==================== multiword_addsub_seq
Fig. 1: multiword_addsub_seq, placement density heat map
Scale bar: 20 microns. 8 x 8 tiles, from dark purple (low) to yellow (high), 0 to 100% covered.
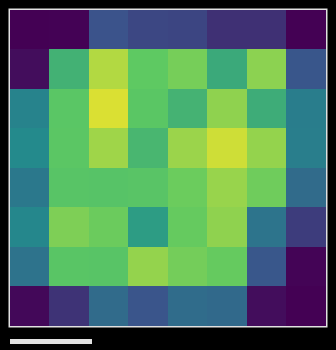
<file path="config.mk">
export PLATFORM = sky130hd
export DESIGN_NAME = multiword_addsub_seq
export DESIGN_NICKNAME = d
export VERILOG_FILES = /design/src/rtl/multiword_addsub_seq.sv
export SDC_FILE = /design/constraint.sdc
export NUM_CORES = 1
export LEC_CHECK = 0
export ABC_AREA = 0
export CAP_MARGIN = 20
export CORE_MARGIN = 4
export CORE_UTILIZATION = 53
export CTS_CLUSTER_DIAMETER = 60
export DETAILED_ROUTE_END_ITERATION = 10
export GPL_ROUTABILITY_DRIVEN = 0
export PLACE_DENSITY = 0.84
export SLEW_MARGIN = 20
export SYNTH_ARGS = -nofsm -noshare
export SYNTH_HDL_FRONTEND = slang
export SYNTH_SLANG_ARGS = --single-unit
export TNS_END_PERCENT = 20
</file>
<file path="constraint.sdc">
create_clock -name clk -period 6 [get_ports clk]
set_input_delay 1.5 -clock clk [delete_from_list [all_inputs] [get_ports clk]]
set_output_delay 1.5 -clock clk [all_outputs]
set_load 0.01 [all_outputs]
</file>
<file path="src/rtl/multiword_addsub_seq.sv">
// Wide two's-complement add/subtract built from one SIZE-bit stage, iterated
// over WORDS cycles with the carry held in a register between words.
module multiword_addsub_seq #(
  parameter int SIZE  = 4,
  parameter int WORDS = 4
) (
  input  logic                  clk,
  input  logic                  rst,
  input  logic                  in_valid,
  output logic                  in_ready,
  input  logic [SIZE*WORDS-1:0] op_a,
  input  logic [SIZE*WORDS-1:0] op_b,
  input  logic                  sub,
  output logic                  out_valid,
  input  logic                  out_ready,
  output logic [SIZE*WORDS-1:0] result,
  output logic                  carry_out,
  output logic                  overflow,
  output logic                  busy
);

  localparam int W  = SIZE * WORDS;
  localparam int IW = (WORDS > 1) ? $clog2(WORDS) : 1;
  localparam logic [IW-1:0] LAST = IW'(WORDS - 1);

  typedef enum logic [1:0] {
    IDLE = 2'd0,
    RUN  = 2'd1,
    DONE = 2'd2
  } state_t;

  state_t          state_q, state_d;
  logic [W-1:0]    a_q, a_d;
  logic [W-1:0]    b_q, b_d;
  logic            sub_q, sub_d;
  logic            carry_q, carry_d;
  logic [IW-1:0]   idx_q, idx_d;
  logic [W-1:0]    result_q, result_d;
  logic            carry_out_q, carry_out_d;
  logic            overflow_q, overflow_d;

  logic [SIZE-1:0] a_word;
  logic [SIZE-1:0] b_word;
  logic [SIZE:0]   word_sum;
  logic            b_eff_msb;

  always_comb begin
    state_d     = state_q;
    a_d         = a_q;
    b_d         = b_q;
    sub_d       = sub_q;
    carry_d     = carry_q;
    idx_d       = idx_q;
    result_d    = result_q;
    carry_out_d = carry_out_q;
    overflow_d  = overflow_q;

    a_word = '0;
    b_word = '0;
    for (int i = 0; i < WORDS; i++) begin
      if (idx_q == IW'(i)) begin
        a_word = a_q[i*SIZE +: SIZE];
        b_word = b_q[i*SIZE +: SIZE];
      end
    end

    // Inverting B and seeding the carry with sub forms A + ~B + 1 for subtract.
    word_sum  = {1'b0, a_word} + {1'b0, b_word ^ {SIZE{sub_q}}} + {{SIZE{1'b0}}, carry_q};
    b_eff_msb = b_word[SIZE-1] ^ sub_q;

    case (state_q)
      IDLE: begin
        if (in_valid) begin
          a_d     = op_a;
          b_d     = op_b;
          sub_d   = sub;
          carry_d = sub;
          idx_d   = '0;
          state_d = RUN;
        end
      end
      RUN: begin
        for (int i = 0; i < WORDS; i++) begin
          if (idx_q == IW'(i)) begin
            result_d[i*SIZE +: SIZE] = word_sum[SIZE-1:0];
          end
        end
        carry_d = word_sum[SIZE];
        idx_d   = idx_q + 1'b1;
        if (idx_q == LAST) begin
          // Signed overflow: effective operand signs agree but the result sign differs.
          carry_out_d = word_sum[SIZE];
          overflow_d  = (a_word[SIZE-1] == b_eff_msb) && (word_sum[SIZE-1] != a_word[SIZE-1]);
          idx_d       = '0;
          state_d     = DONE;
        end
      end
      DONE: begin
        if (out_ready) begin
          state_d = IDLE;
        end
      end
      default: begin
        state_d = IDLE;
      end
    endcase
  end

  always_ff @(posedge clk) begin
    if (rst) begin
      state_q     <= IDLE;
      a_q         <= '0;
      b_q         <= '0;
      sub_q       <= 1'b0;
      carry_q     <= 1'b0;
      idx_q       <= '0;
      result_q    <= '0;
      carry_out_q <= 1'b0;
      overflow_q  <= 1'b0;
    end else begin
      state_q     <= state_d;
      a_q         <= a_d;
      b_q         <= b_d;
      sub_q       <= sub_d;
      carry_q     <= carry_d;
      idx_q       <= idx_d;
      result_q    <= result_d;
      carry_out_q <= carry_out_d;
      overflow_q  <= overflow_d;
    end
  end

  assign in_ready  = (state_q == IDLE);
  assign out_valid = (state_q == DONE);
  assign busy      = (state_q != IDLE);
  assign result    = result_q;
  assign carry_out = carry_out_q;
  assign overflow  = overflow_q;

endmodule

</file>
==> out/results.ini <==
[run_status]
status = finished, final reports clean

[setup_path]
critPathCaptureType = register
critPathTopFamily = adder cells

[global_routing]
grt_pass1_vias = 2066
grt_pass1_wl_mm = 9.349
grt_use_met3 = 0.04450

[pwr]
pg_clk_w = 0.000187
peakVddDrop_v = 0.0001571

[clock_network]
ctsResizeCount = 0

[finish]
fin_area_sq_mm = 0.003132
syn_to_final_growth_pct = 23.48
nets = 404

[synthesis]
syn_area_sq_mm = 0.002536
common_cells = nand2_1, dfxtp_1, a21oi_1

[placed_design]
dp_hpwl_mm = 3.850

[floorplan]
core_sq_mm = 0.004504
dieWidth_microns = 77.18

[sta]
layout_setup_ws_ns = 2.913

About Fig. 1:
mean over tiles: 52%
tiles over 75% full: 30%
emptiest ninth of the die: lower right
Final Util: 0.6953
Initial Util: 0.5631

-- metal layers --
| layer | wire length [microns] | vias up |
|---|---|---|
| li1 | - | 1131 |
| met1 | 2498 | 1015 |
| met2 | 2677 | 57 |
| met3 | 248 | 10 |
| met4 | 113 | 0 |
| met5 | 0 | - |
-- registers in the layout (all words and copies together) (netlist names) --
| name | cells |
|---|---|
| result | 16 |
| carry_q | 1 |
| overflow | 1 |
| b_q | 16 |
| state_q | 2 |
| a_q | 16 |
| carry_out | 1 |
| sub_q | 1 |
| idx_q | 2 |

==================== instruction_fetch_flat
Fig. 2: instruction_fetch_flat, placement density heat map
Scale bar: 20 microns. 12 x 13 tiles, from dark purple (low) to yellow (high), 0 to 100% covered.
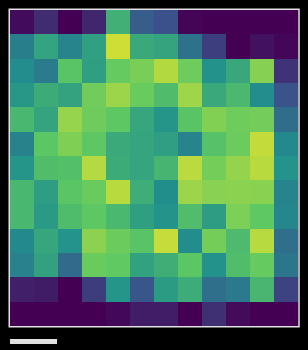
Fig. 3: instruction_fetch_flat, clock routing
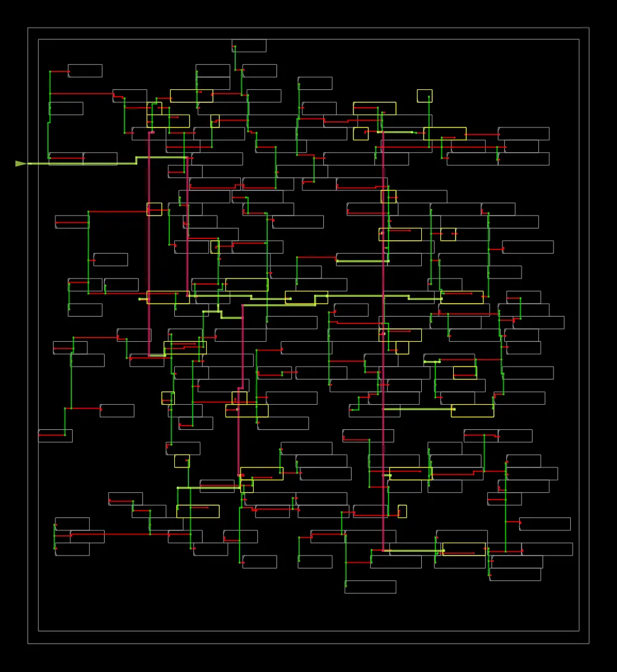
Fig. 4: instruction_fetch_flat, signal wires by layer
Two of the layers only.
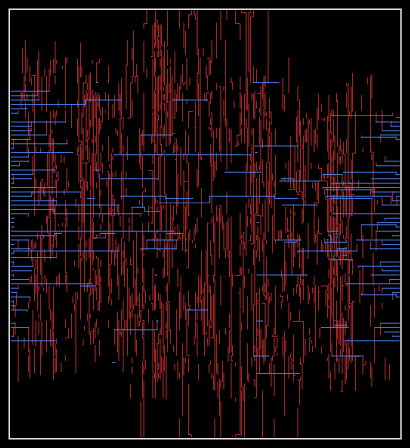
===== src/rtl/instruction_fetch_if.sv =====
// Instruction-memory request/acknowledge bus between the fetch stage (master) and memory (slave).
interface instruction_fetch_if #(
    parameter int ADDR_W  = 16,
    parameter int INSTR_W = 24
);
    logic               imem_req;
    logic [ADDR_W-1:0]  imem_addr;
    logic               imem_ack;
    logic [INSTR_W-1:0] imem_data;

    modport master (
        output imem_req,
        output imem_addr,
        input  imem_ack,
        input  imem_data
    );

    modport slave (
        input  imem_req,
        input  imem_addr,
        output imem_ack,
        output imem_data
    );
endinterface


===== src/rtl/instruction_fetch.sv =====
// Front-end fetch stage: PC generation, one-outstanding imem request, prefetch FIFO to decode,
// and branch flush/redirect with a DRAIN state that swallows the abandoned in-flight word.
module instruction_fetch #(
    parameter int                ADDR_W     = 16,
    parameter int                INSTR_W    = 24,
    parameter logic [ADDR_W-1:0] RESET_PC   = '0,
    parameter int                FIFO_DEPTH = 2
) (
    input  logic                clk,
    input  logic                rst,
    instruction_fetch_if.master imem,
    input  logic                stall,
    input  logic                branch_taken,
    input  logic [ADDR_W-1:0]   branch_target,
    output logic                instr_valid,
    output logic [INSTR_W-1:0]  instruction,
    output logic [ADDR_W-1:0]   instr_pc,
    output logic [ADDR_W-1:0]   fetch_pc
);
    localparam int PTR_W = $clog2(FIFO_DEPTH);
    localparam int CNT_W = PTR_W + 1;
    localparam logic [CNT_W-1:0] DEPTH_C = CNT_W'(FIFO_DEPTH);

    typedef enum logic {
        ST_RUN   = 1'b0,
        ST_DRAIN = 1'b1
    } state_t;

    state_t             r_state;
    state_t             w_state_next;
    logic               r_run_en;
    logic [ADDR_W-1:0]  r_fetch_pc;
    logic [ADDR_W-1:0]  w_fetch_pc_next;
    logic [ADDR_W-1:0]  r_drain_addr;
    logic [ADDR_W-1:0]  w_drain_addr_next;
    logic [PTR_W-1:0]   r_rd_ptr;
    logic [PTR_W-1:0]   r_wr_ptr;
    logic [PTR_W-1:0]   w_rd_ptr_next;
    logic [PTR_W-1:0]   w_wr_ptr_next;
    logic [CNT_W-1:0]   r_count;
    logic [CNT_W-1:0]   w_count_next;
    logic [INSTR_W-1:0] r_instr_mem [FIFO_DEPTH];
    logic [ADDR_W-1:0]  r_pc_mem    [FIFO_DEPTH];
    logic [INSTR_W-1:0] r_head_instr;
    logic [ADDR_W-1:0]  r_head_pc;
    logic [INSTR_W-1:0] w_head_instr_next;
    logic [ADDR_W-1:0]  w_head_pc_next;
    logic               w_req;
    logic [ADDR_W-1:0]  w_addr;
    logic               w_ack;
    logic               w_push;
    logic               w_pop;

    // Next-state, handshake and FIFO bookkeeping
    always_comb begin
        w_req             = 1'b0;
        w_addr            = r_fetch_pc;
        w_state_next      = r_state;
        w_drain_addr_next = r_drain_addr;
        w_fetch_pc_next   = r_fetch_pc;

        // r_run_en keeps the request low until the first cycle after reset is released
        if (r_run_en) begin
            case (r_state)
                ST_RUN:   w_req = (r_count < DEPTH_C);
                ST_DRAIN: w_req = 1'b1;
                default:  w_req = 1'b0;
            endcase
        end
        if (r_state == ST_DRAIN) begin
            w_addr = r_drain_addr;
        end

        w_ack  = w_req & imem.imem_ack;
        w_push = w_ack & (r_state == ST_RUN) & ~branch_taken;
        w_pop  = (r_count != '0) & ~stall & ~branch_taken;

        case (r_state)
            ST_RUN: begin
                if (branch_taken && w_req && !imem.imem_ack) begin
                    w_state_next      = ST_DRAIN;
                    w_drain_addr_next = w_addr;
                end
            end
            ST_DRAIN: begin
                if (w_ack) begin
                    w_state_next = ST_RUN;
                end
            end
            default: w_state_next = ST_RUN;
        endcase

        if (branch_taken) begin
            w_fetch_pc_next = branch_target;
        end else if (w_push) begin
            w_fetch_pc_next = r_fetch_pc + ADDR_W'(1);
        end

        w_wr_ptr_next = r_wr_ptr + PTR_W'(w_push);
        w_rd_ptr_next = branch_taken ? r_wr_ptr : (r_rd_ptr + PTR_W'(w_pop));

        w_count_next = r_count;
        if (branch_taken) begin
            w_count_next = '0;
        end else if (w_push && !w_pop) begin
            w_count_next = r_count + CNT_W'(1);
        end else if (!w_push && w_pop) begin
            w_count_next = r_count - CNT_W'(1);
        end

        // Head registers track the entry that will sit at the read pointer; a word pushed into
        // an otherwise empty FIFO is bypassed straight from the registered write.
        w_head_instr_next = r_head_instr;
        w_head_pc_next    = r_head_pc;
        if (w_count_next != '0) begin
            if (w_push && (w_rd_ptr_next == r_wr_ptr)) begin
                w_head_instr_next = imem.imem_data;
                w_head_pc_next    = r_fetch_pc;
            end else begin
                w_head_instr_next = r_instr_mem[w_rd_ptr_next];
                w_head_pc_next    = r_pc_mem[w_rd_ptr_next];
            end
        end
    end

    always_ff @(posedge clk) begin
        if (rst) begin
            r_state      <= ST_RUN;
            r_run_en     <= 1'b0;
            r_fetch_pc   <= RESET_PC;
            r_drain_addr <= '0;
            r_rd_ptr     <= '0;
            r_wr_ptr     <= '0;
            r_count      <= '0;
            r_head_instr <= '0;
            r_head_pc    <= '0;
        end else begin
            r_state      <= w_state_next;
            r_run_en     <= 1'b1;
            r_fetch_pc   <= w_fetch_pc_next;
            r_drain_addr <= w_drain_addr_next;
            r_rd_ptr     <= w_rd_ptr_next;
            r_wr_ptr     <= w_wr_ptr_next;
            r_count      <= w_count_next;
            r_head_instr <= w_head_instr_next;
            r_head_pc    <= w_head_pc_next;
        end
    end

    always_ff @(posedge clk) begin
        if (!rst && w_push) begin
            r_instr_mem[r_wr_ptr] <= imem.imem_data;
            r_pc_mem[r_wr_ptr]    <= r_fetch_pc;
        end
    end

    assign imem.imem_req  = w_req;
    assign imem.imem_addr = w_addr;
    assign instr_valid    = (r_count != '0);
    assign instruction    = r_head_instr;
    assign instr_pc       = r_head_pc;
    assign fetch_pc       = r_fetch_pc;

endmodule

===== src/flat_wrapper.sv =====
// flat-port wrapper written by rule: the top's interface ports become plain ports
module instruction_fetch_flat 
#(
    parameter int                ADDR_W     = 16,
    parameter int                INSTR_W    = 24,
    parameter logic [ADDR_W-1:0] RESET_PC   = '0,
    parameter int                FIFO_DEPTH = 2
)
  (clk, rst, stall, branch_taken, branch_target, instr_valid, instruction, instr_pc, fetch_pc, imem_imem_req, imem_imem_addr, imem_imem_ack, imem_imem_data);
  instruction_fetch_if #(.ADDR_W(ADDR_W), .INSTR_W(INSTR_W)) imem_i ();
  input  logic clk;
  input  logic rst;
  input  logic stall;
  input  logic branch_taken;
  input  logic [ADDR_W-1:0] branch_target;
  output logic instr_valid;
  output logic [INSTR_W-1:0] instruction;
  output logic [ADDR_W-1:0] instr_pc;
  output logic [ADDR_W-1:0] fetch_pc;
  output wire logic [$bits(imem_i.imem_req)-1:0] imem_imem_req;
  output wire logic [$bits(imem_i.imem_addr)-1:0] imem_imem_addr;
  input wire logic [$bits(imem_i.imem_ack)-1:0] imem_imem_ack;
  input wire logic [$bits(imem_i.imem_data)-1:0] imem_imem_data;
  assign imem_imem_req = imem_i.imem_req;
  assign imem_imem_addr = imem_i.imem_addr;
  assign imem_i.imem_ack = imem_imem_ack;
  assign imem_i.imem_data = imem_imem_data;
  instruction_fetch #(.ADDR_W(ADDR_W), .INSTR_W(INSTR_W), .RESET_PC(RESET_PC), .FIFO_DEPTH(FIFO_DEPTH)) u_core (.clk(clk), .rst(rst), .imem(imem_i), .stall(stall), .branch_taken(branch_taken), .branch_target(branch_target), .instr_valid(instr_valid), .instruction(instruction), .instr_pc(instr_pc), .fetch_pc(fetch_pc));
endmodule

===== config.mk =====
export PLATFORM = sky130hd
export DESIGN_NAME = instruction_fetch_flat
export DESIGN_NICKNAME = d
export VERILOG_FILES = /design/src/rtl/instruction_fetch_if.sv /design/src/rtl/instruction_fetch.sv /design/src/flat_wrapper.sv
export SDC_FILE = /design/constraint.sdc
export NUM_CORES = 1
export LEC_CHECK = 0
export CORE_ASPECT_RATIO = 1.1
export CORE_MARGIN = 2
export CORE_UTILIZATION = 45
export CTS_CLUSTER_DIAMETER = 80
export CTS_CLUSTER_SIZE = 12
export DETAILED_ROUTE_END_ITERATION = 8
export PLACE_DENSITY = 0.74
export REMOVE_ABC_BUFFERS = 1
export SLEW_MARGIN = 20
export SYNTH_ARGS = -nofsm -noshare
export SYNTH_HDL_FRONTEND = slang
export SYNTH_SLANG_ARGS = --single-unit

===== constraint.sdc =====
create_clock -name clk -period 4.7 [get_ports clk]
set_input_delay 0.47 -clock clk [delete_from_list [all_inputs] [get_ports clk]]
set_output_delay 0.47 -clock clk [all_outputs]
set_load 0.01 [all_outputs]

==> out/results.ini <==
[run_status]
status = finished, final reports clean

[floorplan]
rows = 47

[setup_path]
ff2ff_setup_slack_ns = 1.55
arrival_ns = 3.48
critPathLaunch = u_core.r_state$_SDFF_PP0_
critical_path_class = reg2reg

[global_routing]
gr-usage-all-layers = 0.2052
grt-ovfl-total = 0

[clock_network]
hold_buffers = 0
cts_setup_buffers = 0

[synthesis]
netlist_top_cells_area = edfxtp_1, dfxtp_1, mux2_2

[sta]
fmax_mhz = 317.2
finalSetupViolations = 0
timing.hold.ws_ns = 0.4543

[drt]
drtIter0Drc = 371
firstDrtPassIters = 5
viasPerCell = 5.634

[finish]
nets = 745
comb_area_frac = 0.2888
seq_area_sq_mm = 0.003964
fin_area_sq_mm = 0.008678
bufAreaShareNonClock = 0.1433

[placed_design]
dp_hpwl_mm = 10.17
port_buffers = 118
routabilityCongestion = 0.7653

[pwr]
p_sw_w = 0.0008353

## Picture notes: Fig. 2
fullest tile: 93%
tiles over 75% full: 25%
nearly empty tiles: 10%
mean over tiles: 52%
Initial Util: 0.4562
core area: 0.01494 sq mm

## Picture notes: Fig. 3
CLK BUF: 18
Clk. pwr: 0.00127 W
clk sink count: 158

## Picture notes: Fig. 4
| colour | layer | wire length |
|---|---|---|
| blue | metal 3 | 1330 microns |
| red | metal 2 | 7530 microns |

-- flip-flops by register name (all words and copies together) (netlist names) --
signal	count
u_core.r_wr_ptr	1
u_core.r_drain_addr	16
u_core.fetch_pc	16
u_core.r_instr_mem	48
u_core.r_run_en	1
u_core.instr_pc	16
u_core.r_state	1
u_core.r_pc_mem	32
u_core.instruction	24
u_core.r_rd_ptr	1
u_core.r_count	2
-- cell families (layout without fill, tap and decap cells) --
group | after synthesis | after routing
compound gates | 96 | 96
xor+xnor | 17 | 17
fa+ha+maj | 2 | 2
buf+inv | 92 | 205
flops | 158 | 158
mux | 64 | 64
simple gates | 169 | 169

==================== rr_mux_n_to_1
Fig. 5: rr_mux_n_to_1, clock routing
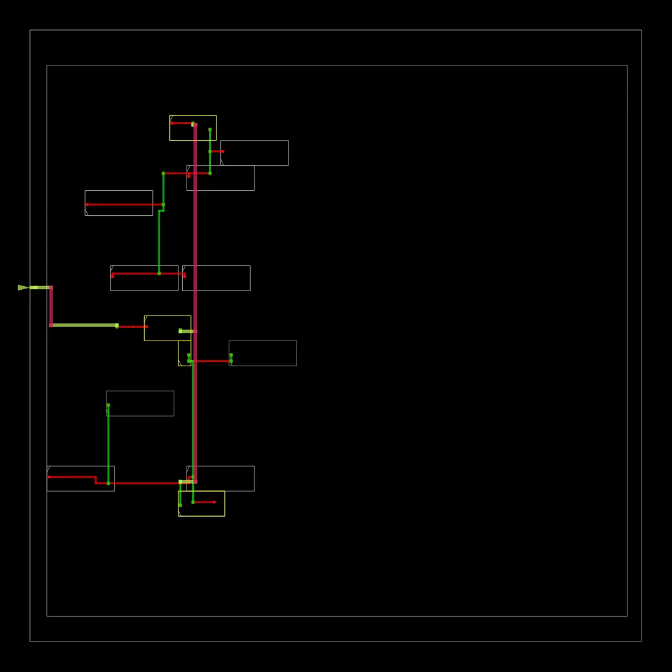
Fig. 6: rr_mux_n_to_1, signal wires by layer
Two of the layers only.
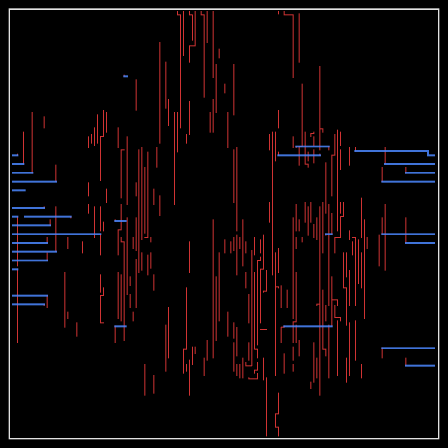
===== config.mk =====
export PLATFORM = sky130hd
export DESIGN_NAME = rr_mux_n_to_1
export DESIGN_NICKNAME = d
export VERILOG_FILES = /design/src/rtl/rr_mux_pkg.sv /design/src/rtl/rr_arbiter.sv /design/src/rtl/rr_mux_n_to_1.sv
export SDC_FILE = /design/constraint.sdc
export NUM_CORES = 1
export LEC_CHECK = 0
export CAP_MARGIN = 10
export CELL_PAD_IN_SITES_DETAIL_PLACEMENT = 0
export CELL_PAD_IN_SITES_GLOBAL_PLACEMENT = 1
export CORE_MARGIN = 1.5
export CORE_UTILIZATION = 25
export CTS_CLUSTER_SIZE = 40
export DETAILED_ROUTE_END_ITERATION = 16
export GPL_TIMING_DRIVEN = 1
export PLACE_DENSITY = 0.63
export SYNTH_ARGS = -nofsm -noshare
export SYNTH_HDL_FRONTEND = slang
export SYNTH_SLANG_ARGS = --single-unit

===== constraint.sdc =====
create_clock -name clk -period 4.7 [get_ports clk]
set_input_delay 1.175 -clock clk [delete_from_list [all_inputs] [get_ports clk]]
set_output_delay 1.175 -clock clk [all_outputs]
set_load 0.05 [all_outputs]

===== src/rtl/rr_mux_pkg.sv =====
// -----------------------------------------------------------------------------
// rr_mux_pkg
// Shared definitions for the round-robin N-to-1 multiplexer:
//   - state_e          : output register occupancy (EMPTY / FULL)
//   - DEFAULT_WIDTH    : default data bits per channel
//   - DEFAULT_CHANNELS : default number of input channels
//   - clog2()          : index width helper, never returns less than 1 so a
//                        select field always has at least one bit
// -----------------------------------------------------------------------------
package rr_mux_pkg;

  // Occupancy of the single output register.
  typedef enum logic {
    EMPTY = 1'b0,
    FULL  = 1'b1
  } state_e;

  localparam int DEFAULT_WIDTH    = 32'sd4;
  localparam int DEFAULT_CHANNELS = 32'sd4;

  // Number of bits needed to index 'value' items (minimum 1).
  function automatic int clog2(input int value);
    int result;
    result = 32'sd0;
    for (int i = 0; i < 31; i++) begin
      if ((32'sd1 << i) < value) begin
        result = i + 32'sd1;
      end else begin
        result = result;
      end
    end
    if (result < 32'sd1) begin
      result = 32'sd1;
    end else begin
      result = result;
    end
    return result;
  endfunction

endpackage : rr_mux_pkg


===== src/rtl/rr_arbiter.sv =====
// -----------------------------------------------------------------------------
// rr_arbiter
// Purely combinational round-robin arbiter. The search starts at the channel
// just above 'ptr' (the last channel served) and wraps modulo CHANNELS, so the
// most recently served channel has the lowest priority.
//
// Ports:
//   req       [CHANNELS-1:0] in  : per-channel request
//   ptr       [SEL_W-1:0]    in  : index of the last channel granted
//   grant     [CHANNELS-1:0] out : one-hot grant, all zero when nothing requests
//   grant_idx [SEL_W-1:0]    out : binary index of the granted channel
//                                  (0 when no grant; qualify with |grant)
// -----------------------------------------------------------------------------
module rr_arbiter
  import rr_mux_pkg::*;
#(
  parameter int CHANNELS = DEFAULT_CHANNELS,
  parameter int SEL_W    = clog2(CHANNELS)
) (
  input  logic [CHANNELS-1:0] req,
  input  logic [SEL_W-1:0]    ptr,
  output logic [CHANNELS-1:0] grant,
  output logic [SEL_W-1:0]    grant_idx
);

  logic [SEL_W-1:0] cand_idx;
  logic             found;

  // Walk the channels in priority order (ptr+1, ptr+2, ... wrapping) and take
  // the first requester. The modulo keeps every candidate below CHANNELS even
  // for non-power-of-two channel counts or an out-of-range ptr.
  always_comb begin
    grant     = '0;
    grant_idx = '0;
    found     = 1'b0;
    cand_idx  = '0;
    for (int k = 1; k <= CHANNELS; k++) begin
      cand_idx = SEL_W'((int'(ptr) + k) % CHANNELS);
      if (!found && req[cand_idx]) begin
        found           = 1'b1;
        grant[cand_idx] = 1'b1;
        grant_idx       = cand_idx;
      end else begin
        found = found;
      end
    end
  end

endmodule : rr_arbiter


===== src/rtl/rr_mux_n_to_1.sv =====
// -----------------------------------------------------------------------------
// rr_mux_n_to_1
// Round-robin N-to-1 multiplexer with a single registered output stage.
// Each load opportunity (output register empty, or being drained this cycle)
// grants one valid input channel in round-robin order; the granted word is
// captured into out_data with one cycle of latency. A drain and a new load can
// happen in the same cycle, so a continuously fed output never bubbles.
//
// Optional feature (compile-time macro RR_MUX_FORCE_SEL_EN):
//   adds force_en / force_sel. While force_en is high the grant is force_sel
//   (only if that channel is valid and in range) and the round-robin pointer
//   is left untouched, so rotation resumes where it left off afterwards.
//
// Ports:
//   clk        in   1                 rising-edge clock
//   rst        in   1                 synchronous active-high reset
//   force_en   in   1                 (RR_MUX_FORCE_SEL_EN only) force select
//   force_sel  in   SEL_W             (RR_MUX_FORCE_SEL_EN only) forced channel
//   in_data    in   CHANNELS*WIDTH    channel i at [i*WIDTH +: WIDTH]
//   in_valid   in   CHANNELS          per-channel data valid
//   in_ready   out  CHANNELS          per-channel accept, at most one hot
//   out_data   out  WIDTH             registered selected data
//   out_sel    out  SEL_W             channel index held in out_data
//   out_valid  out  1                 out_data / out_sel valid
//   out_ready  in   1                 downstream accept
// -----------------------------------------------------------------------------
module rr_mux_n_to_1
  import rr_mux_pkg::*;
#(
  parameter  int WIDTH    = DEFAULT_WIDTH,
  parameter  int CHANNELS = DEFAULT_CHANNELS,
  localparam int SEL_W    = clog2(CHANNELS)
) (
  input  logic                      clk,
  input  logic                      rst,
`ifdef RR_MUX_FORCE_SEL_EN
  input  logic                      force_en,
  input  logic [SEL_W-1:0]          force_sel,
`endif
  input  logic [CHANNELS*WIDTH-1:0] in_data,
  input  logic [CHANNELS-1:0]       in_valid,
  output logic [CHANNELS-1:0]       in_ready,
  output logic [WIDTH-1:0]          out_data,
  output logic [SEL_W-1:0]          out_sel,
  output logic                      out_valid,
  input  logic                      out_ready
);

  // Registered state: occupancy, held word, its channel, round-robin pointer.
  state_e           state_q, state_d;
  logic [WIDTH-1:0] data_q,  data_d;
  logic [SEL_W-1:0] sel_q,   sel_d;
  logic [SEL_W-1:0] ptr_q,   ptr_d;

  // Arbitration results.
  logic [CHANNELS-1:0] arb_grant;
  logic [SEL_W-1:0]    arb_idx;
  logic                grant_vld;  // some channel is selected this cycle
  logic [SEL_W-1:0]    grant_idx;  // selected channel index
  logic                forced;     // selection came from force_sel
  logic                load_en;    // output register can take a new word
  logic                take;       // an input transfer completes this cycle

  // Per-channel view of the packed input bus.
  logic [WIDTH-1:0] chan_word [CHANNELS];

  rr_arbiter #(
    .CHANNELS (CHANNELS),
    .SEL_W    (SEL_W)
  ) u_arbiter (
    .req       (in_valid),
    .ptr       (ptr_q),
    .grant     (arb_grant),
    .grant_idx (arb_idx)
  );

  // Unpack the flat input bus so the data mux indexes by channel number.
  always_comb begin
    for (int i = 0; i < CHANNELS; i++) begin
      chan_word[i] = in_data[i*WIDTH +: WIDTH];
    end
  end

  // Choose the channel to serve: round-robin by default, or the forced
  // channel when the override is compiled in and active.
  always_comb begin
    grant_vld = |arb_grant;
    grant_idx = arb_idx;
    forced    = 1'b0;
`ifdef RR_MUX_FORCE_SEL_EN
    if (force_en) begin
      forced = 1'b1;
      if (int'(force_sel) < CHANNELS) begin
        if (in_valid[force_sel]) begin
          grant_vld = 1'b1;
          grant_idx = force_sel;
        end else begin
          grant_vld = 1'b0;
          grant_idx = '0;
        end
      end else begin
        // Out-of-range forced index never grants.
        grant_vld = 1'b0;
        grant_idx = '0;
      end
    end else begin
      forced = 1'b0;
    end
`endif
  end

  // Handshake: a load slot exists when the register is empty or being drained.
  // rst gates the transfer so nothing is accepted while reset is asserted.
  // in_ready depends only on in_valid, ptr, state, out_ready (never in_data).
  always_comb begin
    load_en  = (state_q == EMPTY) | out_ready;
    take     = load_en & grant_vld & ~rst;
    in_ready = '0;
    if (take) begin
      in_ready[grant_idx] = 1'b1;
    end else begin
      in_ready = '0;
    end
  end

  // Next-state logic for the output stage and the round-robin pointer.
  always_comb begin
    state_d = state_q;
    data_d  = data_q;
    sel_d   = sel_q;
    ptr_d   = ptr_q;
    if (take) begin
      state_d = FULL;
      data_d  = chan_word[grant_idx];
      sel_d   = grant_idx;
      // A forced transfer leaves the rotation where it was.
      if (forced) begin
        ptr_d = ptr_q;
      end else begin
        ptr_d = grant_idx;
      end
    end else if (load_en) begin
      // Drained (or already empty) with nothing to load: go empty, keep
      // the last word, channel and pointer.
      state_d = EMPTY;
    end else begin
      // FULL and stalled: everything holds.
      state_d = state_q;
    end
  end

  // State registers; reset leaves ptr at the last channel so channel 0 wins first.
  always_ff @(posedge clk) begin
    if (rst) begin
      state_q <= EMPTY;
      data_q  <= '0;
      sel_q   <= '0;
      ptr_q   <= SEL_W'(CHANNELS - 1);
    end else begin
      state_q <= state_d;
      data_q  <= data_d;
      sel_q   <= sel_d;
      ptr_q   <= ptr_d;
    end
  end

  assign out_data  = data_q;
  assign out_sel   = sel_q;
  assign out_valid = (state_q == FULL);

endmodule : rr_mux_n_to_1


==> out/results.ini <==
[setup_path]
arrival_ns = 3.45
cp_max_fo = 5
ff2ff_path_depth = 7

[sta]
timing.hold.ws_ns = 0.4657

[clock_network]
clock-sinks = 9
numCtsBuffers = 3

[finish]
comb_area_frac = 0.4968
syn_to_final_growth_pct = 55.67

[drt]
drc = 0
wl_per_cell_microns = 13.75

[pwr]
switching_share = 0.4941

[synthesis]
ys_sh_aoi = 0.3126
yosysTopAreaCell = dfxtp_1
synthMuxAreaShare = 0.1955

[floorplan]
num_tap_cells = 48
top_level_ports = 34
rows = 22
floorplan.core_util = 0.2664

[placed_design]
dp_slack_ns = 0.03312

[run_status]
status = finished, final reports clean

[global_routing]
antenna_found_initial = 0

Notes on Fig. 5 above:
Worst Skew: 0.003996 ns
Worst-Skew Late Latency: 0.24 ns
Seq cells: 9

Notes on Fig. 6 above:
| colour | layer | wire length |
|---|---|---|
| blue | metal 3 | 155 microns |
| red | metal 2 | 1190 microns |

==> power by group through the flow <==
stage	Sequential, W	Combinational, W	Clock [W]
6_report	0.000126	0.00104	0.0000931
5_1_grt	0.000128	0.00112	0.0000982
4_1_cts	0.000126	0.00102	0.0000948
3_5_place_dp	0.000126	0.00101	0
3_3_place_gp	0.000127	0.00100	0
2_1_floorplan	0.000211	0.000609	0
==> critical path: stages <==
cell and delay [ns]:
clkdlybuf4s50_1 0.41, mux4_2 0.50, o41a_1 0.50, or3_4 0.44, nor3_2 0.25, buf_12 0.17

==================== wb_serial_master
File: src/rtl/wb_serial_master.sv
// Wishbone bus master driven by a UART byte stream.
// Host sends read/write commands; the block runs one bus cycle and replies.
module wb_serial_master #(
    parameter int unsigned byte_timeout = 5000000,
    parameter int unsigned bus_timeout  = 1024
) (
    input  logic        clk,
    input  logic        reset_n,
    input  logic [7:0]  rx_data,
    input  logic        rx_valid,
    output logic [7:0]  tx_data,
    output logic        tx_valid,
    input  logic        tx_ready,
    output logic [31:0] wb_adr_o,
    output logic [31:0] wb_dat_o,
    input  logic [31:0] wb_dat_i,
    output logic [3:0]  wb_sel_o,
    output logic        wb_we_o,
    output logic        wb_cyc_o,
    output logic        wb_stb_o,
    input  logic        wb_ack_i,
    input  logic        wb_err_i,
    input  logic        wb_rty_i,
    output logic        busy,
    output logic [7:0]  err_cnt
);

    localparam logic [7:0] CMD_WR   = 8'h01;
    localparam logic [7:0] CMD_RD   = 8'h02;
    localparam logic [7:0] RSP_OK   = 8'hA5;
    localparam logic [7:0] RSP_ERR  = 8'hEE;
    localparam int unsigned BYTE_LAST = byte_timeout - 1;
    localparam int unsigned BUS_LAST  = bus_timeout - 1;

    typedef enum logic [2:0] {
        IDLE,
        ADDR,
        DATA,
        BUS,
        RESP
    } state_t;

    state_t      state;
    logic        is_wr;
    logic [1:0]  idx;
    logic [31:0] adr_sr;
    logic [31:0] dat_sr;
    logic [31:0] byte_tmr;
    logic [31:0] bus_tmr;
    logic [31:0] rsp_sr;
    logic [1:0]  rsp_left;

    logic bus_fail;
    assign bus_fail = wb_err_i | wb_rty_i |
                      (!wb_ack_i && (bus_tmr == BUS_LAST));

    assign busy = (state != IDLE);

    always_ff @(posedge clk or negedge reset_n) begin
        if (!reset_n) begin
            state    <= IDLE;
            is_wr    <= 1'b0;
            idx      <= 2'd0;
            adr_sr   <= '0;
            dat_sr   <= '0;
            byte_tmr <= '0;
            bus_tmr  <= '0;
            rsp_sr   <= '0;
            rsp_left <= 2'd0;
            tx_data  <= 8'h00;
            tx_valid <= 1'b0;
            wb_adr_o <= '0;
            wb_dat_o <= '0;
            wb_sel_o <= 4'h0;
            wb_we_o  <= 1'b0;
            wb_cyc_o <= 1'b0;
            wb_stb_o <= 1'b0;
            err_cnt  <= 8'h00;
        end else begin
            unique case (state)
                IDLE: begin
                    if (rx_valid &&
                        (rx_data == CMD_WR || rx_data == CMD_RD)) begin
                        is_wr    <= (rx_data == CMD_WR);
                        idx      <= 2'd0;
                        byte_tmr <= '0;
                        state    <= ADDR;
                    end
                end
                ADDR: begin
                    if (rx_valid) begin
                        adr_sr   <= {adr_sr[23:0], rx_data};
                        byte_tmr <= '0;
                        idx      <= idx + 2'd1;
                        if (idx == 2'd3) begin
                            if (is_wr) begin
                                state <= DATA;
                            end else begin
                                wb_adr_o <= {adr_sr[23:0], rx_data};
                                wb_cyc_o <= 1'b1;
                                wb_stb_o <= 1'b1;
                                wb_sel_o <= 4'hF;
                                wb_we_o  <= 1'b0;
                                bus_tmr  <= '0;
                                state    <= BUS;
                            end
                        end
                    end else if (byte_tmr == BYTE_LAST) begin
                        state <= IDLE;
                    end else begin
                        byte_tmr <= byte_tmr + 32'd1;
                    end
                end
                DATA: begin
                    if (rx_valid) begin
                        dat_sr   <= {dat_sr[23:0], rx_data};
                        byte_tmr <= '0;
                        idx      <= idx + 2'd1;
                        if (idx == 2'd3) begin
                            wb_adr_o <= adr_sr;
                            wb_dat_o <= {dat_sr[23:0], rx_data};
                            wb_cyc_o <= 1'b1;
                            wb_stb_o <= 1'b1;
                            wb_sel_o <= 4'hF;
                            wb_we_o  <= 1'b1;
                            bus_tmr  <= '0;
                            state    <= BUS;
                        end
                    end else if (byte_tmr == BYTE_LAST) begin
                        state <= IDLE;
                    end else begin
                        byte_tmr <= byte_tmr + 32'd1;
                    end
                end
                BUS: begin
                    if (bus_fail || wb_ack_i) begin
                        wb_cyc_o <= 1'b0;
                        wb_stb_o <= 1'b0;
                        wb_sel_o <= 4'h0;
                        wb_we_o  <= 1'b0;
                        tx_valid <= 1'b1;
                        state    <= RESP;
                        // err/rty outrank a coincident ack
                        if (bus_fail) begin
                            tx_data  <= RSP_ERR;
                            rsp_left <= 2'd0;
                            if (err_cnt != 8'hFF)
                                err_cnt <= err_cnt + 8'd1;
                        end else if (is_wr) begin
                            tx_data  <= RSP_OK;
                            rsp_left <= 2'd0;
                        end else begin
                            tx_data  <= wb_dat_i[31:24];
                            rsp_sr   <= {wb_dat_i[23:0], 8'h00};
                            rsp_left <= 2'd3;
                        end
                    end else begin
                        bus_tmr <= bus_tmr + 32'd1;
                    end
                end
                RESP: begin
                    if (tx_ready) begin
                        if (rsp_left == 2'd0) begin
                            tx_valid <= 1'b0;
                            state    <= IDLE;
                        end else begin
                            tx_data  <= rsp_sr[31:24];
                            rsp_sr   <= {rsp_sr[23:0], 8'h00};
                            rsp_left <= rsp_left - 2'd1;
                        end
                    end
                end
                default: state <= IDLE;
            endcase
        end
    end

endmodule

File: config.mk
export PLATFORM = sky130hd
export DESIGN_NAME = wb_serial_master
export DESIGN_NICKNAME = d
export VERILOG_FILES = /design/src/rtl/wb_serial_master.sv
export SDC_FILE = /design/constraint.sdc
export NUM_CORES = 1
export LEC_CHECK = 0
export CORE_ASPECT_RATIO = 0.9
export CORE_UTILIZATION = 41
export CTS_CLUSTER_DIAMETER = 50
export DETAILED_ROUTE_END_ITERATION = 8
export GPL_ROUTABILITY_DRIVEN = 0
export HOLD_SLACK_MARGIN = 0.15
export PLACE_DENSITY = 0.76
export SETUP_SLACK_MARGIN = 0.15
export SLEW_MARGIN = 0
export SYNTH_ARGS = -nofsm -noshare
export SYNTH_HDL_FRONTEND = slang
export SYNTH_SLANG_ARGS = --single-unit
File: constraint.sdc
create_clock -name clk -period 2.1 [get_ports clk]
set_input_delay 0.42 -clock clk [delete_from_list [all_inputs] [get_ports clk]]
set_output_delay 0.42 -clock clk [all_outputs]
set_load 0.05 [all_outputs]
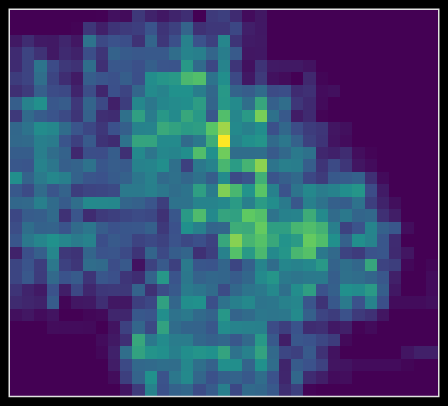
Fig. 7. Wiring heat map (wb_serial_master).
35 x 31 tiles, from dark purple (low) to yellow (high), scaled to the fullest tile. Values are wire area over tile area, all layers added.
mean over tiles: 0.19
emptiest ninth of the die: upper right
tiles over half the peak: 8.5%
densest ninth of the die: centre
DR WL/cell: 18.93 microns
DR vias: 9020
drt total wl: 30.99 mm
gr usage total: 0.2182

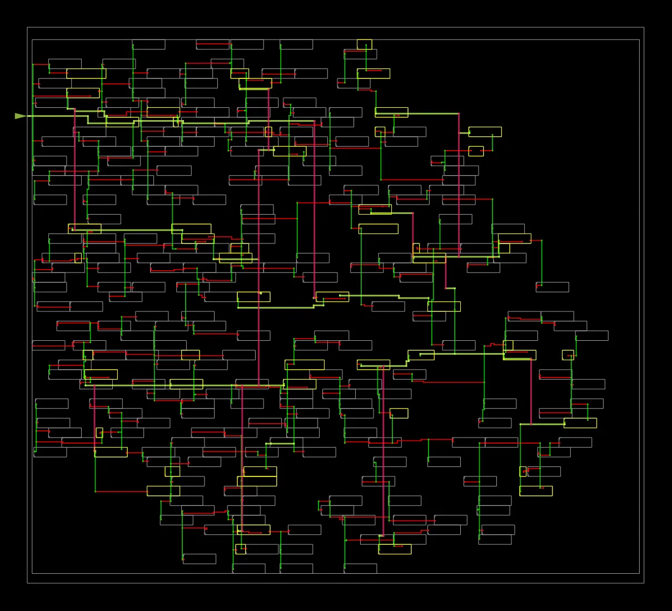
Fig. 8. Clock routing (wb_serial_master).
clk sink count: 235
CLK BUF: 34
Clk. pwr: 0.00543 W
CTS buffer count: 29

## flip-flops by register name, summed over array words and instances, names as in the netlist, 3 cells and up
| name | flops |
|---|---|
| tx_data | 8 |
| bus_tmr | 32 |
| rsp_sr | 24 |
| wb_adr_o | 32 |
| err_cnt | 8 |
| byte_tmr | 32 |
| dat_sr | 24 |
| state | 3 |
| wb_dat_o | 32 |
| adr_sr | 32 |
## metal layers
| layer | up-vias | global-route usage |
|---|---|---|
| met5 | - | 0 |
| met4 | 0 | 0.08344 |
| met2 | 306 | 0.3664 |
| met1 | 4521 | 0.2752 |
| li1 | 4097 | - |
| met3 | 96 | 0.05019 |
==> out/results.ini <==
[finish]
n_all_inverters = 13
logic_gates = 674
nets = 1324
fin_cells = 1637
fillerInstances = 1831
fin_area_sq_mm = 0.01584

[synthesis]
syn_nets = 1028
yosysTopAreaCell = dfrtp_1
netlist_top_cells_area = dfrtp_1, mux2_2, mux2i_1
synth-async-reset-ratio = 1.000

[global_routing]
antenna_found_initial = 0

[run_status]
status = finished, violations left
violations = setup timing

[pwr]
power.static_leakage_nw = 7.363

[sta]
layout_setup_ws_ns = -0.1850
finalSetupViolations = 73

[setup_path]
ff2ff_setup_slack_ns = -0.19

[min_path]
min_to = dat_sr[2]$_DFFE_PN0P_


==================== axi4_wr_burst_slave
Fig. 9: axi4_wr_burst_slave, signal wires by layer
Two of the layers only.
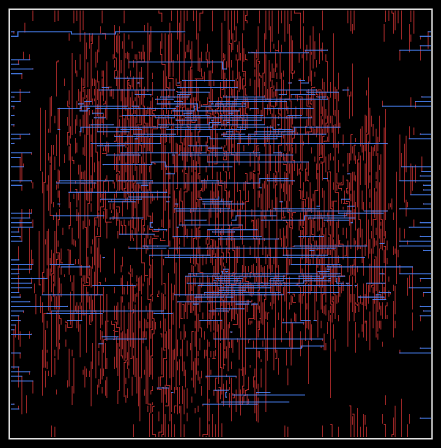
Fig. 10: axi4_wr_burst_slave, placement density heat map
Scale bar: 20 microns. 12 x 12 tiles, from dark purple (low) to yellow (high), 0 to 100% covered.
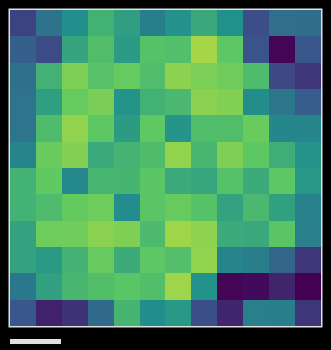
Fig. 11: axi4_wr_burst_slave, sequential cells grouped by signal name
Scale bar: 20 microns. Other sequential cells in the stronger grey, the rest of the logic in the fainter grey.
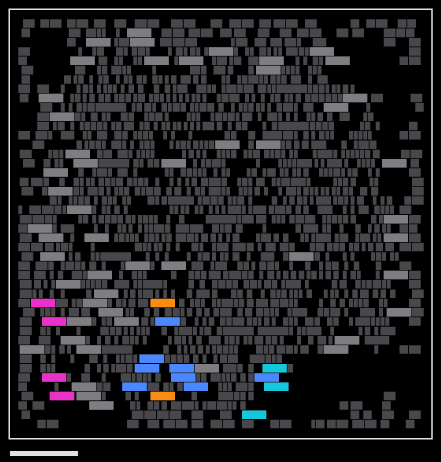
**config.mk**
```make
export PLATFORM = sky130hd
export DESIGN_NAME = axi4_wr_burst_slave
export DESIGN_NICKNAME = d
export VERILOG_FILES = /design/src/rtl/axi4_wr_burst_slave.sv
export SDC_FILE = /design/constraint.sdc
export NUM_CORES = 1
export LEC_CHECK = 0
export ABC_AREA = 1
export CORE_AREA = 2 2 121 123
export DETAILED_ROUTE_END_ITERATION = 10
export DIE_AREA = 0 0 123 125
export GPL_ROUTABILITY_DRIVEN = 0
export GPL_TIMING_DRIVEN = 0
export PLACE_DENSITY = 0.81
export SLEW_MARGIN = 10
export SYNTH_ARGS = -nofsm -noshare
export SYNTH_HDL_FRONTEND = slang
export SYNTH_SLANG_ARGS = --single-unit
```
**constraint.sdc**
```tcl
create_clock -name ACLK -period 4.39 [get_ports ACLK]
set_clock_uncertainty 0.15 [all_clocks]
set_input_delay 0.439 -clock ACLK [delete_from_list [all_inputs] [get_ports ACLK]]
set_output_delay 0.439 -clock ACLK [all_outputs]
set_load 0.01 [all_outputs]
```
**src/rtl/axi4_wr_burst_slave.sv**
```systemverilog
// AXI4 write-burst slave: one AW burst at a time, one memory write per W beat,
// FIXED/INCR/WRAP address generation and SLVERR reporting on the B channel.
module axi4_wr_burst_slave #(
  parameter int ID_W   = 4,
  parameter int ADDR_W = 32,
  parameter int DATA_W = 32,
  parameter int STRB_W = DATA_W / 8
) (
  input  logic              ACLK,
  input  logic              ARESET,
  input  logic [ID_W-1:0]   AWID,
  input  logic [ADDR_W-1:0] AWADDR,
  input  logic [7:0]        AWLEN,
  input  logic [2:0]        AWSIZE,
  input  logic [1:0]        AWBURST,
  input  logic              AWVALID,
  output logic              AWREADY,
  input  logic [DATA_W-1:0] WDATA,
  input  logic [STRB_W-1:0] WSTRB,
  input  logic              WLAST,
  input  logic              WVALID,
  output logic              WREADY,
  output logic [ID_W-1:0]   BID,
  output logic [1:0]        BRESP,
  output logic              BVALID,
  input  logic              BREADY,
  output logic              mem_valid,
  input  logic              mem_ready,
  output logic [ADDR_W-1:0] mem_addr,
  output logic [DATA_W-1:0] mem_wdata,
  output logic [STRB_W-1:0] mem_wstrb
);

  localparam logic [2:0] SZ_MAX = 3'($clog2(STRB_W));

  typedef enum logic [1:0] {IDLE, DATA, RESP} state_t;

  state_t            state_q, state_d;
  logic [ID_W-1:0]   id_q, id_d;
  logic [ADDR_W-1:0] addr_q, addr_d;
  logic [7:0]        len_q, len_d;
  logic [7:0]        cnt_q, cnt_d;
  logic [2:0]        size_q, size_d;
  logic [1:0]        burst_q, burst_d;
  logic              err_q, err_d;
  logic              perr_q, perr_d;
  logic              awready_q, awready_d;
  logic              bvalid_q, bvalid_d;
  logic [1:0]        bresp_q, bresp_d;
  logic [ID_W-1:0]   bid_q, bid_d;

  logic              pre_err;
  logic              beat;
  logic              last;
  logic              lerr;
  logic [ADDR_W-1:0] nbytes;
  logic [ADDR_W-1:0] bound;
  logic [ADDR_W-1:0] next_addr;

  assign AWREADY   = awready_q;
  assign BVALID    = bvalid_q;
  assign BID       = bid_q;
  assign BRESP     = bresp_q;
  // Error bursts drain W without touching memory
  assign WREADY    = (state_q == DATA) & (err_q | mem_ready);
  assign mem_valid = (state_q == DATA) & ~err_q & WVALID;
  assign mem_addr  = addr_q;
  assign mem_wdata = WDATA;
  assign mem_wstrb = WSTRB;

  assign beat = WVALID & WREADY;
  assign last = (cnt_q == len_q);
  assign lerr = WLAST ^ last;

  always_comb begin
    pre_err = 1'b0;
    if (AWSIZE > SZ_MAX) pre_err = 1'b1;
    if (AWBURST == 2'b11) pre_err = 1'b1;
    if (AWBURST == 2'b10) begin
      if (!(AWLEN inside {8'd1, 8'd3, 8'd7, 8'd15}))
        pre_err = 1'b1;
      if ((AWADDR & ((ADDR_W'(1) << AWSIZE) - ADDR_W'(1))) != '0)
        pre_err = 1'b1;
    end
  end

  always_comb begin
    nbytes = ADDR_W'(1) << size_q;
    bound  = (ADDR_W'(len_q) + ADDR_W'(1)) << size_q;
    case (burst_q)
      2'b01:   next_addr = (addr_q & ~(nbytes - ADDR_W'(1))) + nbytes;
      2'b10:   next_addr = (addr_q & ~(bound - ADDR_W'(1)))
                         | ((addr_q + nbytes) & (bound - ADDR_W'(1)));
      default: next_addr = addr_q;
    endcase
  end

  always_comb begin
    state_d  = state_q;
    id_d     = id_q;
    addr_d   = addr_q;
    len_d    = len_q;
    cnt_d    = cnt_q;
    size_d   = size_q;
    burst_d  = burst_q;
    err_d    = err_q;
    perr_d   = perr_q;
    bvalid_d = bvalid_q;
    bresp_d  = bresp_q;
    bid_d    = bid_q;
    case (state_q)
      IDLE: begin
        if (AWVALID && awready_q) begin
          id_d    = AWID;
          addr_d  = AWADDR;
          len_d   = AWLEN;
          size_d  = AWSIZE;
          burst_d = AWBURST;
          cnt_d   = 8'd0;
          err_d   = pre_err;
          perr_d  = 1'b0;
          state_d = DATA;
        end
      end
      DATA: begin
        if (beat) begin
          addr_d = next_addr;
          cnt_d  = cnt_q + 8'd1;
          perr_d = perr_q | lerr;
          if (last) begin
            state_d  = RESP;
            bvalid_d = 1'b1;
            bid_d    = id_q;
            bresp_d  = (err_q | perr_q | lerr) ? 2'b10 : 2'b00;
          end
        end
      end
      RESP: begin
        if (BREADY) begin
          bvalid_d = 1'b0;
          state_d  = IDLE;
        end
      end
      default: state_d = IDLE;
    endcase
    awready_d = (state_d == IDLE);
  end

  always_ff @(posedge ACLK) begin
    if (ARESET) begin
      state_q   <= IDLE;
      id_q      <= '0;
      addr_q    <= '0;
      len_q     <= '0;
      cnt_q     <= '0;
      size_q    <= '0;
      burst_q   <= '0;
      err_q     <= 1'b0;
      perr_q    <= 1'b0;
      awready_q <= 1'b0;
      bvalid_q  <= 1'b0;
      bresp_q   <= 2'b00;
      bid_q     <= '0;
    end else begin
      state_q   <= state_d;
      id_q      <= id_d;
      addr_q    <= addr_d;
      len_q     <= len_d;
      cnt_q     <= cnt_d;
      size_q    <= size_d;
      burst_q   <= burst_d;
      err_q     <= err_d;
      perr_q    <= perr_d;
      awready_q <= awready_d;
      bvalid_q  <= bvalid_d;
      bresp_q   <= bresp_d;
      bid_q     <= bid_d;
    end
  end

endmodule

```
==> out/results.ini <==
[finish]
logic_area_sq_mm = 0.004783
bufAreaShareNonClock = 0.1993
buffers = 208

[flow_run]
maxCapViolCount = 0

[floorplan]
floorplan.core_util = 0.5012
die_h_microns = 125

[setup_path]
path_cells = inv_1 -> buf_2 -> buf_2 -> nor2_1 -> inv_1 -> ha_1 -> nand2_1 -> inv_1 -> ha_1 -> inv_1 -> nor2_1 -> inv_1 -> nor2_1 -> nand2_1 -> nand2_2 -> nand2_1 -> nor2_1 -> nand2_1 -> nand3_1 -> nand2_1 -> inv_1 -> nand2_1 -> nand2_1 -> a21oi_2

[global_routing]
use_met2 = 0.4881
antenna_found_initial = 0

[sta]
fmax_mhz = 265.7
layout_setup_ws_ns = 0.6258

[run_status]
status = finished, final reports clean

[clock_network]
path_clk_slew_ns = 0.06
cts_tree = yes
clock-sinks = 68

[synthesis]
ys_cells = 1211
synth-async-reset-ratio = 0

[drt]
drc = 0

[pwr]
p_sw_w = 0.001021

Notes on Fig. 9 above:
| colour | layer | wire length |
|---|---|---|
| blue | metal 3 | 2760 microns |
| red | metal 2 | 10400 microns |

Notes on Fig. 10 above:
emptiest ninth of the die: lower right
tiles over 75% full: 21%
fullest tile: 86%
nearly empty tiles: 2.1%
mean over tiles: 57%
core area: 0.01420 sq mm
Final Util: 0.6285

Notes on Fig. 11 above:
| colour | name in the netlist | flops |
|---|---|---|
| magenta | id_q | 4 |
| blue | len_q | 8 |
| orange | burst_q | 2 |
| cyan | size_q | 3 |
not coloured: 51
fraction of area in registers: 0.1525
P_seq: 0.000762 W

## routing by layer
layer,share of wire,wire [microns]
met5,0,0
met1,0.41,9976
met4,0.044,1071
met2,0.43,10430
met3,0.11,2763
## worst max-delay path, delay by kind of cell (launching register included)
family / cells / cell delay (ns)
flops: 1 / 0.39
simple gates: 13 / 1.60
fa+ha+maj: 2 / 0.60
compound gates: 1 / 0.05
buf+inv: 8 / 0.82
## cell families after synthesis
family / synth area share
and+or+nand+nor: 0.4269
AOI/OAI and AO/OA: 0.1700
buffers and inverters: 0.1369
DFF: 0.1912
xor gates and xnor gates: 0.04183
adders and majority gates: 0.03269
other: 0.0005267

==================== ste_cycle_ctrl
Fig. 12: ste_cycle_ctrl, sequential cells grouped by signal name
Scale bar: 20 microns. Other sequential cells in the stronger grey, the rest of the logic in the fainter grey.
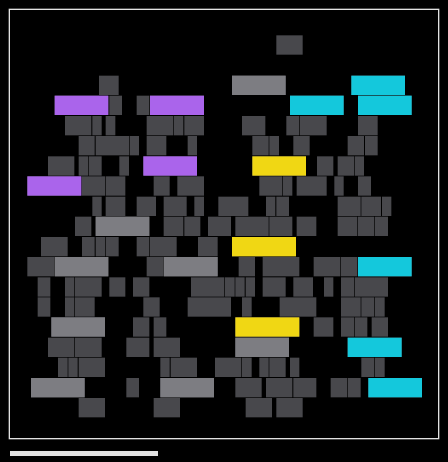
Fig. 13: ste_cycle_ctrl, signal wires by layer
Two of the layers only.
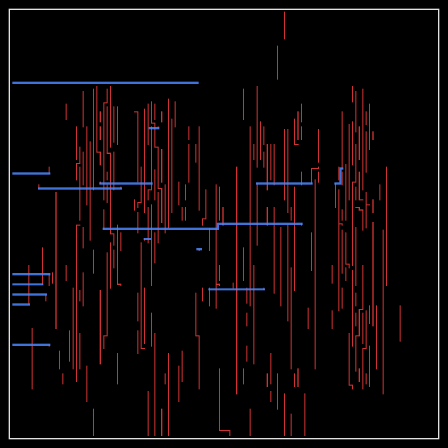
Fig. 14: ste_cycle_ctrl, wiring heat map
12 x 12 tiles, from dark purple (low) to yellow (high), scaled to the fullest tile. Values are wire area over tile area, all layers added.
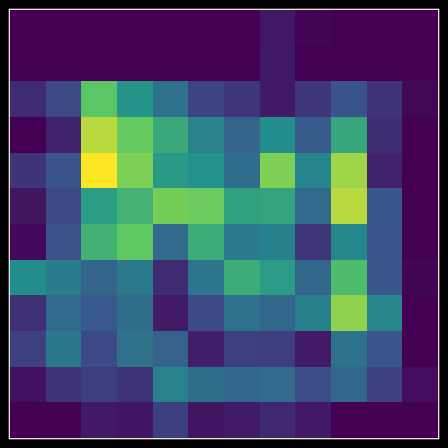
`src/rtl/ste_cycle_ctrl.sv`:
```
// STEbus slave cycle sequencer: decodes the MIO address window and walks chip
// select, rd/wr strobes and datack through SETUP, STROBE, ACK and RELEASE.
module ste_cycle_ctrl #(
    parameter int WS_KBD  = 1,
    parameter int WS_SND  = 1,
    parameter int WS_PRN  = 4,
    parameter int WS_CF   = 6,
    parameter int WS_RTC  = 8,
    parameter int TIMEOUT = 40
) (
    input  logic       clk,
    input  logic       reset,
    input  logic [4:0] addr,
    input  logic       cm0,
    input  logic       ce,
    input  logic       dev_ready,
    output logic       datack,
    output logic       cs_keyboard,
    output logic       cs_sound,
    output logic       cs_printer,
    output logic       cs_compactflash,
    output logic       cs_rtc,
    output logic       rd,
    output logic       wr,
    output logic       bus_err
);

    localparam logic [2:0] ST_IDLE    = 3'd0;
    localparam logic [2:0] ST_SETUP   = 3'd1;
    localparam logic [2:0] ST_STROBE  = 3'd2;
    localparam logic [2:0] ST_ACK     = 3'd3;
    localparam logic [2:0] ST_RELEASE = 3'd4;

    localparam int R_KBD = 0;
    localparam int R_SND = 1;
    localparam int R_PRN = 2;
    localparam int R_CF  = 3;
    localparam int R_RTC = 4;

    localparam logic [5:0] TIMEOUT_LAST = 6'(TIMEOUT - 1);

    logic [2:0] state_reg;
    logic       ce_meta_reg;
    logic       ce_s_reg;
    logic [4:1] addr_reg;
    logic       cm0_reg;
    logic [3:0] wait_cnt_reg;
    logic [5:0] tmo_cnt_reg;
    logic       bus_err_reg;

    logic [4:0] region;
    logic [3:0] ws_sel;
    logic       cs_active;
    logic       strobe_on;

    // Byte-wide peripherals ignore A0; it never affects the decode.
    logic unused_addr0;
    assign unused_addr0 = addr[0];

    // Priority decode of the latched address guarantees exactly one region.
    always_comb begin
        region = '0;
        if (addr_reg[4])      region[R_RTC] = 1'b1;
        else if (addr_reg[3]) region[R_CF]  = 1'b1;
        else if (addr_reg[2]) region[R_PRN] = 1'b1;
        else if (addr_reg[1]) region[R_SND] = 1'b1;
        else                  region[R_KBD] = 1'b1;
    end

    always_comb begin
        ws_sel = 4'(WS_KBD);
        if (region[R_SND]) ws_sel = 4'(WS_SND);
        if (region[R_PRN]) ws_sel = 4'(WS_PRN);
        if (region[R_CF])  ws_sel = 4'(WS_CF);
        if (region[R_RTC]) ws_sel = 4'(WS_RTC);
    end

    always_ff @(posedge clk) begin
        if (!reset) begin
            state_reg    <= ST_IDLE;
            ce_meta_reg  <= 1'b1;
            ce_s_reg     <= 1'b1;
            addr_reg     <= '0;
            cm0_reg      <= 1'b0;
            wait_cnt_reg <= '0;
            tmo_cnt_reg  <= '0;
            bus_err_reg  <= 1'b0;
        end else begin
            ce_meta_reg <= ce;
            ce_s_reg    <= ce_meta_reg;
            bus_err_reg <= 1'b0;
            case (state_reg)
                ST_IDLE: begin
                    if (!ce_s_reg) begin
                        state_reg <= ST_SETUP;
                        addr_reg  <= addr[4:1];
                        cm0_reg   <= cm0;
                    end
                end
                ST_SETUP: begin
                    wait_cnt_reg <= ws_sel;
                    tmo_cnt_reg  <= '0;
                    state_reg    <= ce_s_reg ? ST_RELEASE : ST_STROBE;
                end
                ST_STROBE: begin
                    if (wait_cnt_reg != 4'd0) wait_cnt_reg <= wait_cnt_reg - 4'd1;
                    tmo_cnt_reg <= tmo_cnt_reg + 6'd1;
                    // Master abort wins over a completion in the same cycle.
                    if (ce_s_reg) begin
                        state_reg <= ST_RELEASE;
                    end else if (wait_cnt_reg == 4'd0 && (!region[R_CF] || dev_ready)) begin
                        state_reg <= ST_ACK;
                    end else if (tmo_cnt_reg == TIMEOUT_LAST) begin
                        state_reg   <= ST_ACK;
                        bus_err_reg <= 1'b1;
                    end
                end
                ST_ACK: begin
                    if (ce_s_reg) state_reg <= ST_RELEASE;
                end
                ST_RELEASE: state_reg <= ST_IDLE;
                default:    state_reg <= ST_IDLE;
            endcase
        end
    end

    // Chip select spans SETUP through RELEASE to give address hold time.
    assign cs_active = (state_reg != ST_IDLE);
    assign strobe_on = (state_reg == ST_STROBE) || (state_reg == ST_ACK);

    assign datack          = (state_reg != ST_ACK);
    assign rd              = !(strobe_on && cm0_reg);
    assign wr              = !(strobe_on && !cm0_reg);
    assign cs_keyboard     = cs_active && region[R_KBD];
    assign cs_sound        = cs_active && region[R_SND];
    assign cs_printer      = !(cs_active && region[R_PRN]);
    assign cs_compactflash = !(cs_active && region[R_CF]);
    assign cs_rtc          = !(cs_active && region[R_RTC]);
    assign bus_err         = bus_err_reg;

endmodule

```
`config.mk`:
```
export PLATFORM = sky130hd
export DESIGN_NAME = ste_cycle_ctrl
export DESIGN_NICKNAME = d
export VERILOG_FILES = /design/src/rtl/ste_cycle_ctrl.sv
export SDC_FILE = /design/constraint.sdc
export NUM_CORES = 1
export LEC_CHECK = 0
export CELL_PAD_IN_SITES_DETAIL_PLACEMENT = 0
export CELL_PAD_IN_SITES_GLOBAL_PLACEMENT = 1
export CORE_MARGIN = 2
export CORE_UTILIZATION = 38
export DETAILED_ROUTE_END_ITERATION = 12
export GPL_TIMING_DRIVEN = 0
export PLACE_DENSITY = 0.8
export SLEW_MARGIN = 20
export SYNTH_ARGS = -nofsm -noshare
export SYNTH_HDL_FRONTEND = slang
export SYNTH_SLANG_ARGS = --single-unit
```
`constraint.sdc`:
```
create_clock -name clk -period 1.9 [get_ports clk]
set_input_delay 0.38 -clock clk [delete_from_list [all_inputs] [get_ports clk]]
set_output_delay 0.38 -clock clk [all_outputs]
set_load 0.01 [all_outputs]
```
==> out/results.ini <==
[pwr]
power.static_leakage_nw = 0.4723
comb-power_w = 0.0000854
combPwrFrac = 0.112

[drt]
wl_met2_mm = 1.218
viasPerCell = 5.511

[synthesis]
yosysTopAreaCell = dfxtp_1
ys_sh_aoi = 0.1640

[global_routing]
top_usage_layer = met2
antenna_found_initial = 0

[sta]
grt_setup_unrepaired = false
fmax_mhz = 553.1
fin_tns_setup_ns = 0
finalSetupViolations = 0

[setup_path]
cp.buffers_inverters = 2

[finish]
final_layout_size_suffix_gt1_frac = 0.1457
mostFrequentLayoutCell = dfxtp_1

[run_status]
status = finished, final reports clean

## Picture notes: Fig. 12
| colour | name in the netlist | flops |
|---|---|---|
| yellow | state_reg | 3 |
| cyan | tmo_cnt_reg | 6 |
| purple | wait_cnt_reg | 4 |
fraction of area in registers: 0.3129
Final Util: 0.4959
register area: 427.9 sq um
P_seq: 0.000456 W

## Picture notes: Fig. 13
| colour | layer | wire length |
|---|---|---|
| blue | metal 3 | 115 microns |
| red | metal 2 | 1220 microns |
DR WL/cell: 13.74 microns
drt total wl: 2.501 mm
gr usage total: 0.1719
DR vias: 1003

## Picture notes: Fig. 14
emptiest ninth of the die: upper right
mean over tiles: 0.12
tiles over half the peak: 18%
densest ninth of the die: centre
fullest tile: 0.45

==> layout make-up <==
class                   instances  area [sq um]  area share
flip-flops and latches         21         427.9      0.3129
repair buffers                 17         148.9      0.1089
clock inverters                 1         5.005    0.003660
multi-input cells              94         638.1      0.4666
inverters                       7         26.28     0.01921
well taps                      31         38.79     0.02836
plain buffers                   8         60.06     0.04392
clock buffers                   3         22.52     0.01647
==> worst reg2reg max path, stage by stage, from the launching register on <==
cell and delay, ns:
dfxtp_1 0.33, buf_6 0.13, or3b_1 0.34, buf_2 0.19, or4_1 0.47, a21oi_1 0.17

==================== device_mux_param
Fig. 15: device_mux_param, wiring heat map
18 x 27 tiles, from dark purple (low) to yellow (high), scaled to the fullest tile. Values are wire area over tile area, all layers added.
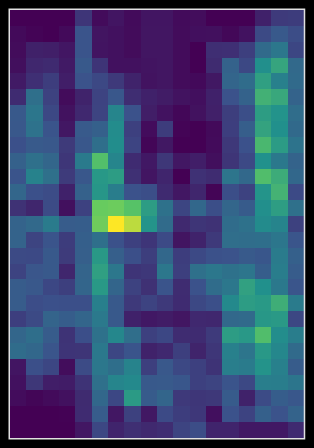
<file path="src/rtl/device_mux_param.sv">
// device_mux_param
// Registered address decoder / bus mux between one 16-bit master (m68k bus
// wrapper) and NUM_SLAVES peripherals. The address is decoded against a
// base/mask table, the transaction is latched, the strobes are forwarded to
// the selected slave, and that slave's data/ack is returned. Unmapped
// addresses produce master_berr.
//
// Optional feature macro: DEVICE_MUX_TIMEOUT_EN
//   defined   : an ACCESS that runs TIMEOUT_CYCLES cycles without an ack ends
//               in ERROR (master_berr)
//   undefined : no counter is built; ACCESS waits for slave_ack indefinitely
//
// Ports
//   clk, reset_n   clock, asynchronous active-low reset
//   master_write   write data from CPU
//   master_read    read data to CPU (registered)
//   master_addr    byte address from CPU
//   master_uds/lds upper/lower data strobes, active-high
//   master_ack     transfer acknowledge (registered)
//   master_berr    bus error (registered)
//   slave_read     packed read data, slave i at [16*i+:16]
//   slave_write    latched write data, shared
//   slave_addr     latched master_addr[SLAVE_ADDR_W-1:0], shared
//   slave_uds/lds  one-hot strobes to the selected slave
//   slave_ack      per-slave acknowledge
module device_mux_param #(
   parameter int unsigned NUM_SLAVES     = 5,
   parameter int unsigned SLAVE_ADDR_W   = 24,
   parameter logic [NUM_SLAVES*32-1:0] SLAVE_BASE =
      {32'h0010_0300, 32'h0010_0200, 32'h0010_0100, 32'h0010_0000, 32'h0000_0000},
   parameter logic [NUM_SLAVES*32-1:0] SLAVE_MASK =
      {{4{32'hFFFF_FF00}}, 32'hFFF0_0000},
   parameter int unsigned TIMEOUT_CYCLES = 255
) (
   input  logic                      clk,
   input  logic                      reset_n,
   input  logic [15:0]               master_write,
   output logic [15:0]               master_read,
   input  logic [31:0]               master_addr,
   input  logic                      master_uds,
   input  logic                      master_lds,
   output logic                      master_ack,
   output logic                      master_berr,
   input  logic [16*NUM_SLAVES-1:0]  slave_read,
   output logic [15:0]               slave_write,
   output logic [SLAVE_ADDR_W-1:0]   slave_addr,
   output logic [NUM_SLAVES-1:0]     slave_uds,
   output logic [NUM_SLAVES-1:0]     slave_lds,
   input  logic [NUM_SLAVES-1:0]     slave_ack
);

   localparam int unsigned IDX_W = (NUM_SLAVES > 1) ? $clog2(NUM_SLAVES) : 1;

   localparam logic [1:0] ST_IDLE   = 2'd0;
   localparam logic [1:0] ST_ACCESS = 2'd1;
   localparam logic [1:0] ST_DONE   = 2'd2;
   localparam logic [1:0] ST_ERROR  = 2'd3;

   // Parameter sanity checks at elaboration
   if (NUM_SLAVES < 1 || NUM_SLAVES > 16) begin : g_bad_num_slaves
      $error("device_mux_param: NUM_SLAVES must be 1..16");
   end
   if (TIMEOUT_CYCLES < 1 || TIMEOUT_CYCLES > 65535) begin : g_bad_timeout
      $error("device_mux_param: TIMEOUT_CYCLES must be 1..65535");
   end

   logic [1:0]              state_q, state_d;
   logic [IDX_W-1:0]        idx_q, idx_d;
   logic [15:0]             master_read_q, master_read_d;
   logic                    master_ack_q, master_ack_d;
   logic                    master_berr_q, master_berr_d;
   logic [15:0]             slave_write_q, slave_write_d;
   logic [SLAVE_ADDR_W-1:0] slave_addr_q, slave_addr_d;
   logic [NUM_SLAVES-1:0]   slave_uds_q, slave_uds_d;
   logic [NUM_SLAVES-1:0]   slave_lds_q, slave_lds_d;

   logic                    hit;
   logic [IDX_W-1:0]        hit_idx;
   logic                    sel_ack;
   logic [15:0]             sel_read;
   logic                    master_req;

`ifdef DEVICE_MUX_TIMEOUT_EN
   localparam int unsigned CNT_W = $clog2(TIMEOUT_CYCLES + 1);
   logic [CNT_W-1:0]        cnt_q, cnt_d;
`endif

   assign master_req = master_uds | master_lds;

   // Address decode: iterate high to low so the lowest matching index wins
   always_comb begin : p_decode
      hit     = 1'b0;
      hit_idx = '0;
      for (int i = int'(NUM_SLAVES) - 1; i >= 0; i--) begin
         if ((master_addr & SLAVE_MASK[32*i +: 32]) == SLAVE_BASE[32*i +: 32]) begin
            hit     = 1'b1;
            hit_idx = IDX_W'(i);
         end
      end
   end

   // Return path: only the latched slave's ack/data is ever looked at
   always_comb begin : p_return_mux
      sel_ack  = 1'b0;
      sel_read = '0;
      for (int i = 0; i < int'(NUM_SLAVES); i++) begin
         if (idx_q == IDX_W'(i)) begin
            sel_ack  = slave_ack[i];
            sel_read = slave_read[16*i +: 16];
         end
      end
   end

   // Next-state and registered-output logic
   always_comb begin : p_next
      state_d       = state_q;
      idx_d         = idx_q;
      master_read_d = master_read_q;
      master_ack_d  = master_ack_q;
      master_berr_d = master_berr_q;
      slave_write_d = slave_write_q;
      slave_addr_d  = slave_addr_q;
      slave_uds_d   = slave_uds_q;
      slave_lds_d   = slave_lds_q;
`ifdef DEVICE_MUX_TIMEOUT_EN
      cnt_d         = cnt_q;
`endif

      case (state_q)
         ST_IDLE: begin
            if (master_req) begin
               slave_write_d = master_write;
               slave_addr_d  = master_addr[SLAVE_ADDR_W-1:0];
               idx_d         = hit_idx;
               if (hit) begin
                  state_d     = ST_ACCESS;
                  slave_uds_d = NUM_SLAVES'(master_uds) << hit_idx;
                  slave_lds_d = NUM_SLAVES'(master_lds) << hit_idx;
               end else begin
                  state_d       = ST_ERROR;
                  master_berr_d = 1'b1;
               end
            end
         end

         ST_ACCESS: begin
            if (!master_req) begin
               // Master abandoned the cycle: quietly release the slave
               state_d     = ST_IDLE;
               slave_uds_d = '0;
               slave_lds_d = '0;
            end else if (sel_ack) begin
               // Ack has priority over a coincident timeout
               state_d       = ST_DONE;
               master_ack_d  = 1'b1;
               master_read_d = sel_read;
               slave_uds_d   = '0;
               slave_lds_d   = '0;
            end
`ifdef DEVICE_MUX_TIMEOUT_EN
            else if (cnt_q == CNT_W'(TIMEOUT_CYCLES - 1)) begin
               state_d       = ST_ERROR;
               master_berr_d = 1'b1;
               slave_uds_d   = '0;
               slave_lds_d   = '0;
            end else begin
               cnt_d = cnt_q + CNT_W'(1);
            end
`endif
         end

         ST_DONE: begin
            if (!master_req) begin
               state_d      = ST_IDLE;
               master_ack_d = 1'b0;
            end
         end

         ST_ERROR: begin
            if (!master_req) begin
               state_d       = ST_IDLE;
               master_berr_d = 1'b0;
            end
         end

         default: begin
            state_d       = ST_IDLE;
            master_ack_d  = 1'b0;
            master_berr_d = 1'b0;
            slave_uds_d   = '0;
            slave_lds_d   = '0;
         end
      endcase

`ifdef DEVICE_MUX_TIMEOUT_EN
      if (state_d == ST_IDLE) begin
         cnt_d = '0;
      end
`endif
   end

   // State and output registers
   always_ff @(posedge clk or negedge reset_n) begin : p_regs
      if (!reset_n) begin
         state_q       <= ST_IDLE;
         idx_q         <= '0;
         master_read_q <= '0;
         master_ack_q  <= 1'b0;
         master_berr_q <= 1'b0;
         slave_write_q <= '0;
         slave_addr_q  <= '0;
         slave_uds_q   <= '0;
         slave_lds_q   <= '0;
      end else begin
         state_q       <= state_d;
         idx_q         <= idx_d;
         master_read_q <= master_read_d;
         master_ack_q  <= master_ack_d;
         master_berr_q <= master_berr_d;
         slave_write_q <= slave_write_d;
         slave_addr_q  <= slave_addr_d;
         slave_uds_q   <= slave_uds_d;
         slave_lds_q   <= slave_lds_d;
      end
   end

`ifdef DEVICE_MUX_TIMEOUT_EN
   // ACCESS-cycle counter for the no-ack timeout
   always_ff @(posedge clk or negedge reset_n) begin : p_cnt
      if (!reset_n) begin
         cnt_q <= '0;
      end else begin
         cnt_q <= cnt_d;
      end
   end
`endif

   assign master_read = master_read_q;
   assign master_ack  = master_ack_q;
   assign master_berr = master_berr_q;
   assign slave_write = slave_write_q;
   assign slave_addr  = slave_addr_q;
   assign slave_uds   = slave_uds_q;
   assign slave_lds   = slave_lds_q;

endmodule

</file>
<file path="config.mk">
export PLATFORM = sky130hd
export DESIGN_NAME = device_mux_param
export DESIGN_NICKNAME = d
export VERILOG_FILES = /design/src/rtl/device_mux_param.sv
export SDC_FILE = /design/constraint.sdc
export NUM_CORES = 1
export LEC_CHECK = 0
export ABC_AREA = 1
export CAP_MARGIN = 20
export CORE_ASPECT_RATIO = 1.5
export CORE_MARGIN = 4
export CORE_UTILIZATION = 36
export CTS_CLUSTER_DIAMETER = 200
export DETAILED_ROUTE_END_ITERATION = 8
export PLACE_DENSITY = 0.84
export SETUP_SLACK_MARGIN = 0.15
export SLEW_MARGIN = 20
export SYNTH_ARGS = -nofsm -noshare
export SYNTH_HDL_FRONTEND = slang
export SYNTH_SLANG_ARGS = --single-unit
export TNS_END_PERCENT = 5
</file>
<file path="constraint.sdc">
create_clock -name clk -period 1.4 [get_ports clk]
set_input_delay 0.21 -clock clk [delete_from_list [all_inputs] [get_ports clk]]
set_output_delay 0.21 -clock clk [all_outputs]
set_load 0.01 [all_outputs]
</file>
==> out/results.ini <==
[run_status]
status = finished, violations left
violations = setup timing

[synthesis]
syn_inst = 439
yosys.area.top_type_share = 0.4812
synth-async-reset-ratio = 1.000
synth_warnings = 0

[setup_path]
critPathLaunchType = register

[clock_network]
clock-sinks = 73
htreeDepth = 3

[drt]
viasPerCell = 5.151

[pwr]
power.static_leakage_nw = 3.285
p_per_area_mw_per_mm2 = 1713

[global_routing]
grt_util_met1 = 0.2279
grt_max_degree = 31

[finish]
design.seq.count = 73
fillerInstances = 772

[sta]
finalSetupViolations = 31
layout_setup_ws_ns = -0.2694

Notes on Fig. 15 above:
mean over tiles: 0.20
tiles over half the peak: 8.6%
fullest tile: 0.84
nearly empty tiles: 5.8%
emptiest ninth of the die: top centre
DR vias: 4337
DR WL/cell: 17.29 microns
drt total wl: 14.56 mm
gr usage total: 0.2346

power by group through the flow:
stage,Sequential [W],Clock (W),Combinational (W)
2_1_floorplan,0.00389,0,0.00240
3_3_place_gp,0.00347,0,0.00575
3_5_place_dp,0.00353,0,0.00590
4_1_cts,0.00348,0.00271,0.00567
5_1_grt,0.00360,0.00282,0.00634
6_report,0.00349,0.00265,0.00589
registers in the layout (all words and copies together) (netlist names):
name and cells:
slave_addr 24, slave_lds 5, master_ack 1, slave_write 16, state_q 2, master_berr 1
idx_q 3, slave_uds 5, master_read 16


==> notes/layouts.md <==
Pictures saved along the way, in no particular order.

Signal wires by layer.
Two of the layers only.
panel A
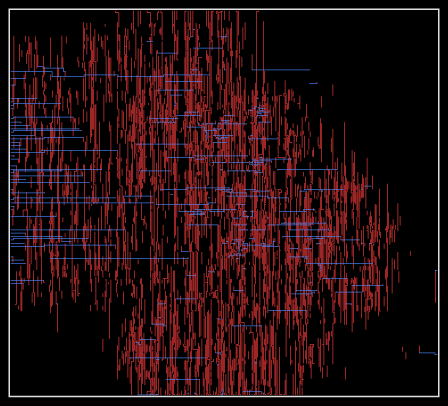
panel B
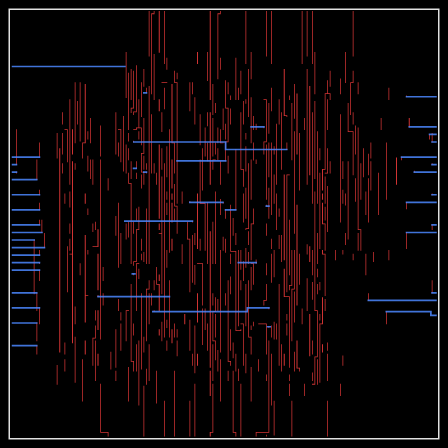
panel C
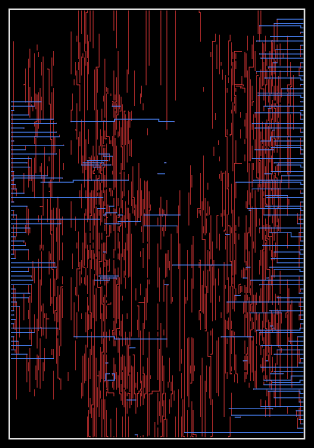
- panel B = multiword_addsub_seq
- panel C = device_mux_param
- panel A = wb_serial_master

Key to panel B:
| colour | layer | wire length |
|---|---|---|
| blue | metal 3 | 249 microns |
| red | metal 2 | 2680 microns |


==> layout pictures side by side <==
Sequential cells grouped by signal name.
shot_01.png
Scale bar: 50 microns. Other sequential cells in the stronger grey, the rest of the logic in the fainter grey.
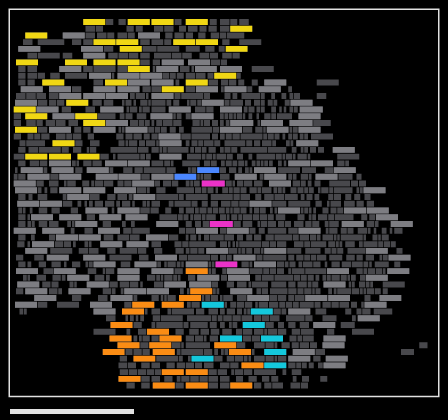
shot_02.png
Scale bar: 20 microns. Other sequential cells in the stronger grey, the rest of the logic in the fainter grey.
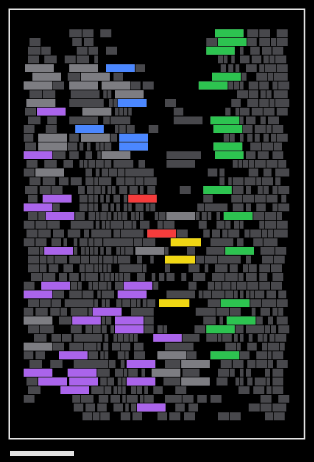
shot_03.png
Scale bar: 20 microns. Other sequential cells in the stronger grey, the rest of the logic in the fainter grey.
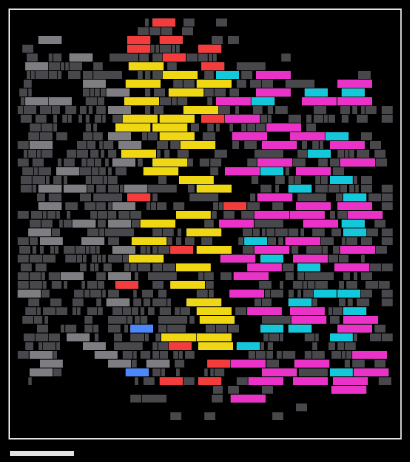
shot_04.png
Scale bar: 20 microns. Other sequential cells in the stronger grey, the rest of the logic in the fainter grey.
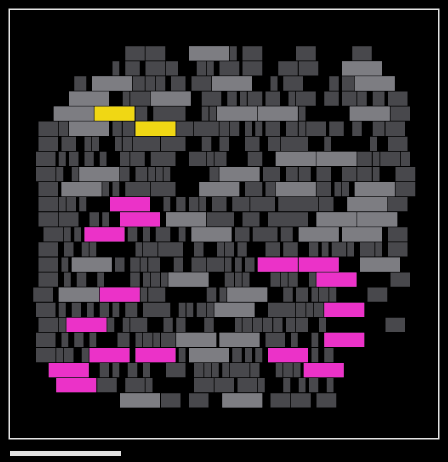
shot_05.png
Scale bar: 20 microns. Other sequential cells in the stronger grey, the rest of the logic in the fainter grey.
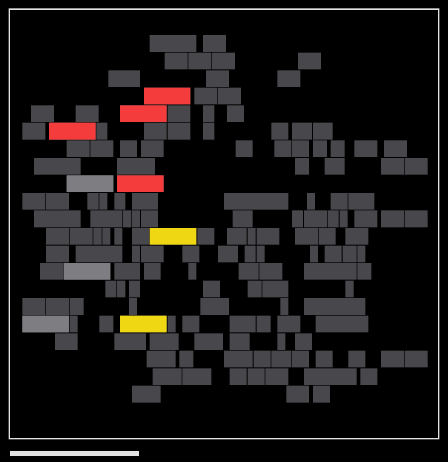
- fewest sequential cells: shot_05.png
- most sequential cells: shot_01.png
rr_mux_n_to_1: shot_05.png
device_mux_param: shot_02.png
wb_serial_master: shot_01.png
multiword_addsub_seq: shot_04.png
instruction_fetch_flat: shot_03.png

Key to shot_04.png:
| colour | name in the netlist | flops |
|---|---|---|
| magenta | a_q | 16 |
| yellow | idx_q | 2 |
not coloured: 38

Power figures rest on the tool's default switching activity, not on a simulated workload.
